# ---- design 1 ----
Figure 1. I/O nets highlighted (design 1).
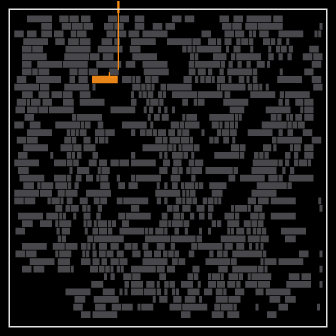

===== config.mk =====
export PLATFORM = sky130hd
export DESIGN_NAME = piezo_pulse_gen_flat
export DESIGN_NICKNAME = d
export VERILOG_FILES = /design/src/rtl/piezo_pulse_gen_if.sv /design/src/rtl/piezo_pulse_gen.sv /design/src/flat_wrapper.sv
export SDC_FILE = /design/constraint.sdc
export NUM_CORES = 1
export LEC_CHECK = 0
export CORE_MARGIN = 1
export CORE_UTILIZATION = 45
export CTS_CLUSTER_DIAMETER = 120
export DETAILED_ROUTE_END_ITERATION = 12
export PLACE_DENSITY_LB_ADDON = 0.08
export SLEW_MARGIN = 30
export SYNTH_ARGS = -nofsm -noshare
export SYNTH_HDL_FRONTEND = slang
export SYNTH_SLANG_ARGS = --single-unit

===== constraint.sdc =====
create_clock -name clk -period 8 [get_ports clk]
set_input_delay 1.2 -clock clk [delete_from_list [all_inputs] [get_ports clk]]
set_output_delay 1.2 -clock clk [all_outputs]
set_load 0.05 [all_outputs]

===== src/rtl/piezo_pulse_gen_if.sv =====
// Request, divider and drive signals of piezo_pulse_gen bundled as one interface.
// drive_n exists only when PIEZO_DEADTIME_EN is defined.
interface piezo_pulse_gen_if;
  logic        start;
  logic        abort;
  logic [15:0] freq;
  logic [15:0] pulse_cnt;
  logic        div_go;
  logic [15:0] div_divisor;
  logic [15:0] div_dividend;
  logic [15:0] div_quotient;
  logic        div_done;
  logic        drive;
`ifdef PIEZO_DEADTIME_EN
  logic        drive_n;
`endif
  logic        busy;
  logic        pulse_done;
  logic        err;

  // Requester and divider side
  modport master (
    output start, abort, freq, pulse_cnt, div_quotient, div_done,
    input  div_go, div_divisor, div_dividend, drive, busy, pulse_done, err
`ifdef PIEZO_DEADTIME_EN
    , input drive_n
`endif
  );

  // Pulse generator side
  modport slave (
    input  start, abort, freq, pulse_cnt, div_quotient, div_done,
    output div_go, div_divisor, div_dividend, drive, busy, pulse_done, err
`ifdef PIEZO_DEADTIME_EN
    , output drive_n
`endif
  );
endinterface


===== src/rtl/piezo_pulse_gen.sv =====
// Launches the divider for period = PERIOD_NUM / freq, then emits pulse_cnt square pulses.
// Optional PIEZO_DEADTIME_EN adds complementary drive_n with DEADTIME low gaps after each edge.
module piezo_pulse_gen #(
  parameter logic [15:0] PERIOD_NUM = 16'd60000,
  parameter int unsigned MIN_PERIOD = 4,
  parameter int unsigned DEADTIME   = 2
) (
  input  logic             clk,
  input  logic             rst,
  piezo_pulse_gen_if.slave pif
);

  localparam logic [2:0] IDLE   = 3'd0;
  localparam logic [2:0] LAUNCH = 3'd1;
  localparam logic [2:0] GUARD  = 3'd2;
  localparam logic [2:0] WAIT   = 3'd3;
  localparam logic [2:0] CHECK  = 3'd4;
  localparam logic [2:0] RUN    = 3'd5;

  localparam int unsigned DEAD_W = $clog2(DEADTIME + 2);
`ifdef PIEZO_DEADTIME_EN
  localparam int unsigned       MIN_DT    = 2 * DEADTIME + 2;
  localparam logic [15:0]       MIN_EFF   = 16'((MIN_PERIOD > MIN_DT) ? MIN_PERIOD : MIN_DT);
  localparam logic [DEAD_W-1:0] DEAD_LOAD = DEAD_W'(DEADTIME);
`else
  localparam logic [15:0]       MIN_EFF   = 16'(MIN_PERIOD);
  localparam logic [DEAD_W-1:0] DEAD_LOAD = '0;
`endif

  logic [2:0]        state, state_nx;
  logic [15:0]       freq_q, freq_nx;
  logic [15:0]       remain, remain_nx;
  logic [15:0]       period, period_nx;
  logic [15:0]       phase, phase_nx;
  logic [15:0]       half;
  logic [DEAD_W-1:0] dead, dead_nx;
  logic              level, level_nx;
  logic              go_nx, done_nx, err_nx, drive_nx;
  logic [15:0]       dividend_q;
  logic              go_q, busy_q, drive_q, done_q, err_q;
`ifdef PIEZO_DEADTIME_EN
  logic              drive_n_q, drive_n_nx;
`endif

  assign half = {1'b0, period[15:1]};

  // level is the phase polarity; the dead counter blanks the start of each phase
  // and simply stays at zero when no dead time is configured.
  always_comb begin
    state_nx  = state;
    freq_nx   = freq_q;
    remain_nx = remain;
    period_nx = period;
    phase_nx  = phase;
    level_nx  = level;
    dead_nx   = (dead != '0) ? dead - DEAD_W'(1) : '0;
    go_nx     = 1'b0;
    done_nx   = 1'b0;
    err_nx    = 1'b0;
    if (pif.abort) begin
      state_nx = IDLE;
      level_nx = 1'b0;
      dead_nx  = '0;
    end else begin
      case (state)
        IDLE: begin
          if (pif.start) begin
            freq_nx   = pif.freq;
            remain_nx = pif.pulse_cnt;
            if (pif.freq == '0) begin
              err_nx = 1'b1;
            end else begin
              state_nx = LAUNCH;
              go_nx    = 1'b1;
            end
          end
        end
        LAUNCH: state_nx = GUARD;
        GUARD:  state_nx = WAIT;
        WAIT: begin
          if (pif.div_done) begin
            period_nx = pif.div_quotient;
            state_nx  = CHECK;
          end
        end
        CHECK: begin
          if (period < MIN_EFF) begin
            err_nx   = 1'b1;
            state_nx = IDLE;
          end else if (remain == '0) begin
            done_nx  = 1'b1;
            state_nx = IDLE;
          end else begin
            state_nx = RUN;
            level_nx = 1'b1;
            phase_nx = half - 16'd1;
            dead_nx  = DEAD_LOAD;
          end
        end
        RUN: begin
          if (phase != '0) begin
            phase_nx = phase - 16'd1;
          end else if (level) begin
            level_nx = 1'b0;
            phase_nx = period - half - 16'd1;
            dead_nx  = DEAD_LOAD;
            if (remain != '0) remain_nx = remain - 16'd1;
          end else if (remain == '0) begin
            done_nx  = 1'b1;
            state_nx = IDLE;
          end else begin
            level_nx = 1'b1;
            phase_nx = half - 16'd1;
            dead_nx  = DEAD_LOAD;
          end
        end
        default: state_nx = IDLE;
      endcase
    end
    drive_nx = (state_nx == RUN) && level_nx && (dead_nx == '0);
`ifdef PIEZO_DEADTIME_EN
    drive_n_nx = (state_nx == RUN) && !level_nx && (dead_nx == '0);
`endif
  end

  always_ff @(posedge clk or posedge rst) begin
    if (rst) begin
      state      <= IDLE;
      freq_q     <= '0;
      remain     <= '0;
      period     <= '0;
      phase      <= '0;
      level      <= 1'b0;
      dead       <= '0;
      dividend_q <= '0;
      go_q       <= 1'b0;
      busy_q     <= 1'b0;
      drive_q    <= 1'b0;
      done_q     <= 1'b0;
      err_q      <= 1'b0;
`ifdef PIEZO_DEADTIME_EN
      drive_n_q  <= 1'b0;
`endif
    end else begin
      state      <= state_nx;
      freq_q     <= freq_nx;
      remain     <= remain_nx;
      period     <= period_nx;
      phase      <= phase_nx;
      level      <= level_nx;
      dead       <= dead_nx;
      dividend_q <= PERIOD_NUM;
      go_q       <= go_nx;
      busy_q     <= (state_nx != IDLE);
      drive_q    <= drive_nx;
      done_q     <= done_nx;
      err_q      <= err_nx;
`ifdef PIEZO_DEADTIME_EN
      drive_n_q  <= drive_n_nx;
`endif
    end
  end

  assign pif.div_go       = go_q;
  assign pif.div_divisor  = freq_q;
  assign pif.div_dividend = dividend_q;
  assign pif.drive        = drive_q;
  assign pif.busy         = busy_q;
  assign pif.pulse_done   = done_q;
  assign pif.err          = err_q;
`ifdef PIEZO_DEADTIME_EN
  assign pif.drive_n      = drive_n_q;
`endif

endmodule


===== src/flat_wrapper.sv =====
// flat-port wrapper written by rule: the top's interface ports become plain ports
module piezo_pulse_gen_flat 
#(
  parameter logic [15:0] PERIOD_NUM = 16'd60000,
  parameter int unsigned MIN_PERIOD = 4,
  parameter int unsigned DEADTIME   = 2
)
  (clk, rst, pif_start, pif_abort, pif_freq, pif_pulse_cnt, pif_div_quotient, pif_div_done, pif_div_go, pif_div_divisor, pif_div_dividend, pif_drive, pif_busy, pif_pulse_done, pif_err);
  piezo_pulse_gen_if pif_i ();
  input  logic clk;
  input  logic rst;
  input wire logic [$bits(pif_i.start)-1:0] pif_start;
  input wire logic [$bits(pif_i.abort)-1:0] pif_abort;
  input wire logic [$bits(pif_i.freq)-1:0] pif_freq;
  input wire logic [$bits(pif_i.pulse_cnt)-1:0] pif_pulse_cnt;
  input wire logic [$bits(pif_i.div_quotient)-1:0] pif_div_quotient;
  input wire logic [$bits(pif_i.div_done)-1:0] pif_div_done;
  output wire logic [$bits(pif_i.div_go)-1:0] pif_div_go;
  output wire logic [$bits(pif_i.div_divisor)-1:0] pif_div_divisor;
  output wire logic [$bits(pif_i.div_dividend)-1:0] pif_div_dividend;
  output wire logic [$bits(pif_i.drive)-1:0] pif_drive;
  output wire logic [$bits(pif_i.busy)-1:0] pif_busy;
  output wire logic [$bits(pif_i.pulse_done)-1:0] pif_pulse_done;
  output wire logic [$bits(pif_i.err)-1:0] pif_err;
  assign pif_i.start = pif_start;
  assign pif_i.abort = pif_abort;
  assign pif_i.freq = pif_freq;
  assign pif_i.pulse_cnt = pif_pulse_cnt;
  assign pif_i.div_quotient = pif_div_quotient;
  assign pif_i.div_done = pif_div_done;
  assign pif_div_go = pif_i.div_go;
  assign pif_div_divisor = pif_i.div_divisor;
  assign pif_div_dividend = pif_i.div_dividend;
  assign pif_drive = pif_i.drive;
  assign pif_busy = pif_i.busy;
  assign pif_pulse_done = pif_i.pulse_done;
  assign pif_err = pif_i.err;
  piezo_pulse_gen #(.PERIOD_NUM(PERIOD_NUM), .MIN_PERIOD(MIN_PERIOD), .DEADTIME(DEADTIME)) u_core (.clk(clk), .rst(rst), .pif(pif_i));
endmodule

# ---- design 2 ----
`src/rtl/ctrl_pipeline.sv`:
```
// Control/index staging for the E, M and W stages, with load-use stall, redirect flush and forwarding selects.
// Optional performance counters are built in when CTRL_PIPE_PERF_EN is defined.
module ctrl_pipeline #(
  parameter int RF_AW  = 5,
  parameter int ALUC_W = 3
) (
  input  logic              clk,
  input  logic              rst,
  input  logic              ValidD,
  input  logic              RegWriteD,
  input  logic              MemWriteD,
  input  logic              BranchD,
  input  logic              JumpD,
  input  logic              ALUSrcD,
  input  logic [1:0]        ResultSrcD,
  input  logic [ALUC_W-1:0] ALUControlD,
  input  logic [RF_AW-1:0]  Rs1D,
  input  logic [RF_AW-1:0]  Rs2D,
  input  logic [RF_AW-1:0]  RdD,
  input  logic              ZeroE,
  output logic              StallF,
  output logic              StallD,
  output logic              FlushD,
  output logic              PCSrcE,
  output logic              RegWriteE,
  output logic              RegWriteM,
  output logic              RegWriteW,
  output logic              MemWriteE,
  output logic              MemWriteM,
  output logic              ALUSrcE,
  output logic [1:0]        ResultSrcE,
  output logic [1:0]        ResultSrcM,
  output logic [1:0]        ResultSrcW,
  output logic [ALUC_W-1:0] ALUControlE,
  output logic [RF_AW-1:0]  Rs1E,
  output logic [RF_AW-1:0]  Rs2E,
  output logic [RF_AW-1:0]  RdE,
  output logic [RF_AW-1:0]  RdM,
  output logic [RF_AW-1:0]  RdW,
  output logic [1:0]        ForwardAE,
  output logic [1:0]        ForwardBE,
  output logic              ValidW
`ifdef CTRL_PIPE_PERF_EN
  ,
  output logic [31:0]       RetireCnt,
  output logic [31:0]       StallCnt,
  output logic [31:0]       FlushCnt
`endif
);

  logic valid_e;
  logic branch_e;
  logic jump_e;
  logic valid_m;
  logic lw_stall;
  logic flush_e;

  // Hazard detection and redirect, all combinational on the current E/D contents.
  always_comb begin
    lw_stall = 1'b0;
    PCSrcE   = 1'b0;
    if (valid_e && (ResultSrcE == 2'b01) && (RdE != '0) &&
        ((Rs1D == RdE) || (Rs2D == RdE)))
      lw_stall = 1'b1;
    if (valid_e && ((branch_e && ZeroE) || jump_e))
      PCSrcE = 1'b1;
  end

  // A redirect discards the D instruction, so it overrides the stall.
  assign StallF  = lw_stall & ~PCSrcE;
  assign StallD  = lw_stall & ~PCSrcE;
  assign FlushD  = PCSrcE;
  assign flush_e = lw_stall | PCSrcE;

  // M has priority over W; x0 is never a forwarding source.
  always_comb begin
    ForwardAE = 2'b00;
    ForwardBE = 2'b00;
    if (RegWriteM && (RdM != '0) && (RdM == Rs1E))
      ForwardAE = 2'b10;
    else if (RegWriteW && (RdW != '0) && (RdW == Rs1E))
      ForwardAE = 2'b01;
    if (RegWriteM && (RdM != '0) && (RdM == Rs2E))
      ForwardBE = 2'b10;
    else if (RegWriteW && (RdW != '0) && (RdW == Rs2E))
      ForwardBE = 2'b01;
  end

  always_ff @(posedge clk) begin
    if (rst) begin
      valid_e     <= 1'b0;
      branch_e    <= 1'b0;
      jump_e      <= 1'b0;
      RegWriteE   <= 1'b0;
      MemWriteE   <= 1'b0;
      ALUSrcE     <= 1'b0;
      ResultSrcE  <= 2'b00;
      ALUControlE <= '0;
      Rs1E        <= '0;
      Rs2E        <= '0;
      RdE         <= '0;
      valid_m     <= 1'b0;
      RegWriteM   <= 1'b0;
      MemWriteM   <= 1'b0;
      ResultSrcM  <= 2'b00;
      RdM         <= '0;
      ValidW      <= 1'b0;
      RegWriteW   <= 1'b0;
      ResultSrcW  <= 2'b00;
      RdW         <= '0;
    end else begin
      if (flush_e) begin
        valid_e     <= 1'b0;
        branch_e    <= 1'b0;
        jump_e      <= 1'b0;
        RegWriteE   <= 1'b0;
        MemWriteE   <= 1'b0;
        ALUSrcE     <= 1'b0;
        ResultSrcE  <= 2'b00;
        ALUControlE <= '0;
        Rs1E        <= '0;
        Rs2E        <= '0;
        RdE         <= '0;
      end else begin
        valid_e     <= ValidD;
        branch_e    <= BranchD;
        jump_e      <= JumpD;
        RegWriteE   <= RegWriteD;
        MemWriteE   <= MemWriteD;
        ALUSrcE     <= ALUSrcD;
        ResultSrcE  <= ResultSrcD;
        ALUControlE <= ALUControlD;
        Rs1E        <= Rs1D;
        Rs2E        <= Rs2D;
        RdE         <= RdD;
      end
      valid_m    <= valid_e;
      RegWriteM  <= RegWriteE;
      MemWriteM  <= MemWriteE;
      ResultSrcM <= ResultSrcE;
      RdM        <= RdE;
      ValidW     <= valid_m;
      RegWriteW  <= RegWriteM;
      ResultSrcW <= ResultSrcM;
      RdW        <= RdM;
    end
  end

`ifdef CTRL_PIPE_PERF_EN
  // Free-running event counters; they wrap naturally at 32 bits.
  always_ff @(posedge clk) begin
    if (rst) begin
      RetireCnt <= '0;
      StallCnt  <= '0;
      FlushCnt  <= '0;
    end else begin
      if (ValidW) RetireCnt <= RetireCnt + 32'd1;
      if (StallD) StallCnt  <= StallCnt + 32'd1;
      if (PCSrcE) FlushCnt  <= FlushCnt + 32'd1;
    end
  end
`endif

endmodule
```
`config.mk`:
```
export PLATFORM = sky130hd
export DESIGN_NAME = ctrl_pipeline
export DESIGN_NICKNAME = d
export VERILOG_FILES = /design/src/rtl/ctrl_pipeline.sv
export SDC_FILE = /design/constraint.sdc
export NUM_CORES = 1
export LEC_CHECK = 0
export ABC_AREA = 1
export CAP_MARGIN = 20
export CORE_UTILIZATION = 41
export DETAILED_ROUTE_END_ITERATION = 10
export GPL_ROUTABILITY_DRIVEN = 0
export GPL_TIMING_DRIVEN = 0
export PLACE_DENSITY = 0.79
export SLEW_MARGIN = 20
export SYNTH_ARGS = -nofsm -noshare
export SYNTH_HDL_FRONTEND = slang
export SYNTH_SLANG_ARGS = --single-unit
export TNS_END_PERCENT = 1
```
`constraint.sdc`:
```
create_clock -name clk -period 1.43 [get_ports clk]
set_clock_uncertainty 0.05 [all_clocks]
set_input_delay 0.286 -clock clk [delete_from_list [all_inputs] [get_ports clk]]
set_output_delay 0.286 -clock clk [all_outputs]
set_load 0.02 [all_outputs]
```
# ---- design 3 ----
File: src/rtl/mem_access_ctrl_if.sv
// Data-cache bus between the MEM-stage access controller (master) and the cache (slave).
interface mem_access_ctrl_if;
  logic        read;
  logic        write;
  logic [15:0] address;
  logic [15:0] wdata;
  logic [1:0]  byte_enable;  // bit1 = high byte, bit0 = low byte
  logic        resp;
  logic [15:0] rdata;

  modport master (
    output read, write, address, wdata, byte_enable,
    input  resp, rdata
  );

  modport slave (
    input  read, write, address, wdata, byte_enable,
    output resp, rdata
  );
endinterface

File: src/rtl/mem_access_ctrl.sv
// LC-3b MEM-stage data-memory access controller: LDB/LDW/LDI/STB/STW/STI over the cache handshake.
// Optional word-alignment trap enabled by defining MEM_ACCESS_ALIGN_CHECK_EN.
module mem_access_ctrl (
  input  logic                     clk,
  input  logic                     reset,
  input  logic                     req_valid,
  input  logic [3:0]               opcode,
  input  logic [15:0]              address,
  input  logic [15:0]              store_data,
  mem_access_ctrl_if.master        dmem,
  output logic [15:0]              load_data,
  output logic                     stall,
  output logic                     misaligned
);

  typedef enum logic [1:0] {IDLE, PTR, ACC, DONE} state_t;

  state_t      state, state_nxt;
  logic        op_byte_q, op_store_q;
  logic [15:0] addr_q, data_q;
  logic        misaligned_q, mis_nxt;
  logic        mem_op, req_misaligned, ptr_misaligned;
  logic [7:0]  rd_byte;
  logic [15:0] rd_result;

  // Memory opcodes are exactly those with bit1 set, excluding the 11xx group.
  assign mem_op = req_valid && opcode[1] && (opcode[3:2] != 2'b11);

`ifdef MEM_ACCESS_ALIGN_CHECK_EN
  assign req_misaligned = (opcode[3:2] != 2'b00) && address[0];
  assign ptr_misaligned = dmem.rdata[0];
`else
  assign req_misaligned = 1'b0;
  assign ptr_misaligned = 1'b0;
`endif

  // NOTE: every signal gets a default before the case so no path leaves it unassigned (no latches).
  always_comb begin
    state_nxt = state;
    mis_nxt   = 1'b0;
    case (state)
      IDLE: begin
        if (mem_op) begin
          if (req_misaligned) begin
            state_nxt = DONE;
            mis_nxt   = 1'b1;
          end else if (opcode[3:2] == 2'b10) begin
            state_nxt = PTR;
          end else begin
            state_nxt = ACC;
          end
        end
      end
      PTR: begin
        if (dmem.resp) begin
          if (ptr_misaligned) begin
            state_nxt = DONE;
            mis_nxt   = 1'b1;
          end else begin
            state_nxt = ACC;
          end
        end
      end
      ACC:     if (dmem.resp) state_nxt = DONE;
      DONE:    state_nxt = IDLE;
      default: state_nxt = IDLE;
    endcase
  end

  // Bus requests come only from registered state and latched operands.
  always_comb begin
    dmem.read        = 1'b0;
    dmem.write       = 1'b0;
    dmem.address     = 16'h0000;
    dmem.wdata       = 16'h0000;
    dmem.byte_enable = 2'b00;
    case (state)
      PTR: begin
        dmem.read        = 1'b1;
        dmem.address     = {addr_q[15:1], 1'b0};
        dmem.byte_enable = 2'b11;
      end
      ACC: begin
        dmem.read  = !op_store_q;
        dmem.write = op_store_q;
        if (op_byte_q) begin
          dmem.address     = addr_q;
          dmem.byte_enable = addr_q[0] ? 2'b10 : 2'b01;
        end else begin
          dmem.address     = {addr_q[15:1], 1'b0};
          dmem.byte_enable = 2'b11;
        end
        if (op_store_q)
          dmem.wdata = op_byte_q ? {data_q[7:0], data_q[7:0]} : data_q;
      end
      default: ;
    endcase
  end

  assign rd_byte   = addr_q[0] ? dmem.rdata[15:8] : dmem.rdata[7:0];
  assign rd_result = op_byte_q ? {{8{rd_byte[7]}}, rd_byte} : dmem.rdata;

  // NOTE: sequential state uses non-blocking assignments so every register samples pre-edge values.
  always_ff @(posedge clk) begin
    if (reset) begin
      state        <= IDLE;
      op_byte_q    <= 1'b0;
      op_store_q   <= 1'b0;
      addr_q       <= 16'h0000;
      data_q       <= 16'h0000;
      load_data    <= 16'h0000;
      misaligned_q <= 1'b0;
    end else begin
      state        <= state_nxt;
      misaligned_q <= mis_nxt;
      if (state == IDLE && mem_op) begin
        op_byte_q  <= (opcode[3:2] == 2'b00);
        op_store_q <= opcode[0];
        addr_q     <= address;
        data_q     <= store_data;
      end
      // The fetched pointer replaces the effective address for the second access.
      if (state == PTR && dmem.resp)
        addr_q <= dmem.rdata;
      if (state == ACC && dmem.resp && !op_store_q)
        load_data <= rd_result;
    end
  end

  assign stall      = (state == IDLE && mem_op) || (state == PTR) || (state == ACC);
  assign misaligned = misaligned_q;

endmodule

File: src/flat_wrapper.sv
// flat-port wrapper written by rule: the top's interface ports become plain ports
module mem_access_ctrl_flat 
  (clk, reset, req_valid, opcode, address, store_data, load_data, stall, misaligned, dmem_read, dmem_write, dmem_address, dmem_wdata, dmem_byte_enable, dmem_resp, dmem_rdata);
  mem_access_ctrl_if dmem_i ();
  input  logic clk;
  input  logic reset;
  input  logic req_valid;
  input  logic [3:0] opcode;
  input  logic [15:0] address;
  input  logic [15:0] store_data;
  output logic [15:0] load_data;
  output logic stall;
  output logic misaligned;
  output wire logic [$bits(dmem_i.read)-1:0] dmem_read;
  output wire logic [$bits(dmem_i.write)-1:0] dmem_write;
  output wire logic [$bits(dmem_i.address)-1:0] dmem_address;
  output wire logic [$bits(dmem_i.wdata)-1:0] dmem_wdata;
  output wire logic [$bits(dmem_i.byte_enable)-1:0] dmem_byte_enable;
  input wire logic [$bits(dmem_i.resp)-1:0] dmem_resp;
  input wire logic [$bits(dmem_i.rdata)-1:0] dmem_rdata;
  assign dmem_read = dmem_i.read;
  assign dmem_write = dmem_i.write;
  assign dmem_address = dmem_i.address;
  assign dmem_wdata = dmem_i.wdata;
  assign dmem_byte_enable = dmem_i.byte_enable;
  assign dmem_i.resp = dmem_resp;
  assign dmem_i.rdata = dmem_rdata;
  mem_access_ctrl u_core (.clk(clk), .reset(reset), .req_valid(req_valid), .opcode(opcode), .address(address), .store_data(store_data), .dmem(dmem_i), .load_data(load_data), .stall(stall), .misaligned(misaligned));
endmodule
File: config.mk
export PLATFORM = sky130hd
export DESIGN_NAME = mem_access_ctrl_flat
export DESIGN_NICKNAME = d
export VERILOG_FILES = /design/src/rtl/mem_access_ctrl_if.sv /design/src/rtl/mem_access_ctrl.sv /design/src/flat_wrapper.sv
export SDC_FILE = /design/constraint.sdc
export NUM_CORES = 1
export LEC_CHECK = 0
export CORE_ASPECT_RATIO = 0.75
export CORE_MARGIN = 5
export CORE_UTILIZATION = 47
export DETAILED_ROUTE_END_ITERATION = 7
export PLACE_DENSITY_LB_ADDON = 0.3
export SETUP_SLACK_MARGIN = 0.3
export SYNTH_ARGS = -nofsm -noshare
export SYNTH_HDL_FRONTEND = slang
export SYNTH_SLANG_ARGS = --single-unit
File: constraint.sdc
create_clock -name clk -period 4 [get_ports clk]
set_input_delay 0.8 -clock clk [delete_from_list [all_inputs] [get_ports clk]]
set_output_delay 0.8 -clock clk [all_outputs]
set_load 0.05 [all_outputs]
Figure 2. Signal wires on met3 (design 1).
Bar = 20 um.
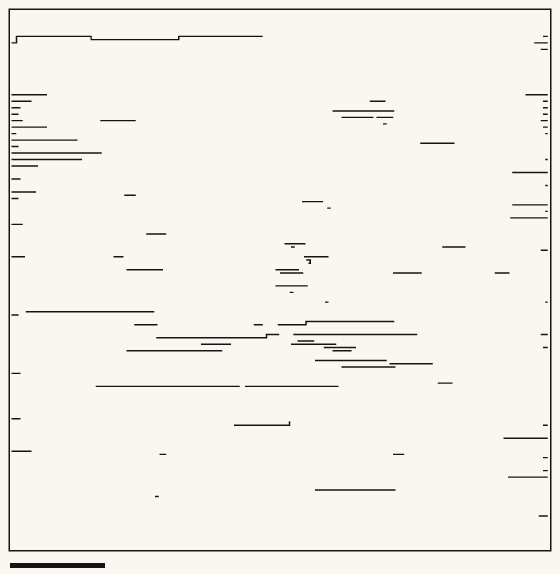
- longest straight run: 29.9 um
- wire length on this layer: 588 um
- main direction: horizontal

About Figure 1:
- pif_div_go: orange (bits 1; direction output; end cells 1; buffers 1; wire 25.6 um)

==> impl_metrics.env, design 1 <==
# yosys + openroad results
export IMPL_fa_ha_area_share_pct=8.66
export IMPL_postSynthAreaPerCell_um2=8.97
export IMPL_mux_share_pct=7.79
export IMPL_fin_util_pct=56.2
export IMPL_grt_busiest_layer="met2"
export IMPL_ys_warn_count=0
export IMPL_cts_tree="built"
export IMPL_synth_edff_count=0
export IMPL_ys_top_cells_by_count="dfrtp_1, nor2_1, a21oi_1, inv_1, nand2_1"
export IMPL_post_cts_buffers=0
export IMPL_comb_cells=477
export IMPL_period_used_pct=39.4
export IMPL_cts_hold_buf=0
export IMPL_setup_viol=0
export IMPL_power_per_cell_area_nw_per_um2=296
export IMPL_cts_root_buf="clkbuf_16"
export IMPL_drcViolationCount=0
export IMPL_status="finished, final reports clean"
export IMPL_combGateArea_um2=3350
export IMPL_synth_largest_area_cell="dfrtp_1"
design 1: state kept, by name, indices dropped and copies added (netlist names):
name,count
u_core.period,16
u_core.phase,16
u_core.pif.div_divisor,16
u_core.remain,16
u_core.state,3
u_core.dead,2
u_core.level,1
u_core.pif.busy,1
u_core.pif.div_dividend,1
u_core.pif.div_go,1
u_core.pif.drive,1
u_core.pif.err,1
u_core.pif.pulse_done,1
design 1: report_power, final:
group	switching (mW)	internal, mW	total, mW
Combinational	0.557	0.411	0.969
Sequential	0.105	0.477	0.582
Clock	0.159	0.300	0.460
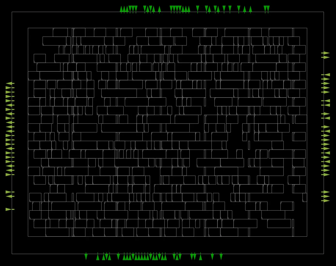
Figure 3: design 3, cell outlines without signal wires.
fill cell total of the finished layout: 507
Util after Layout: 68.2%

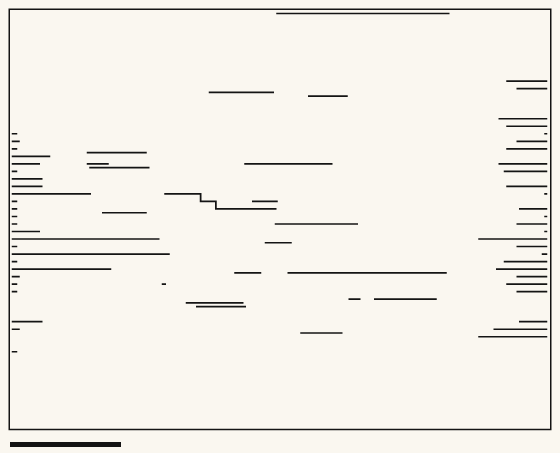
Figure 4: design 3, signal wires on met3.
Bar = 20 um.
- longest straight run: 31.1 um
- nets with wire on the layer: 66
- share of all routed wire: 6.4%
- wire length on this layer: 501 um
- main direction: horizontal
vias post-DR: 2,668
met3 Use GR: 4.57%
drt total wl: 7840 um

==> impl_metrics.env, design 3 <==
# yosys + openroad results
export IMPL_status="finished, final reports clean"
export IMPL_vias_per_cell=5.21
export IMPL_xor_area_share_pct=0
export IMPL_fp_util_pct=47.5
export IMPL_lay_top_count="clkdlybuf4s50_1"
export IMPL_cts_made_buffers=5
export IMPL_grt_pass1_wl_um=12600
export IMPL_synthFlopType="dfxtp_1"
export IMPL_fmax_mhz=293
export IMPL_reg_top3="u_core.addr_q: 16 flops, u_core.data_q: 16 flops, u_core.load_data: 16 flops"
export IMPL_die_area_um2=7400
export IMPL_core_um2=5710
export IMPL_cts_htree_levels=2
export IMPL_syn_area_um2=2710
export IMPL_cts_sinks=52
export IMPL_peakVddDrop_uv=302
export IMPL_critical_path_depth=5
export IMPL_postSynthAreaPerCell_um2=7.95
export IMPL_period_used_pct=85.4
export IMPL_area_leaders="dfxtp_1, nand2_1, a311oi_2, nor2_1, mux2i_1"
export IMPL_hpwl_um=5770
export IMPL_ys_cells=341
export IMPL_worstPathBufferInverterCount=2
export IMPL_placed_cell_area_um2=3760
export IMPL_crit_fanout=16
[design 3: metal layers]
metal	vias to the layer above	wire [um]	GRT usage, %
met4	0	50	3.84
met3	4	500	4.57
met2	90	3480	33.1
met5	-	0	0
li1	1335	-	-
met1	1239	3810	29.7
[design 3: cell type report]
class,instances,share of cell area [%]
inverter,10,0.965
timing repair buffer,115,28.9
clock buffer,5,1.77
sequential,52,26.8
tap,78,2.51
multi-input combinational,250,37.5
clock inverter,2,1.54
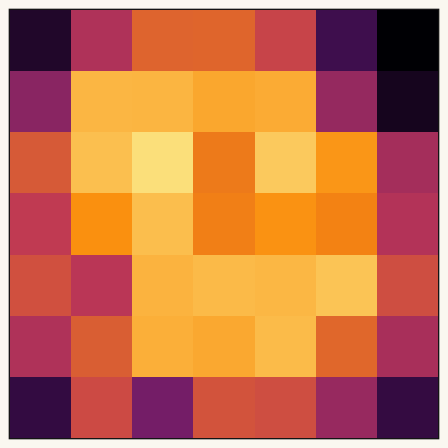
Figure 5: design 2, placement density heat map.
7 x 7 tiles, from black (low) to pale yellow (high), 0 to 100% covered.
- emptiest ninth of the die: north-east
- nearly empty tiles: 2.0%
- fullest tile: 93%
core box area: 4060 um^2
FP Util: 43.6%
Util after Layout: 68.4%

==> impl_metrics.env, design 2 <==
# yosys + openroad results
export IMPL_cts_tree="built"
export IMPL_hpwl_um=3100
export IMPL_worstPathCellList="inv_2, nand2_1, nand2_1, nor2_2, nand3_1, nand2_1, nand2_2, nor2_4, buf_6, buf_6"
export IMPL_fin_ws_ns=-0.403
export IMPL_violations="negative setup slack"
export IMPL_io_pins=78
export IMPL_xor_area_share_pct=10.9
export IMPL_status="finished, violations left"
export IMPL_synth_most_common_cell="nor2_1"
export IMPL_seq_cell_power_mw=1.37
export IMPL_drcViolationCount=0
export IMPL_cts_sinks=45
export IMPL_pg_clk_mw=0.913
export IMPL_lay_top_count="nor2_1"
export IMPL_flops=45
export IMPL_worstPathArrival_ns=1.50
export IMPL_end_kind="output pin"
export IMPL_setup_viol=27
export IMPL_grt_pass1_vias=1430
export IMPL_final_area_um2=2780
export IMPL_tool_warnings=29
==> design 2: metal layers <==
layer	part of all wire (%)	up-vias	routed length (um)	GRT usage, %
met5	0	-	0	0
met4	1.5	0	60	7.98
met3	6.7	4	265	6.25
met2	52	50	2060	33.7
met1	40	689	1600	20.5
li1	-	816	-	-
==> design 2: timing repair <==
action,4_1_cts,5_1_grt
setup buffers,2,0
setup endpoints to repair,79,46
gates resized,97,13
pin swaps,15,3
cloned,0,0

# ---- design 4 ----
Figure 6. Placement density heat map (design 4).
7 x 7 tiles, from black (low) to pale yellow (high), 0 to 100% covered.
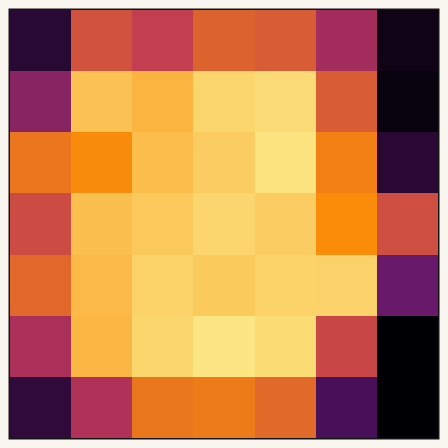

--- config.mk ---
export PLATFORM = sky130hd
export DESIGN_NAME = rect_draw
export DESIGN_NICKNAME = d
export VERILOG_FILES = /design/src/rtl/brick_draw_pkg.sv /design/src/rtl/xy_scan_counter.sv /design/src/rtl/rect_draw.sv
export SDC_FILE = /design/constraint.sdc
export NUM_CORES = 1
export LEC_CHECK = 0
export CORE_MARGIN = 2
export CORE_UTILIZATION = 56
export CTS_BUF_LIST = sky130_fd_sc_hd__clkbuf_4
export DETAILED_ROUTE_END_ITERATION = 8
export HOLD_SLACK_MARGIN = 0.12
export PLACE_DENSITY = 0.95
export SLEW_MARGIN = 20
export SYNTH_ARGS = -nofsm -noshare
export SYNTH_HDL_FRONTEND = slang
export SYNTH_SLANG_ARGS = --single-unit
--- constraint.sdc ---
create_clock -name clk -period 5 [get_ports clk]
set_input_delay 0.75 -clock clk [delete_from_list [all_inputs] [get_ports clk]]
set_output_delay 0.75 -clock clk [all_outputs]
set_load 0.01 [all_outputs]
--- src/rtl/brick_draw_pkg.sv ---
// Shared defaults, background colour and FSM state type for the rectangle rasteriser.
package brick_draw_pkg;

    localparam int DEF_COORD_W  = 10;
    localparam int DEF_SIZE_W   = 6;
    localparam int DEF_COLOUR_W = 3;
    localparam int DEF_SCREEN_W = 320;
    localparam int DEF_SCREEN_H = 240;

    localparam logic [2:0] BG_COLOUR = 3'b000;

    typedef enum logic [1:0] {
        S_IDLE = 2'd0,
        S_DRAW = 2'd1,
        S_DONE = 2'd2
    } draw_state_t;

endpackage

--- src/rtl/xy_scan_counter.sv ---
// Two-dimensional raster counter: cx sweeps 0..w-1 inside each row, cy advances per row.
module xy_scan_counter #(
    parameter int SIZE_W = 6
) (
    input  logic              clk,
    input  logic              resetn,
    input  logic              i_clear,
    input  logic              i_step,
    input  logic [SIZE_W-1:0] i_w,
    input  logic [SIZE_W-1:0] i_h,
    output logic [SIZE_W-1:0] o_cx,
    output logic [SIZE_W-1:0] o_cy,
    output logic              o_last
);

    logic [SIZE_W-1:0] r_cx;
    logic [SIZE_W-1:0] r_cy;
    logic              w_endRow;

    assign w_endRow = (r_cx == i_w - SIZE_W'(1));

    always_ff @(posedge clk) begin
        if (!resetn) begin
            r_cx <= '0;
            r_cy <= '0;
        end else if (i_clear) begin
            r_cx <= '0;
            r_cy <= '0;
        end else if (i_step) begin
            if (w_endRow) begin
                r_cx <= '0;
                r_cy <= r_cy + SIZE_W'(1);
            end else begin
                r_cx <= r_cx + SIZE_W'(1);
            end
        end
    end

    assign o_cx   = r_cx;
    assign o_cy   = r_cy;
    assign o_last = w_endRow && (r_cy == i_h - SIZE_W'(1));

endmodule

--- src/rtl/rect_draw.sv ---
// Rectangle rasteriser emitting one pixel write per cycle with a start/busy/done handshake.
// Define RECT_DRAW_CLIP_EN to suppress writes that fall outside SCREEN_W x SCREEN_H.
module rect_draw
    import brick_draw_pkg::*;
#(
    parameter int COORD_W  = DEF_COORD_W,
    parameter int SIZE_W   = DEF_SIZE_W,
    parameter int COLOUR_W = DEF_COLOUR_W
`ifdef RECT_DRAW_CLIP_EN
    ,
    parameter int SCREEN_W = DEF_SCREEN_W,
    parameter int SCREEN_H = DEF_SCREEN_H
`endif
) (
    input  logic                clk,
    input  logic                resetn,
    input  logic                start,
    input  logic [COORD_W-1:0]  x_in,
    input  logic [COORD_W-1:0]  y_in,
    input  logic [SIZE_W-1:0]   w_in,
    input  logic [SIZE_W-1:0]   h_in,
    input  logic [COLOUR_W-1:0] colour_in,
    input  logic                erase,
    output logic                busy,
    output logic                done,
    output logic                wren,
    output logic [COORD_W-1:0]  x_out,
    output logic [COORD_W-1:0]  y_out,
    output logic [COLOUR_W-1:0] colour
);

    draw_state_t         r_state;
    draw_state_t         w_nextState;
    logic [COORD_W-1:0]  r_x;
    logic [COORD_W-1:0]  r_y;
    logic [SIZE_W-1:0]   r_w;
    logic [SIZE_W-1:0]   r_h;
    logic [COLOUR_W-1:0] r_colour;
    logic                w_accept;
    logic                w_step;
    logic                w_last;
    logic [SIZE_W-1:0]   w_cx;
    logic [SIZE_W-1:0]   w_cy;

    always_ff @(posedge clk) begin
        if (!resetn) begin
            r_state <= S_IDLE;
        end else begin
            r_state <= w_nextState;
        end
    end

    // An empty rectangle skips DRAW entirely so no write strobe is ever raised for it.
    always_comb begin
        w_nextState = r_state;
        w_accept    = 1'b0;
        w_step      = 1'b0;
        busy        = 1'b0;
        done        = 1'b0;
        case (r_state)
            S_IDLE: begin
                if (start) begin
                    w_accept    = 1'b1;
                    w_nextState = (w_in == '0 || h_in == '0) ? S_DONE : S_DRAW;
                end
            end
            S_DRAW: begin
                busy   = 1'b1;
                w_step = 1'b1;
                if (w_last) begin
                    w_nextState = S_DONE;
                end
            end
            S_DONE: begin
                busy        = 1'b1;
                done        = 1'b1;
                w_nextState = S_IDLE;
            end
            default: w_nextState = S_IDLE;
        endcase
    end

    always_ff @(posedge clk) begin
        if (!resetn) begin
            r_x      <= '0;
            r_y      <= '0;
            r_w      <= '0;
            r_h      <= '0;
            r_colour <= '0;
        end else if (w_accept) begin
            r_x      <= x_in;
            r_y      <= y_in;
            r_w      <= w_in;
            r_h      <= h_in;
            r_colour <= erase ? COLOUR_W'(BG_COLOUR) : colour_in;
        end
    end

    xy_scan_counter #(
        .SIZE_W (SIZE_W)
    ) u_scan (
        .clk     (clk),
        .resetn  (resetn),
        .i_clear (w_accept),
        .i_step  (w_step),
        .i_w     (r_w),
        .i_h     (r_h),
        .o_cx    (w_cx),
        .o_cy    (w_cy),
        .o_last  (w_last)
    );

`ifdef RECT_DRAW_CLIP_EN
    // The extra sum bit makes coordinates that wrap past 2^COORD_W clip as off-screen.
    logic [COORD_W:0] w_sumX;
    logic [COORD_W:0] w_sumY;

    assign w_sumX = {1'b0, r_x} + (COORD_W+1)'(w_cx);
    assign w_sumY = {1'b0, r_y} + (COORD_W+1)'(w_cy);
    assign x_out  = w_sumX[COORD_W-1:0];
    assign y_out  = w_sumY[COORD_W-1:0];
    assign wren   = w_step && (w_sumX < (COORD_W+1)'(SCREEN_W))
                           && (w_sumY < (COORD_W+1)'(SCREEN_H));
`else
    assign x_out = r_x + COORD_W'(w_cx);
    assign y_out = r_y + COORD_W'(w_cy);
    assign wren  = w_step;
`endif

    assign colour = r_colour;

endmodule

# ---- design 5 ----
`src/rtl/pe_mac_pipe.sv`:
```
// Systolic multiply-accumulate processing element: forwards operands east/south and
// accumulates framed dot products with optional product pipelining and saturation.
module pe_mac_pipe #(
    parameter int DATA_WIDTH = 8,
    parameter int ACC_WIDTH  = 2*DATA_WIDTH+4,
    parameter int SIGNED     = 1,
    parameter int SATURATE   = 0,
    parameter int MULT_PIPE  = 1
) (
    input  logic                  clk_i,
    input  logic                  rst_ni,
    input  logic                  start_i,
    input  logic                  valid_i,
    input  logic                  last_i,
    input  logic [DATA_WIDTH-1:0] a_i,
    input  logic [DATA_WIDTH-1:0] b_i,
    output logic [DATA_WIDTH-1:0] a_o,
    output logic [DATA_WIDTH-1:0] b_o,
    output logic                  valid_o,
    output logic                  last_o,
    output logic [ACC_WIDTH-1:0]  res_o,
    output logic                  res_valid_o,
    output logic                  overflow_o,
    output logic                  busy_o,
    output logic [1:0]            state_o
);
    // Framing: a beat is a cycle with valid_i=1; last_i is only meaningful on a beat.
    // There is no ready; every beat is consumed in the cycle it is presented.
    localparam int PW = 2*DATA_WIDTH;
    localparam int XW = ACC_WIDTH + 1 - PW;
    localparam logic [1:0] S_IDLE  = 2'd0;
    localparam logic [1:0] S_ACCUM = 2'd1;
    localparam logic [1:0] S_FLUSH = 2'd2;

    logic [1:0]           r_state;
    logic [1:0]           w_state_nxt;
    logic [PW-1:0]        r_prod;
    logic                 r_pvalid;
    logic                 r_plast;
    logic [ACC_WIDTH-1:0] r_acc;
    logic                 r_sticky;

    logic [PW-1:0]        w_a_ext;
    logic [PW-1:0]        w_b_ext;
    logic [PW-1:0]        w_prod_now;
    logic [PW-1:0]        w_prod;
    logic                 w_beat;
    logic                 w_beat_last;
    logic [ACC_WIDTH:0]   w_prod_x;
    logic [ACC_WIDTH:0]   w_acc_x;
    logic [ACC_WIDTH:0]   w_sum;
    logic                 w_ovf;
    logic [ACC_WIDTH-1:0] w_sat;
    logic [ACC_WIDTH-1:0] w_next_acc;

    // Extending both operands to PW bits first makes the low PW bits of the product
    // correct for either signedness.
    assign w_a_ext    = {{DATA_WIDTH{(SIGNED != 0) && a_i[DATA_WIDTH-1]}}, a_i};
    assign w_b_ext    = {{DATA_WIDTH{(SIGNED != 0) && b_i[DATA_WIDTH-1]}}, b_i};
    assign w_prod_now = w_a_ext * w_b_ext;

    assign w_prod      = (MULT_PIPE != 0) ? r_prod   : w_prod_now;
    assign w_beat      = (MULT_PIPE != 0) ? r_pvalid : valid_i;
    assign w_beat_last = (MULT_PIPE != 0) ? r_plast  : (valid_i & last_i);

    assign w_prod_x = {{XW{(SIGNED != 0) && w_prod[PW-1]}}, w_prod};
    assign w_acc_x  = {(SIGNED != 0) && r_acc[ACC_WIDTH-1], r_acc};
    assign w_sum    = w_acc_x + w_prod_x;
    assign w_ovf    = (SIGNED != 0) ? (w_sum[ACC_WIDTH] ^ w_sum[ACC_WIDTH-1]) : w_sum[ACC_WIDTH];

    // Bit ACC_WIDTH of the wide sum carries the true sign, selecting which rail to clamp to.
    always_comb begin
        w_sat = '1;
        if (SIGNED != 0) begin
            w_sat = w_sum[ACC_WIDTH] ? {1'b1, {(ACC_WIDTH-1){1'b0}}}
                                     : {1'b0, {(ACC_WIDTH-1){1'b1}}};
        end
    end

    assign w_next_acc = ((SATURATE != 0) && w_ovf) ? w_sat : w_sum[ACC_WIDTH-1:0];

    always_ff @(posedge clk_i or negedge rst_ni) begin
        if (!rst_ni) begin
            a_o         <= '0;
            b_o         <= '0;
            valid_o     <= 1'b0;
            last_o      <= 1'b0;
            res_o       <= '0;
            res_valid_o <= 1'b0;
            overflow_o  <= 1'b0;
            r_prod      <= '0;
            r_pvalid    <= 1'b0;
            r_plast     <= 1'b0;
            r_acc       <= '0;
            r_sticky    <= 1'b0;
        end else if (!start_i) begin
            a_o         <= '0;
            b_o         <= '0;
            valid_o     <= 1'b0;
            last_o      <= 1'b0;
            res_o       <= '0;
            res_valid_o <= 1'b0;
            overflow_o  <= 1'b0;
            r_prod      <= '0;
            r_pvalid    <= 1'b0;
            r_plast     <= 1'b0;
            r_acc       <= '0;
            r_sticky    <= 1'b0;
        end else begin
            valid_o     <= valid_i;
            last_o      <= valid_i & last_i;
            if (valid_i) begin
                a_o <= a_i;
                b_o <= b_i;
            end
            r_prod      <= w_prod_now;
            r_pvalid    <= valid_i;
            r_plast     <= valid_i & last_i;
            res_valid_o <= 1'b0;
            // Completion restarts the accumulator on the same edge so the next beat needs no bubble.
            if (w_beat) begin
                if (w_beat_last) begin
                    res_o       <= w_next_acc;
                    overflow_o  <= r_sticky | w_ovf;
                    res_valid_o <= 1'b1;
                    r_acc       <= '0;
                    r_sticky    <= 1'b0;
                end else begin
                    r_acc    <= w_next_acc;
                    r_sticky <= r_sticky | w_ovf;
                end
            end
        end
    end

    always_ff @(posedge clk_i or negedge rst_ni) begin
        if (!rst_ni) begin
            r_state <= S_IDLE;
        end else if (!start_i) begin
            r_state <= S_IDLE;
        end else begin
            r_state <= w_state_nxt;
        end
    end

    // FLUSH marks a registered last product still waiting for its final add.
    always_comb begin
        w_state_nxt = r_state;
        case (r_state)
            S_IDLE: begin
                if (valid_i && !last_i)     w_state_nxt = S_ACCUM;
                else if (valid_i && last_i) w_state_nxt = (MULT_PIPE != 0) ? S_FLUSH : S_IDLE;
            end
            S_ACCUM: begin
                if (valid_i && last_i)      w_state_nxt = (MULT_PIPE != 0) ? S_FLUSH : S_IDLE;
            end
            S_FLUSH: begin
                if (valid_i && !last_i)     w_state_nxt = S_ACCUM;
                else if (valid_i && last_i) w_state_nxt = S_FLUSH;
                else                        w_state_nxt = S_IDLE;
            end
            default:                        w_state_nxt = S_IDLE;
        endcase
    end

    always_comb begin
        busy_o  = (r_state != S_IDLE);
        state_o = r_state;
    end
endmodule

```
`config.mk`:
```
export PLATFORM = sky130hd
export DESIGN_NAME = pe_mac_pipe
export DESIGN_NICKNAME = d
export VERILOG_FILES = /design/src/rtl/pe_mac_pipe.sv
export SDC_FILE = /design/constraint.sdc
export NUM_CORES = 1
export LEC_CHECK = 0
export ABC_CLOCK_PERIOD_IN_PS = 3100
export CAP_MARGIN = 20
export CORE_ASPECT_RATIO = 0.6
export CORE_UTILIZATION = 45
export DETAILED_ROUTE_END_ITERATION = 12
export GPL_ROUTABILITY_DRIVEN = 1
export PLACE_DENSITY = 0.65
export SYNTH_ARGS = -nofsm -noshare
export SYNTH_HDL_FRONTEND = slang
export SYNTH_SLANG_ARGS = --single-unit
```
`constraint.sdc`:
```
create_clock -name clk_i -period 3.1 [get_ports clk_i]
set_input_delay 0.31 -clock clk_i [delete_from_list [all_inputs] [get_ports clk_i]]
set_output_delay 0.31 -clock clk_i [all_outputs]
set_load 0.03 [all_outputs]
```

==> gallery <==
I/O nets highlighted.
(a)
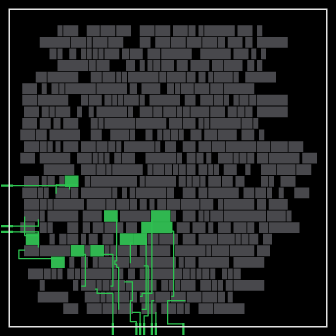
(b)
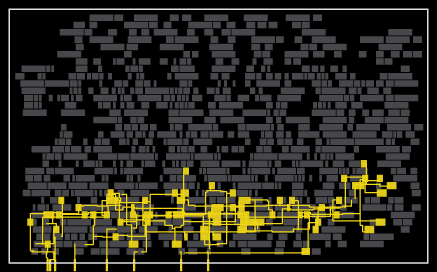
- (b) = design 5
- (a) = design 4
Of these, most cells: (b)

Key to (b):
- a_i: yellow (bits 8; direction input; end cells 72; buffers 16; wire 1,180 um)

Figure 7. Logic cells by family (design 4).
Bar = 20 um.
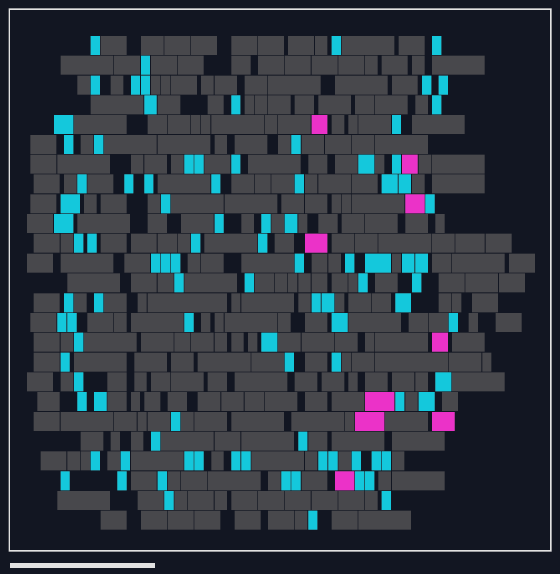
- nand cells: cyan (cells 97; where all over the die)
- and/or cells: magenta (cells 9)
Top cell excl fill/tap: nand2_1
Comb area share: 47.4%
post-route non-filler standard cell count: 470

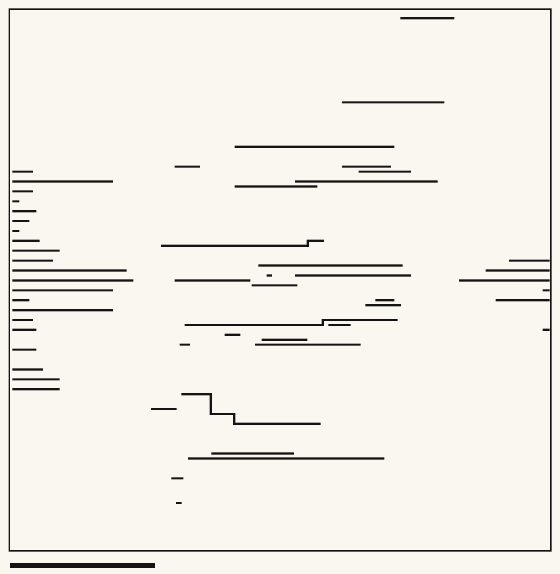
Figure 8: design 4, signal wires on met3.
Bar = 20 um.
- main direction: horizontal
- wire length on this layer: 452 um
- longest straight run: 26.7 um
- share of all routed wire: 7.0%

Notes on Figure 6 above:
- fullest tile: 95%
- tiles over 75% full: 41%
- densest ninth of the die: centre
- emptiest ninth of the die: south-east
core box area: 4750 um^2
FP Util: 58.1%
Util after Layout: 74.2%

==> impl_metrics.env, design 4 <==
# yosys + openroad results
export IMPL_tightest_slew_ns=1.00
export IMPL_wl_met3_um=452
export IMPL_drcViolationCount=0
export IMPL_async_reset_ff_share_pct=0
export IMPL_aoi_share_pct=16.8
export IMPL_synth_largest_area_cell="dfxtp_1"
export IMPL_final_setup_tns_ns=0
export IMPL_vias=2587
export IMPL_chipHeight_um=74.2
export IMPL_setup_viol=0
export IMPL_use_met1_pct=28.6
export IMPL_top_power_group="sequential cells"
export IMPL_clk_path_buf_depth=2
export IMPL_status="finished, final reports clean"
export IMPL_drt_iter0_markers=169
==> design 4: per-stage QoR <==
stage	cells	total power, mW	setup WS (ns)
2_1_floorplan	341	0.632	2.38
3_3_place_gp	462	0.732	1.85
3_5_place_dp	462	0.744	1.72
4_1_cts	470	0.985	1.29
5_1_grt	470	1.03	1.12
6_report	470	0.981	1.30
==> design 4: cell type report <==
cell class                 count  area, um^2  share of cell area (%)
clock buffer                   5        37.5                    1.06
tap                           67        83.8                    2.38
timing repair buffer          66         656                    18.6
inverter                      14        52.6                    1.49
multi-input combinational    266        1670                    47.4
clock inverter                 3        46.3                    1.31
sequential                    49         981                    27.8
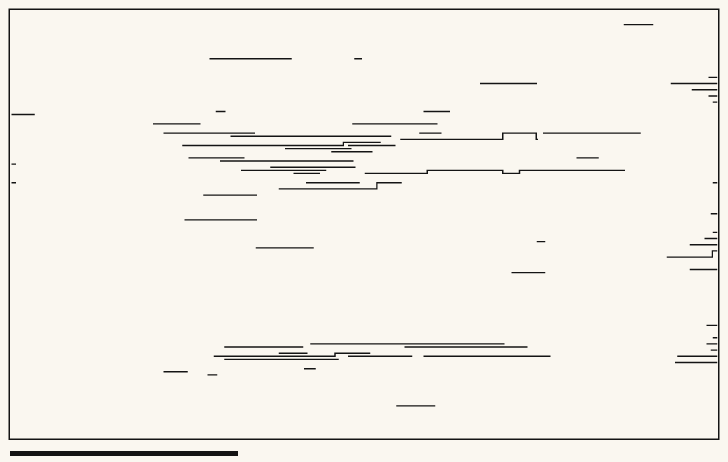
Figure 9: design 5, signal wires on met3.
Bar = 50 um.
- wire length on this layer: 786 um
- main direction: horizontal
- nets with wire on the layer: 55

==> impl_metrics.env, design 5 <==
# yosys + openroad results
export IMPL_status="finished, violations left"
export IMPL_violations="negative setup slack"
export IMPL_grt_pass1_wl_um=25600
export IMPL_p_leak_nw=3.98
export IMPL_p_comb_mw=3.31
export IMPL_hpwl_um=11600
export IMPL_setup_viol=9
export IMPL_fin_ws_ns=-0.781
export IMPL_drtAntennaViolNets=0
export IMPL_wl_met2_um=6790
export IMPL_min_path_type="in2reg"
export IMPL_routed_top_layer="met4"
export IMPL_postRouteWirelength_um=15300
export IMPL_crit_family="adder cells"
export IMPL_lay_top_count="dfrtp_1"
[design 5: flip-flops by register name (all words and copies together), names as in the netlist]
register,count
r_sticky,1
a_o,8
res_valid_o,1
b_o,8
r_pvalid,1
res_o,20
r_plast,1
overflow_o,1
r_prod,16
r_acc,20
state_o,2
[design 5: repair_timing]
item	4_1_cts	5_1_grt
hold endpoints to repair	0	13
setup endpoints to repair	11	10
pin swaps	29	39
cloned	0	1
buffers inserted	4	3
hold buffers	0	1
gates resized	114	40

# ---- design 6 ----
Figure 10. Placement density heat map (design 6).
13 x 13 tiles, from black (low) to pale yellow (high), 0 to 100% covered.
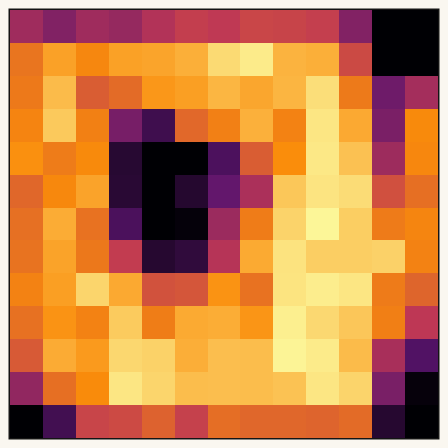

File: src/rtl/fetch_control.sv
// Fetch-side control: IF/ID register, JAL/EX redirect, load-use stall and HALT drain FSM.
// Optional FETCH_PERF_COUNTERS_EN adds stall_count/flush_count outputs.
module fetch_control #(
    parameter logic [31:0] NOP_INSTR    = 32'h00000013,
    parameter logic [6:0]  HALT_OPCODE  = 7'h7F,
    parameter int          DRAIN_CYCLES = 3
) (
    input  logic        clk,
    input  logic        rst,
    input  logic [31:0] instruction,
    input  logic        bubble,
    input  logic [31:0] PC,
    input  logic [31:0] nextPC,
    input  logic        ex_mem_read,
    input  logic [4:0]  ex_rd,
    input  logic        ex_branch_taken,
    input  logic [31:0] ex_target,
    output logic        hlt,
    output logic        jump,
    output logic [31:0] next,
    output logic        stall,
    output logic        id_valid,
    output logic [31:0] id_instruction,
    output logic [31:0] id_PC,
    output logic [31:0] id_nextPC,
    output logic        id_bubble,
    output logic        halt_done,
    output logic [1:0]  fsm_state
`ifdef FETCH_PERF_COUNTERS_EN
    ,
    output logic [31:0] stall_count,
    output logic [31:0] flush_count
`endif
);

    // Handshake: the program server treats stall as "hold PC and re-serve" and
    // jump/next as a same-cycle redirect; no valid/ready pairs exist on this side.

    typedef enum logic [1:0] {
        ST_RUN    = 2'd0,
        ST_DRAIN  = 2'd1,
        ST_HALTED = 2'd2
    } state_t;

    localparam int CNT_W = (DRAIN_CYCLES > 1) ? $clog2(DRAIN_CYCLES) : 1;

    state_t             state, state_nxt;
    logic [CNT_W-1:0]   drain_cnt, drain_cnt_nxt;
    logic               hlt_nxt;

    logic [6:0]  opc;
    logic [4:0]  rs1, rs2;
    logic        rs1_used, rs2_used;
    logic        is_jal, is_halt;
    logic [20:0] jal_imm;
    logic [31:0] jal_word_off;
    logic [31:0] jal_target;

    assign opc = id_instruction[6:0];
    assign rs1 = id_instruction[19:15];
    assign rs2 = id_instruction[24:20];

    assign rs1_used = !((opc == 7'h37) || (opc == 7'h17) || (opc == 7'h6F) || (opc == HALT_OPCODE));
    assign rs2_used = (opc == 7'h33) || (opc == 7'h23) || (opc == 7'h63);

    assign is_jal  = id_valid && (opc == 7'h6F);
    assign is_halt = id_valid && (opc == HALT_OPCODE);

    // Byte offset is even; the PC is a word address, so drop two bits arithmetically.
    assign jal_imm      = {id_instruction[31], id_instruction[19:12], id_instruction[20],
                           id_instruction[30:21], 1'b0};
    assign jal_word_off = {{13{jal_imm[20]}}, jal_imm[20:2]};
    assign jal_target   = id_PC + jal_word_off;

    always_comb begin
        stall = 1'b0;
        jump  = 1'b0;
        next  = 32'd0;
        if (!ex_branch_taken && id_valid && ex_mem_read && (ex_rd != 5'd0)) begin
            stall = (rs1_used && (rs1 == ex_rd)) || (rs2_used && (rs2 == ex_rd));
        end
        // The EX instruction is older, so its redirect squashes a JAL sitting in ID.
        if (ex_branch_taken) begin
            jump = 1'b1;
            next = ex_target;
        end else if (is_jal && (state == ST_RUN)) begin
            jump = 1'b1;
            next = jal_target;
        end
    end

    assign id_bubble = stall;
    assign halt_done = (state == ST_HALTED);
    assign fsm_state = state;

    always_comb begin
        state_nxt     = state;
        drain_cnt_nxt = drain_cnt;
        hlt_nxt       = hlt;
        unique case (state)
            ST_RUN: begin
                if (is_halt && !ex_branch_taken) begin
                    state_nxt     = ST_DRAIN;
                    drain_cnt_nxt = '0;
                    hlt_nxt       = 1'b1;
                end
            end
            ST_DRAIN: begin
                drain_cnt_nxt = drain_cnt + 1'b1;
                if (drain_cnt == CNT_W'(DRAIN_CYCLES - 1)) begin
                    state_nxt = ST_HALTED;
                end
            end
            ST_HALTED: begin
                state_nxt = ST_HALTED;
            end
            default: begin
                state_nxt = ST_RUN;
            end
        endcase
    end

    always_ff @(posedge clk) begin
        if (rst) begin
            state     <= ST_RUN;
            drain_cnt <= '0;
            hlt       <= 1'b0;
        end else begin
            state     <= state_nxt;
            drain_cnt <= drain_cnt_nxt;
            hlt       <= hlt_nxt;
        end
    end

    // IF/ID register: flush beats stall, stall beats load.
    always_ff @(posedge clk) begin
        if (rst) begin
            id_instruction <= NOP_INSTR;
            id_valid       <= 1'b0;
            id_PC          <= 32'd0;
            id_nextPC      <= 32'd0;
        end else if (jump || (state != ST_RUN)) begin
            id_instruction <= NOP_INSTR;
            id_valid       <= 1'b0;
        end else if (!stall) begin
            id_instruction <= instruction;
            id_valid       <= !bubble;
            id_PC          <= PC;
            id_nextPC      <= nextPC;
        end
    end

`ifdef FETCH_PERF_COUNTERS_EN
    always_ff @(posedge clk) begin
        if (rst) begin
            stall_count <= 32'd0;
            flush_count <= 32'd0;
        end else if (state == ST_RUN) begin
            if (stall) stall_count <= stall_count + 32'd1;
            if (jump)  flush_count <= flush_count + 32'd1;
        end
    end
`endif

endmodule

File: config.mk
export PLATFORM = sky130hd
export DESIGN_NAME = fetch_control
export DESIGN_NICKNAME = d
export VERILOG_FILES = /design/src/rtl/fetch_control.sv
export SDC_FILE = /design/constraint.sdc
export NUM_CORES = 1
export LEC_CHECK = 0
export ABC_CLOCK_PERIOD_IN_PS = 2850
export CAP_MARGIN = 20
export CORE_MARGIN = 2
export CORE_UTILIZATION = 38
export CTS_CLUSTER_SIZE = 20
export DETAILED_ROUTE_END_ITERATION = 8
export PLACE_DENSITY = 0.9
export SYNTH_ARGS = -nofsm -noshare
export SYNTH_HDL_FRONTEND = slang
export SYNTH_SLANG_ARGS = --single-unit
File: constraint.sdc
create_clock -name clk -period 2.85 [get_ports clk]
set_clock_uncertainty 0.2 [all_clocks]
set_input_delay 0.285 -clock clk [delete_from_list [all_inputs] [get_ports clk]]
set_output_delay 0.285 -clock clk [all_outputs]
set_load 0.03 [all_outputs]
# ---- design 7 ----
==> src/rtl/canny_pkg.sv <==
// Shared types and timing constants for the Canny/Gaussian frame pipeline.
// Holds the frame-controller FSM encoding and the fixed read-to-write latency
// (one cycle memory read + one cycle input register in front of the filter).
package canny_pkg;

  typedef enum logic [2:0] {
    ST_IDLE  = 3'd0,
    ST_CLEAR = 3'd1,
    ST_RUN   = 3'd2,
    ST_DRAIN = 3'd3,
    ST_DONE  = 3'd4
  } frame_state_t;

  // Cycles from a source read strobe to the matching destination write.
  localparam int RD2WR_LAT = 2;

endpackage

==> src/rtl/raster_counter.sv <==
// Raster-order row/col position counter for an IMG_W x IMG_H frame.
// Ports: clk, rst (sync, active-high), clr (restart at 0,0), inc (advance one
// pixel); row, col (current position), last (position is the final pixel).
module raster_counter #(
  parameter int IMG_W = 4,
  parameter int IMG_H = 3
) (
  input  logic                       clk,
  input  logic                       rst,
  input  logic                       clr,
  input  logic                       inc,
  output logic [$clog2(IMG_H)-1:0]   row,
  output logic [$clog2(IMG_W)-1:0]   col,
  output logic                       last
);

  localparam int RW = $clog2(IMG_H);
  localparam int CW = $clog2(IMG_W);

  logic col_end;
  logic row_end;

  assign col_end = (col == CW'(IMG_W - 1));
  assign row_end = (row == RW'(IMG_H - 1));
  assign last    = col_end && row_end;

  always_ff @(posedge clk) begin
    if (rst || clr) begin
      row <= '0;
      col <= '0;
    end else if (inc) begin
      if (col_end) begin
        col <= '0;
        row <= row_end ? '0 : row + 1'b1;
      end else begin
        col <= col + 1'b1;
      end
    end
  end

endmodule

==> src/rtl/gaussian_frame_ctrl.sv <==
// Frame sequencer for a streaming Gaussian filter: clears the filter, reads
// the source frame in raster order, feeds the filter and writes the result.
// Ports: start/busy/done handshake; rd_* source memory; filt_* filter stream;
// wr_* destination memory with wr_border flagging frame-edge pixels.
module gaussian_frame_ctrl
  import canny_pkg::*;
#(
  parameter int IMG_W       = 4,
  parameter int IMG_H       = 3,
  parameter int ADDR_W      = 16,
  parameter int BORDER_ZERO = 1
) (
  input  logic              clk,
  input  logic              rst,
  input  logic              start,
  output logic              busy,
  output logic              done,
  output logic              rd_en,
  output logic [ADDR_W-1:0] rd_addr,
  input  logic [7:0]        rd_data,
  output logic              filt_clr,
  output logic [7:0]        filt_din,
  input  logic [7:0]        filt_dout,
  output logic              wr_en,
  output logic [ADDR_W-1:0] wr_addr,
  output logic [7:0]        wr_data,
  output logic              wr_border
);

  localparam int N  = IMG_W * IMG_H;
  localparam int RW = $clog2(IMG_H);
  localparam int CW = $clog2(IMG_W);

  frame_state_t          state, state_nxt;
  logic [ADDR_W-1:0]     rd_cnt;
  logic                  rd_last;
  logic [RD2WR_LAT-1:0]  vld_sr;
  logic [ADDR_W-1:0]     addr_sr [RD2WR_LAT];
  logic [RW-1:0]         wr_row;
  logic [CW-1:0]         wr_col;
  logic                  wr_last;

  always_ff @(posedge clk) begin
    if (rst) state <= ST_IDLE;
    else     state <= state_nxt;
  end

  // Outputs decode from the state register only, so nothing on the input
  // side reaches rd_en/wr_en combinationally.
  always_comb begin
    state_nxt = state;
    busy      = 1'b0;
    done      = 1'b0;
    filt_clr  = 1'b0;
    rd_en     = 1'b0;
    case (state)
      ST_IDLE:  if (start) state_nxt = ST_CLEAR;
      ST_CLEAR: begin
        busy      = 1'b1;
        filt_clr  = 1'b1;
        state_nxt = ST_RUN;
      end
      ST_RUN: begin
        busy  = 1'b1;
        rd_en = 1'b1;
        if (rd_last) state_nxt = ST_DRAIN;
      end
      // The pipeline empties exactly when the final pixel is written, which
      // is the second drain cycle.
      ST_DRAIN: begin
        busy = 1'b1;
        if (wr_en && wr_last) state_nxt = ST_DONE;
      end
      ST_DONE: begin
        done      = 1'b1;
        state_nxt = ST_IDLE;
      end
      default: state_nxt = ST_IDLE;
    endcase
  end

  assign rd_last = (rd_cnt == ADDR_W'(N - 1));
  assign rd_addr = rd_en ? rd_cnt : '0;

  always_ff @(posedge clk) begin
    if (rst) rd_cnt <= '0;
    else if (state == ST_RUN && !rd_last) rd_cnt <= rd_cnt + 1'b1;
    else rd_cnt <= '0;
  end

  // Read-to-write delay line. rd_addr is already zero when idle, so the
  // delayed address is zero on every non-write cycle.
  always_ff @(posedge clk) begin
    if (rst) begin
      vld_sr   <= '0;
      filt_din <= '0;
      for (int i = 0; i < RD2WR_LAT; i++) addr_sr[i] <= '0;
    end else begin
      vld_sr     <= {vld_sr[RD2WR_LAT-2:0], rd_en};
      addr_sr[0] <= rd_addr;
      for (int i = 1; i < RD2WR_LAT; i++) addr_sr[i] <= addr_sr[i-1];
      // rd_data is valid the cycle after a read strobe.
      filt_din   <= vld_sr[0] ? rd_data : 8'h00;
    end
  end

  assign wr_en   = vld_sr[RD2WR_LAT-1];
  assign wr_addr = wr_en ? addr_sr[RD2WR_LAT-1] : '0;

  raster_counter #(
    .IMG_W (IMG_W),
    .IMG_H (IMG_H)
  ) u_wr_pos (
    .clk  (clk),
    .rst  (rst),
    .clr  (filt_clr),
    .inc  (wr_en),
    .row  (wr_row),
    .col  (wr_col),
    .last (wr_last)
  );

  assign wr_border = wr_en && ((wr_row == '0) || (wr_row == RW'(IMG_H - 1)) ||
                               (wr_col == '0) || (wr_col == CW'(IMG_W - 1)));

  assign wr_data = (!wr_en || ((BORDER_ZERO != 0) && wr_border)) ? 8'h00 : filt_dout;

endmodule

==> config.mk <==
export PLATFORM = sky130hd
export DESIGN_NAME = gaussian_frame_ctrl
export DESIGN_NICKNAME = d
export VERILOG_FILES = /design/src/rtl/canny_pkg.sv /design/src/rtl/raster_counter.sv /design/src/rtl/gaussian_frame_ctrl.sv
export SDC_FILE = /design/constraint.sdc
export NUM_CORES = 1
export LEC_CHECK = 0
export CORE_MARGIN = 5
export CORE_UTILIZATION = 31
export CTS_BUF_LIST = sky130_fd_sc_hd__clkbuf_8
export DETAILED_ROUTE_END_ITERATION = 8
export PLACE_DENSITY = 0.56
export SYNTH_ARGS = -nofsm -noshare
export SYNTH_HDL_FRONTEND = slang
export SYNTH_SLANG_ARGS = --single-unit
==> constraint.sdc <==
create_clock -name clk -period 3.52 [get_ports clk]
set_input_delay 1.056 -clock clk [delete_from_list [all_inputs] [get_ports clk]]
set_output_delay 1.056 -clock clk [all_outputs]
set_load 0.01 [all_outputs]
# ---- design 8 ----
===== config.mk =====
export PLATFORM = sky130hd
export DESIGN_NAME = shift_reg_univ
export DESIGN_NICKNAME = d
export VERILOG_FILES = /design/src/rtl/shift_reg_univ_pkg.sv /design/src/rtl/shift_reg_univ_dff_en_rn.sv /design/src/rtl/shift_reg_univ.sv
export SDC_FILE = /design/constraint.sdc
export NUM_CORES = 1
export LEC_CHECK = 0
export ABC_AREA = 1
export ABC_CLOCK_PERIOD_IN_PS = 1100
export CORE_MARGIN = 5
export CORE_UTILIZATION = 30
export DETAILED_ROUTE_END_ITERATION = 8
export PLACE_DENSITY = 0.59
export SLEW_MARGIN = 20
export SYNTH_ARGS = -nofsm -noshare
export SYNTH_HDL_FRONTEND = slang
export SYNTH_SLANG_ARGS = --single-unit

===== constraint.sdc =====
create_clock -name Clk -period 1.1 [get_ports Clk]
set_input_delay 0.22 -clock Clk [delete_from_list [all_inputs] [get_ports Clk]]
set_output_delay 0.22 -clock Clk [all_outputs]
set_load 0.05 [all_outputs]

===== src/rtl/shift_reg_univ_pkg.sv =====
// Shared definitions for the universal shift register: mode encodings,
// counter width formula and a shift-op classifier.
package shift_reg_univ_pkg;

  typedef enum logic [2:0] {
    MODE_HOLD  = 3'b000,
    MODE_SHL   = 3'b001,
    MODE_SHR   = 3'b010,
    MODE_ROL   = 3'b011,
    MODE_ROR   = 3'b100,
    MODE_ASR   = 3'b101,
    MODE_LOAD  = 3'b110,
    MODE_CLEAR = 3'b111
  } mode_e;

  // Enough bits to hold 0..WIDTH, so WIDTH-1 always fits.
  function automatic int cnt_width(input int width);
    return $clog2(width + 1);
  endfunction

  function automatic logic is_shift(input mode_e m);
    return (m inside {MODE_SHL, MODE_SHR, MODE_ROL, MODE_ROR, MODE_ASR});
  endfunction

endpackage


===== src/rtl/shift_reg_univ_dff_en_rn.sv =====
// dff_en_rn: single-bit flop with enable and asynchronous active-low reset
// to a parametrised value.
module shift_reg_univ_dff_en_rn #(
  parameter logic RST_VAL = 1'b0
) (
  input  logic Clk,
  input  logic Rst_n,
  input  logic En,
  input  logic D,
  output logic Q
);

  always_ff @(posedge Clk or negedge Rst_n) begin
    if (!Rst_n) begin
      Q <= RST_VAL;
    end else if (En) begin
      Q <= D;
    end
  end

endmodule


===== src/rtl/shift_reg_univ.sv =====
// Universal shift register: per-bit next-value muxes feeding enable flops,
// plus a frame counter that pulses FrameDone every WIDTH shift ops.
module shift_reg_univ
  import shift_reg_univ_pkg::*;
#(
  parameter int              WIDTH      = 4,
  parameter logic [WIDTH-1:0] INIT_VALUE = '0,
  localparam int             CW         = cnt_width(WIDTH)
) (
  input  logic             Clk,
  input  logic             Rst_n,
  input  logic             En,
  input  logic [2:0]       Mode,
  input  logic             SerInL,
  input  logic             SerInR,
  input  logic [WIDTH-1:0] ParIn,
  output logic [WIDTH-1:0] Out,
  output logic             SerOutL,
  output logic             SerOutR,
  output logic [CW-1:0]    ShiftCnt,
  output logic             FrameDone
);

  mode_e            mode;
  logic [WIDTH-1:0] out_reg;
  logic [CW-1:0]    cnt_reg, cnt_next;
  logic             frame_done_reg, frame_done_next;

  assign mode = mode_e'(Mode);

  generate
    for (genvar gi = 0; gi < WIDTH; gi++) begin : g_bit
      logic from_lo;   // neighbour feeding this bit on a left move
      logic from_hi;   // neighbour feeding this bit on a right move
      logic bit_next;

      if (gi == 0) begin : g_lsb
        assign from_lo = (mode == MODE_SHL) ? SerInR : out_reg[WIDTH-1];
      end else begin : g_lo
        assign from_lo = out_reg[gi-1];
      end

      // Top bit takes serial input, wrapped LSB, or its own sign for ASR.
      if (gi == WIDTH - 1) begin : g_msb
        assign from_hi = (mode == MODE_SHR) ? SerInL :
                         (mode == MODE_ROR) ? out_reg[0] : out_reg[WIDTH-1];
      end else begin : g_hi
        assign from_hi = out_reg[gi+1];
      end

      always_comb begin
        bit_next = out_reg[gi];
        case (mode)
          MODE_SHL, MODE_ROL:           bit_next = from_lo;
          MODE_SHR, MODE_ROR, MODE_ASR: bit_next = from_hi;
          MODE_LOAD:                    bit_next = ParIn[gi];
          MODE_CLEAR:                   bit_next = 1'b0;
          default:                      bit_next = out_reg[gi];
        endcase
      end

      shift_reg_univ_dff_en_rn #(
        .RST_VAL (INIT_VALUE[gi])
      ) u_dff (
        .Clk   (Clk),
        .Rst_n (Rst_n),
        .En    (En),
        .D     (bit_next),
        .Q     (out_reg[gi])
      );
    end
  endgenerate

  always_comb begin
    cnt_next        = cnt_reg;
    frame_done_next = 1'b0;
    if (En) begin
      if (is_shift(mode)) begin
        if (cnt_reg == CW'(WIDTH - 1)) begin
          cnt_next        = '0;
          frame_done_next = 1'b1;
        end else begin
          cnt_next = cnt_reg + CW'(1);
        end
      end else if (mode == MODE_LOAD || mode == MODE_CLEAR) begin
        cnt_next = '0;
      end
    end
  end

  always_ff @(posedge Clk or negedge Rst_n) begin
    if (!Rst_n) begin
      cnt_reg        <= '0;
      frame_done_reg <= 1'b0;
    end else begin
      cnt_reg        <= cnt_next;
      frame_done_reg <= frame_done_next;
    end
  end

  assign Out       = out_reg;
  assign SerOutL   = out_reg[WIDTH-1];
  assign SerOutR   = out_reg[0];
  assign ShiftCnt  = cnt_reg;
  assign FrameDone = frame_done_reg;

endmodule


# ---- design 9 ----
$ cat config.mk
export PLATFORM = sky130hd
export DESIGN_NAME = alu_operand_sequencer_flat
export DESIGN_NICKNAME = d
export VERILOG_FILES = /design/src/rtl/alu_pkg.sv /design/src/rtl/alu_operand_sequencer_if.sv /design/src/rtl/key_rise_detect.sv /design/src/rtl/alu_operand_sequencer.sv /design/src/flat_wrapper.sv
export SDC_FILE = /design/constraint.sdc
export NUM_CORES = 1
export LEC_CHECK = 0
export CAP_MARGIN = 30
export CORE_MARGIN = 3
export CORE_UTILIZATION = 43
export CTS_CLUSTER_DIAMETER = 150
export DETAILED_ROUTE_END_ITERATION = 7
export PLACE_DENSITY = 0.74
export SYNTH_ARGS = -nofsm -noshare
export SYNTH_HDL_FRONTEND = slang
export SYNTH_SLANG_ARGS = --single-unit
$ cat constraint.sdc
create_clock -name clk -period 1.45 [get_ports clk]
set_input_delay 0.29 -clock clk [delete_from_list [all_inputs] [get_ports clk]]
set_output_delay 0.29 -clock clk [all_outputs]
set_load 0.005 [all_outputs]
$ cat src/rtl/alu_pkg.sv
// Shared ALU constants: widths, opcodes, unary mask, sequencer states.
package alu_pkg;

  localparam int DATA_W = 8;
  localparam int OP_W = 3;
  localparam logic [7:0] UNARY_MASK = 8'b0010_0000;

  localparam logic [2:0] OP_ADD = 3'd0;
  localparam logic [2:0] OP_SUB = 3'd1;
  localparam logic [2:0] OP_AND = 3'd2;
  localparam logic [2:0] OP_OR  = 3'd3;
  localparam logic [2:0] OP_XOR = 3'd4;
  localparam logic [2:0] OP_NOT = 3'd5;
  localparam logic [2:0] OP_SHL = 3'd6;
  localparam logic [2:0] OP_SHR = 3'd7;

  typedef enum logic [2:0] {
    S_GET_OP = 3'd0,
    S_GET_A  = 3'd1,
    S_GET_B  = 3'd2,
    S_ISSUE  = 3'd3,
    S_DONE   = 3'd4
  } state_t;

endpackage

$ cat src/rtl/alu_operand_sequencer_if.sv
// Issue bundle from the operand sequencer to the ALU.
interface alu_operand_sequencer_if;
  import alu_pkg::*;

  logic [DATA_W-1:0] op_a;
  logic [DATA_W-1:0] op_b;
  logic [OP_W-1:0]   opcode;
  logic              issue_valid;
  logic              issue_ready;

  modport master (
    output op_a,
    output op_b,
    output opcode,
    output issue_valid,
    input  issue_ready
  );

  modport slave (
    input  op_a,
    input  op_b,
    input  opcode,
    input  issue_valid,
    output issue_ready
  );

endinterface

$ cat src/rtl/key_rise_detect.sv
// Rising-edge pulse from a synchronised key level.
module key_rise_detect (
  input  logic clk,
  input  logic reset,
  input  logic key,
  output logic rise
);

  logic hist;

  // Reset to 1 so a key held through reset yields no edge.
  always_ff @(posedge clk) begin
    if (reset) hist <= 1'b1;
    else       hist <= key;
  end

  assign rise = key & ~hist;

endmodule

$ cat src/rtl/alu_operand_sequencer.sv
// Collects opcode/operands from switches and issues them to the ALU.
module alu_operand_sequencer #(
  parameter int DATA_W = alu_pkg::DATA_W,
  parameter int OP_W   = alu_pkg::OP_W,
  parameter logic [(2**OP_W)-1:0] UNARY_MASK = alu_pkg::UNARY_MASK
) (
  input  logic              clk,
  input  logic              reset,
  input  logic              key_confirm,
  input  logic              key_cancel,
  input  logic [DATA_W-1:0] sw_data,
  alu_operand_sequencer_if.master bus,
  output logic              busy,
  output logic [2:0]        stage
);
  import alu_pkg::*;

  logic   conf_e;
  logic   canc_e;
  state_t state;

  key_rise_detect u_conf (
    .clk   (clk),
    .reset (reset),
    .key   (key_confirm),
    .rise  (conf_e)
  );

  key_rise_detect u_canc (
    .clk   (clk),
    .reset (reset),
    .key   (key_cancel),
    .rise  (canc_e)
  );

  assign stage = 3'(state);

  always_ff @(posedge clk) begin
    if (reset) begin
      state           <= S_GET_OP;
      bus.op_a        <= '0;
      bus.op_b        <= '0;
      bus.opcode      <= '0;
      bus.issue_valid <= 1'b0;
      busy            <= 1'b0;
    end else if (canc_e && state != S_ISSUE) begin
      // Cancel beats a simultaneous confirm.
      state      <= S_GET_OP;
      bus.op_a   <= '0;
      bus.op_b   <= '0;
      bus.opcode <= '0;
    end else begin
      unique case (state)
        S_GET_OP: begin
          if (conf_e) begin
            bus.opcode <= sw_data[OP_W-1:0];
            state      <= S_GET_A;
          end
        end
        S_GET_A: begin
          if (conf_e) begin
            bus.op_a <= sw_data;
            if (UNARY_MASK[bus.opcode]) begin
              bus.op_b        <= '0;
              state           <= S_ISSUE;
              bus.issue_valid <= 1'b1;
              busy            <= 1'b1;
            end else begin
              state <= S_GET_B;
            end
          end
        end
        S_GET_B: begin
          if (conf_e) begin
            bus.op_b        <= sw_data;
            state           <= S_ISSUE;
            bus.issue_valid <= 1'b1;
            busy            <= 1'b1;
          end
        end
        S_ISSUE: begin
          if (bus.issue_ready) begin
            state           <= S_DONE;
            bus.issue_valid <= 1'b0;
            busy            <= 1'b0;
          end
        end
        S_DONE: begin
          if (conf_e) state <= S_GET_OP;
        end
        default: begin
          state           <= S_GET_OP;
          bus.issue_valid <= 1'b0;
          busy            <= 1'b0;
        end
      endcase
    end
  end

endmodule

$ cat src/flat_wrapper.sv
// flat-port wrapper written by rule: the top's interface ports become plain ports
module alu_operand_sequencer_flat import alu_pkg::*;
#(
  parameter int DATA_W = alu_pkg::DATA_W,
  parameter int OP_W   = alu_pkg::OP_W,
  parameter logic [(2**OP_W)-1:0] UNARY_MASK = alu_pkg::UNARY_MASK
)
  (clk, reset, key_confirm, key_cancel, sw_data, busy, stage, bus_op_a, bus_op_b, bus_opcode, bus_issue_valid, bus_issue_ready);
  alu_operand_sequencer_if bus_i ();
  input  logic clk;
  input  logic reset;
  input  logic key_confirm;
  input  logic key_cancel;
  input  logic [DATA_W-1:0] sw_data;
  output logic busy;
  output logic [2:0] stage;
  output wire logic [$bits(bus_i.op_a)-1:0] bus_op_a;
  output wire logic [$bits(bus_i.op_b)-1:0] bus_op_b;
  output wire logic [$bits(bus_i.opcode)-1:0] bus_opcode;
  output wire logic [$bits(bus_i.issue_valid)-1:0] bus_issue_valid;
  input wire logic [$bits(bus_i.issue_ready)-1:0] bus_issue_ready;
  assign bus_op_a = bus_i.op_a;
  assign bus_op_b = bus_i.op_b;
  assign bus_opcode = bus_i.opcode;
  assign bus_issue_valid = bus_i.issue_valid;
  assign bus_i.issue_ready = bus_issue_ready;
  alu_operand_sequencer #(.DATA_W(DATA_W), .OP_W(OP_W), .UNARY_MASK(UNARY_MASK)) u_core (.clk(clk), .reset(reset), .key_confirm(key_confirm), .key_cancel(key_cancel), .sw_data(sw_data), .bus(bus_i), .busy(busy), .stage(stage));
endmodule
Figure 11. Logic cells by family (design 7).
Bar = 20 um.
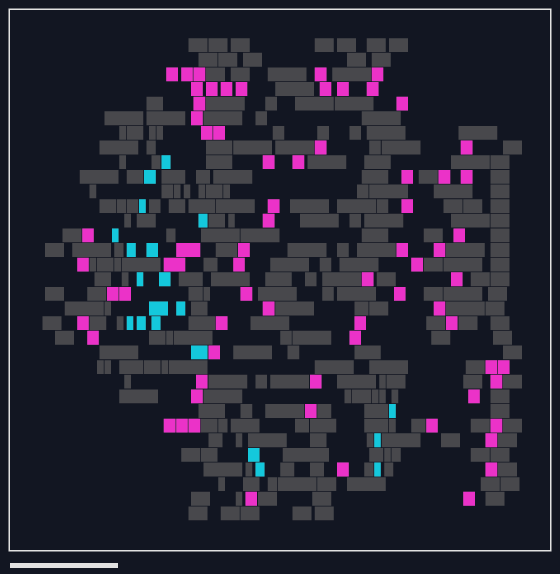
- nand cells: cyan (cells 20)
- and/or cells: magenta (cells 70)
Top cell excl fill/tap: clkdlybuf4s50_1
post-route non-filler standard cell count: 446
Comb area share: 32.1%

==> impl_metrics.env, design 7 <==
# yosys + openroad results
export IMPL_status="finished, final reports clean"
export IMPL_die_x_um=100
export IMPL_cts_root_buf="clkbuf_8"
export IMPL_nClkBuffers=11
export IMPL_grt_overflow_total=0
export IMPL_core_um2=8090
export IMPL_clock_cell_area_share_pct=5.41
export IMPL_largest_class="sequential cells"
export IMPL_drcViolationCount=0
export IMPL_diodes=0
export IMPL_worstPathCellList="clkdlybuf4s50_1, and2_1, clkdlybuf4s50_1"
export IMPL_layout_non_clock_buffers=76
export IMPL_fin_ws_ns=0.286
export IMPL_grt_max_degree=25
export IMPL_cts_resized=0
export IMPL_synth_largest_area_cell="dfxtp_1"
export IMPL_ys_seq_share_pct=51.4
export IMPL_ys_cells=263
export IMPL_end_kind="output pin"
export IMPL_tool_warnings=27
export IMPL_syn_inst=263
==> design 7: worst max path at each step <==
stage | cells past startpoint | slack (ns) | start | to
floorplan | 1 | 1.26 | filt_dout[0] | wr_data[0]
global placement | 3 | 0.30 | filt_dout[5] | wr_data[5]
detailed placement | 3 | 0.28 | filt_dout[5] | wr_data[5]
CTS | 3 | 0.27 | filt_dout[5] | wr_data[5]
global route | 3 | 0.25 | filt_dout[5] | wr_data[5]
finish | 3 | 0.29 | filt_dout[5] | wr_data[5]
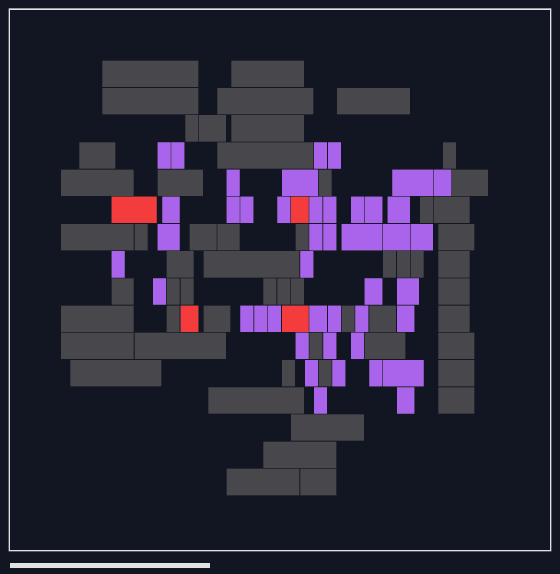
Figure 12: design 8, logic cells by family.
Bar = 20 um.
- aoi and oai cells: red (cells 4; where centre)
- nand cells: purple (cells 44)
post-route non-filler standard cell count: 132
Comb area share: 32.2%
Top cell excl fill/tap: nand2_1

==> impl_metrics.env, design 8 <==
# yosys + openroad results
export IMPL_comb_cells=58
export IMPL_wl_met3_um=88
export IMPL_synth_largest_area_cell="dfrtp_1"
export IMPL_p_leak_nw=0.472
export IMPL_postRouteWirelength_um=1390
export IMPL_diodes=0
export IMPL_fp_util_pct=30.5
export IMPL_grt_pass1_vias=574
export IMPL_aoi_share_pct=5.17
export IMPL_p_comb_mw=0.863
export IMPL_synthFlopType="dfrtp_1"
export IMPL_area_leaders="dfrtp_1, nand2_1, nand3_1, nand2_4, buf_4"
export IMPL_hpwl_um=1070
export IMPL_cap_violations=0
export IMPL_ys_ff=8
export IMPL_routed_top_layer="met3"
export IMPL_largest_reg_flops=4
export IMPL_status="finished, final reports clean"
export IMPL_rr_endpoint="ShiftCnt[0]"
export IMPL_inv_count=12
design 8: per-stage QoR:
| step | hold WS [ns] | std cells |
|---|---|---|
| 2_1_floorplan | -0.0756 | 82 |
| 3_3_place_gp | 0.522 | 128 |
| 3_5_place_dp | 0.536 | 128 |
| 4_1_cts | 0.267 | 132 |
| 5_1_grt | 0.269 | 132 |
| 6_report | 0.242 | 132 |
design 8: cells in the mapped netlist (3+ instances only):
cell type / count
nand3_1: 7
nand2_1: 28
buf_4: 4
inv_1: 8
nand2_2: 3
dfrtp_1: 8
nor2_1: 7
inv_2: 3
nand2_4: 3
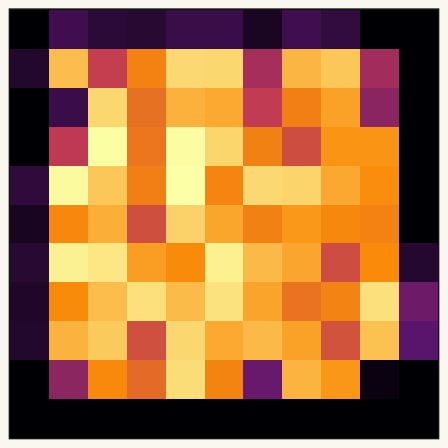
Figure 13: design 9, placement density heat map.
11 x 11 tiles, from black (low) to pale yellow (high), 0 to 100% covered.
- nearly empty tiles: 19%
- fullest tile: 100%
- tiles over 75% full: 39%
FP Util: 46.8%
core box area: 2280 um^2
Util after Layout: 73.1%

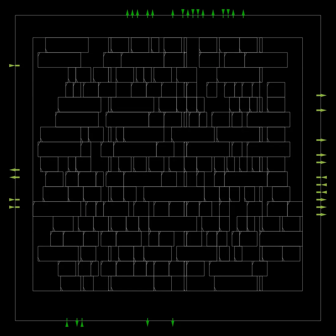
Figure 14: design 9, cell outlines without signal wires.
Site Rows: 17
post-route non-filler standard cell count: 203
flop count: 26
well tap count: 28

==> impl_metrics.env, design 9 <==
# yosys + openroad results
export IMPL_tool_warnings=27
export IMPL_hold_viol=0
export IMPL_internal_power_mw=1.10
export IMPL_cts_tree="built"
export IMPL_final_setup_tns_ns=0
export IMPL_nNetsFinal=189
export IMPL_r2r_cells=6
export IMPL_status="finished, final reports clean"
export IMPL_drt_pass1_iterations=4
export IMPL_logic_family="simple AND/OR/NAND/NOR gates"
export IMPL_use_met3_pct=3.71
export IMPL_finalPower_mw=1.42
export IMPL_gp_congestion=0.885
export IMPL_fin_hold_ws_ns=0.296
export IMPL_grt_pass1_vias=1047
export IMPL_synth_cell_type_count=28
export IMPL_worstPathBufferInverterCount=3
export IMPL_cts_htree_levels=1
export IMPL_ys_ff=26
export IMPL_cpMaxStageDelayCell="dfxtp_4"
export IMPL_use_met1_pct=24.3
export IMPL_ys_seq_share_pct=48.9
export IMPL_antenna_found_initial=0
export IMPL_lay_top_count="dlygate4sd2_1"
export IMPL_clk_pin_slew_worst_paths_ns=0.15
export IMPL_reg2reg_slack_ns=0.08
export IMPL_min_path_type="in2reg"
export IMPL_worstSetupPathType="reg2reg"
export IMPL_use_met2_pct=32.4
export IMPL_critical_path_depth=6
design 9: final cells by class:
type | instances | area, um^2
Clock buffer | 3 | 22.5
Sequential cell | 26 | 554
Fill cell | 190 | 613
Timing Repair Buffer | 55 | 488
Multi-Input combinational cell | 88 | 526
Clock inverter | 1 | 30.0
Inverter | 2 | 7.51
Tap cell | 28 | 35.0
design 9: power groups by stage:
stage               clock, mW  sequential (mW)  combinational, mW
global route            0.547            0.733              0.188
finish                  0.513            0.731              0.173
CTS                     0.511            0.731              0.168
floorplan                   0            0.751             0.0656
global placement            0            0.754              0.153
detailed placement          0            0.754              0.154
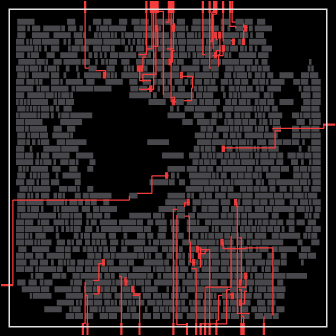
Figure 15: design 6, I/O nets highlighted.
- PC: red (bits 32; direction input; end cells 32; buffers 32; wire 1,130 um)
I/O Buffers: 273
Boundary Pins: 274

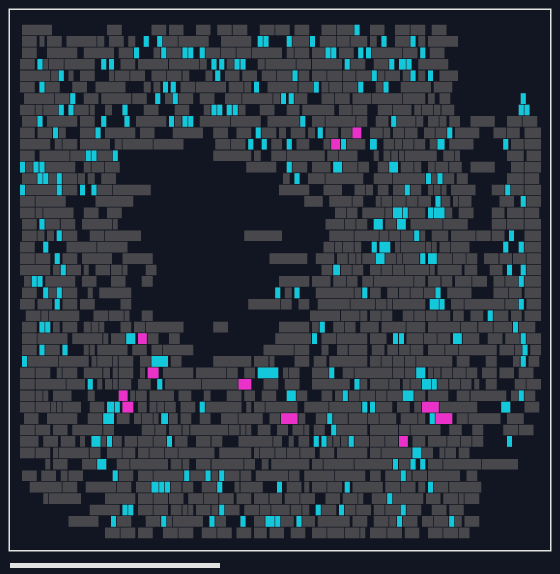
Figure 16: design 6, logic cells by family.
Bar = 50 um.
- and/or cells: magenta (cells 11)
- nand cells: cyan (cells 217; where all over the die)

Notes on Figure 10 above:
- emptiest ninth of the die: centre
- nearly empty tiles: 7.1%
- tiles over 75% full: 41%
- mean over tiles: 63%

==> impl_metrics.env, design 6 <==
# yosys + openroad results
export IMPL_status="finished, violations left"
export IMPL_violations="negative setup slack"
export IMPL_clock_cell_area_share_pct=2.88
export IMPL_fin_ws_ns=-0.581
export IMPL_synth_cell_type_count=54
export IMPL_seqPwrFrac_pct=38.9
export IMPL_top_power_group="sequential cells"
export IMPL_lay_top_count="clkdlybuf4s50_1"
export IMPL_crit_start="id_PC[1]"
export IMPL_worstSetupPathType="reg2out"
export IMPL_drt_pass1_iterations=5
export IMPL_setup_viol=26
export IMPL_comb_cells=599
export IMPL_postSynthAreaPerCell_um2=7.75
export IMPL_pg_clk_mw=1.28
export IMPL_final_setup_tns_ns=-8.74
export IMPL_layout_non_clock_buffers=410
export IMPL_hpwl_um=16700
export IMPL_gp_congestion=0.915
export IMPL_r2r_cells=11
export IMPL_hold_end="id_PC[0]"
export IMPL_drtAntennaViolNets=0
export IMPL_rr_endpoint="id_PC[19]"
export IMPL_final_area_um2=10700
export IMPL_clk_path_buf_depth=2
export IMPL_internal_power_mw=2.72
export IMPL_wl_met3_um=1600
export IMPL_register_area_um2=2090
export IMPL_grt_pass1_wl_um=34300
-- design 6: logic make-up (layout without fill, tap and decap cells) --
logic type | count (synthesis) | count (layout) | share of synthesized area [%]
flops | 102 | 102 | 34.7
xor+xnor | 38 | 38 | 5.65
compound gates | 196 | 196 | 20.1
buf+inv | 59 | 440 | 4.95
simple gates | 295 | 295 | 21.1
fa+ha+maj | 37 | 37 | 7.98
mux | 33 | 33 | 5.61
-- design 6: timing repair --
action / CTS / global route
setup endpoints to repair: 32 / 31
pin swaps: 30 / 31
gates cloned: 0 / 0
buffers inserted: 9 / 14
gates resized: 84 / 44

==> layout pictures side by side <==
Signal wires on met3.
picture 1
Bar = 20 um.
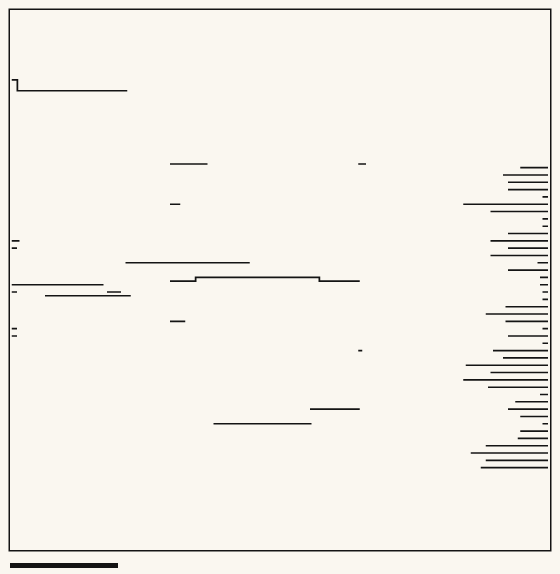
picture 2
Bar = 20 um.
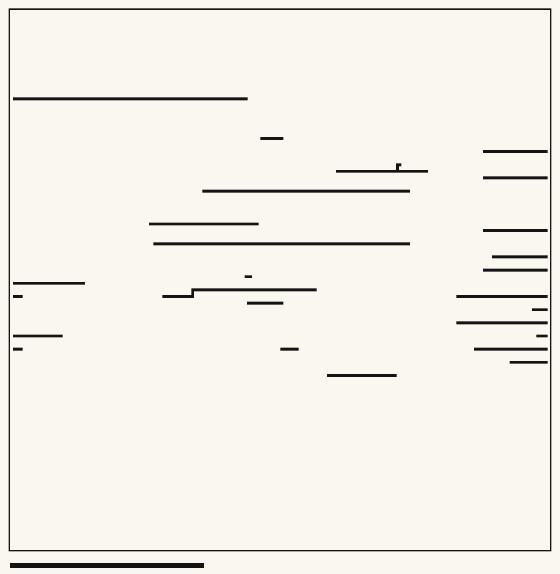
picture 3
Bar = 20 um.
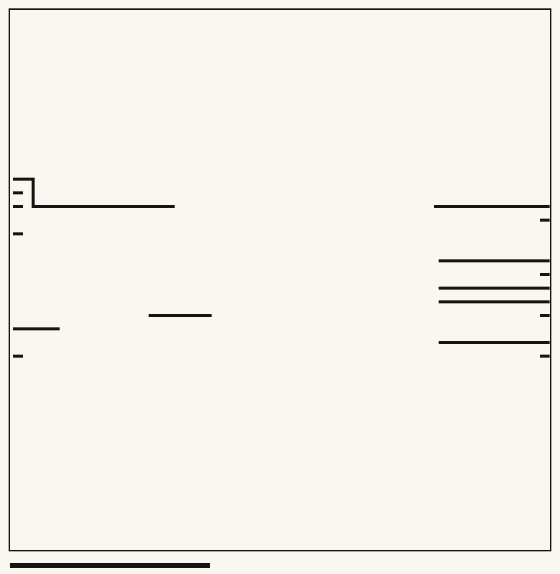
picture 4
Bar = 50 um.
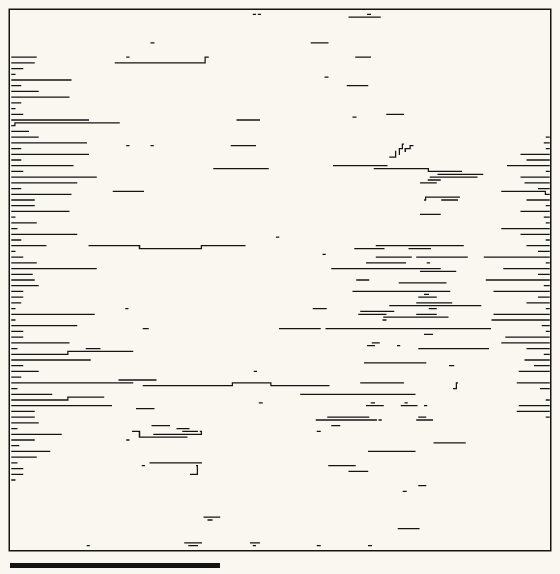
design 6: picture 4
design 7: picture 1
design 9: picture 2
design 8: picture 3

Key to picture 3:
- share of all routed wire: 6.4%
- wire length on this layer: 89.0 um
- nets with wire on the layer: 16
- main direction: horizontal
- longest straight run: 14.0 um



==> gallery <==
I/O nets highlighted.
panel A
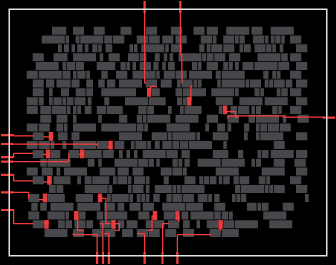
panel B
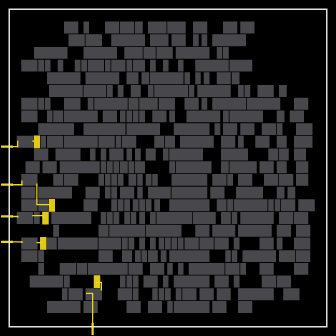
panel C
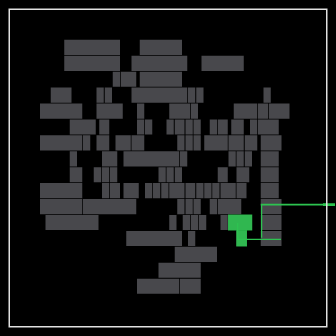
panel D
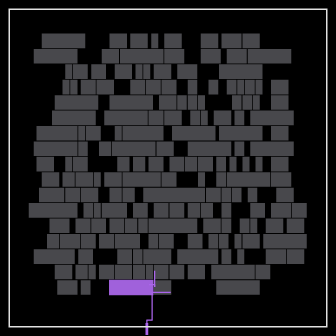
panel E
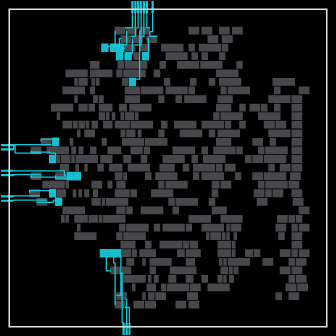
The one with the fewest cells is panel C.
panel B: design 2
panel D: design 9
panel E: design 7
panel A: design 3
panel C: design 8

Key to panel B:
- RdD: yellow (bits 5; direction input; end cells 5; buffers 5; wire 31.8 um)


==> gallery <==
Placement density heat map.
shot_01.png
10 x 8 tiles, from black (low) to pale yellow (high), 0 to 100% covered.
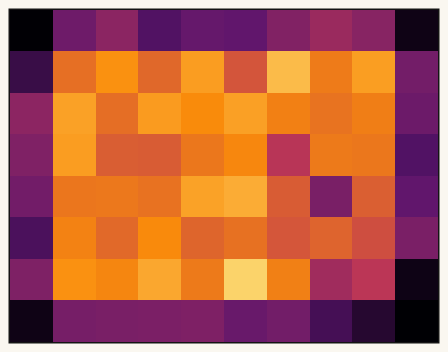
shot_02.png
10 x 10 tiles, from black (low) to pale yellow (high), 0 to 100% covered.
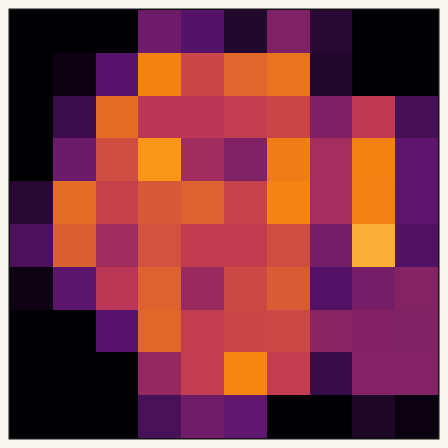
shot_03.png
11 x 11 tiles, from black (low) to pale yellow (high), 0 to 100% covered.
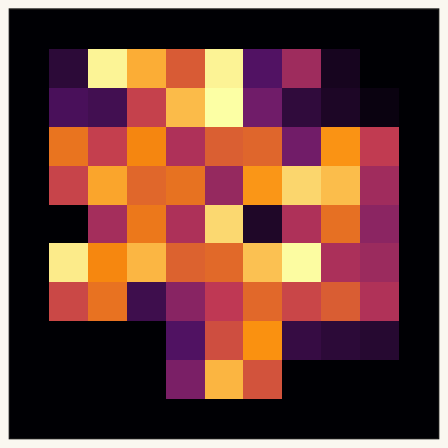
shot_04.png
11 x 11 tiles, from black (low) to pale yellow (high), 0 to 100% covered.
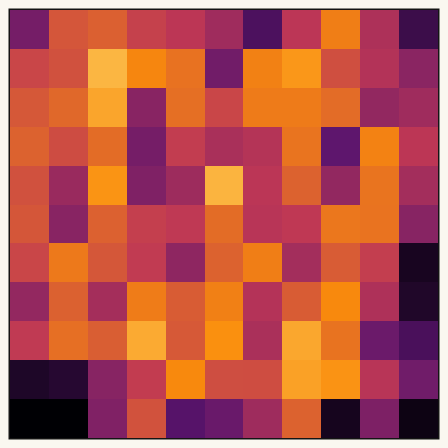
shot_05.png
16 x 9 tiles, from black (low) to pale yellow (high), 0 to 100% covered.
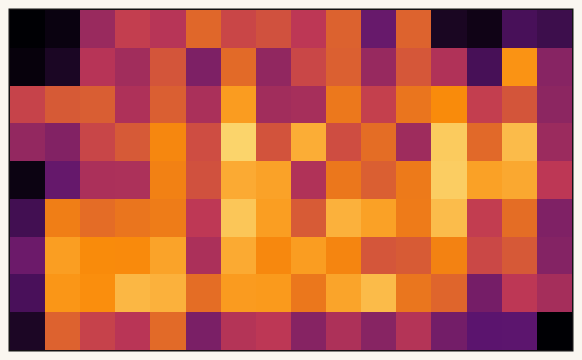
- shot_01.png = design 3
- shot_02.png = design 7
- shot_03.png = design 8
- shot_04.png = design 1
- shot_05.png = design 5

Key to shot_04.png:
- tiles over 75% full: 8.3%
- nearly empty tiles: 1.7%
- mean over tiles: 51%
- fullest tile: 84%

Power is estimated from default activity; no workload was simulated.
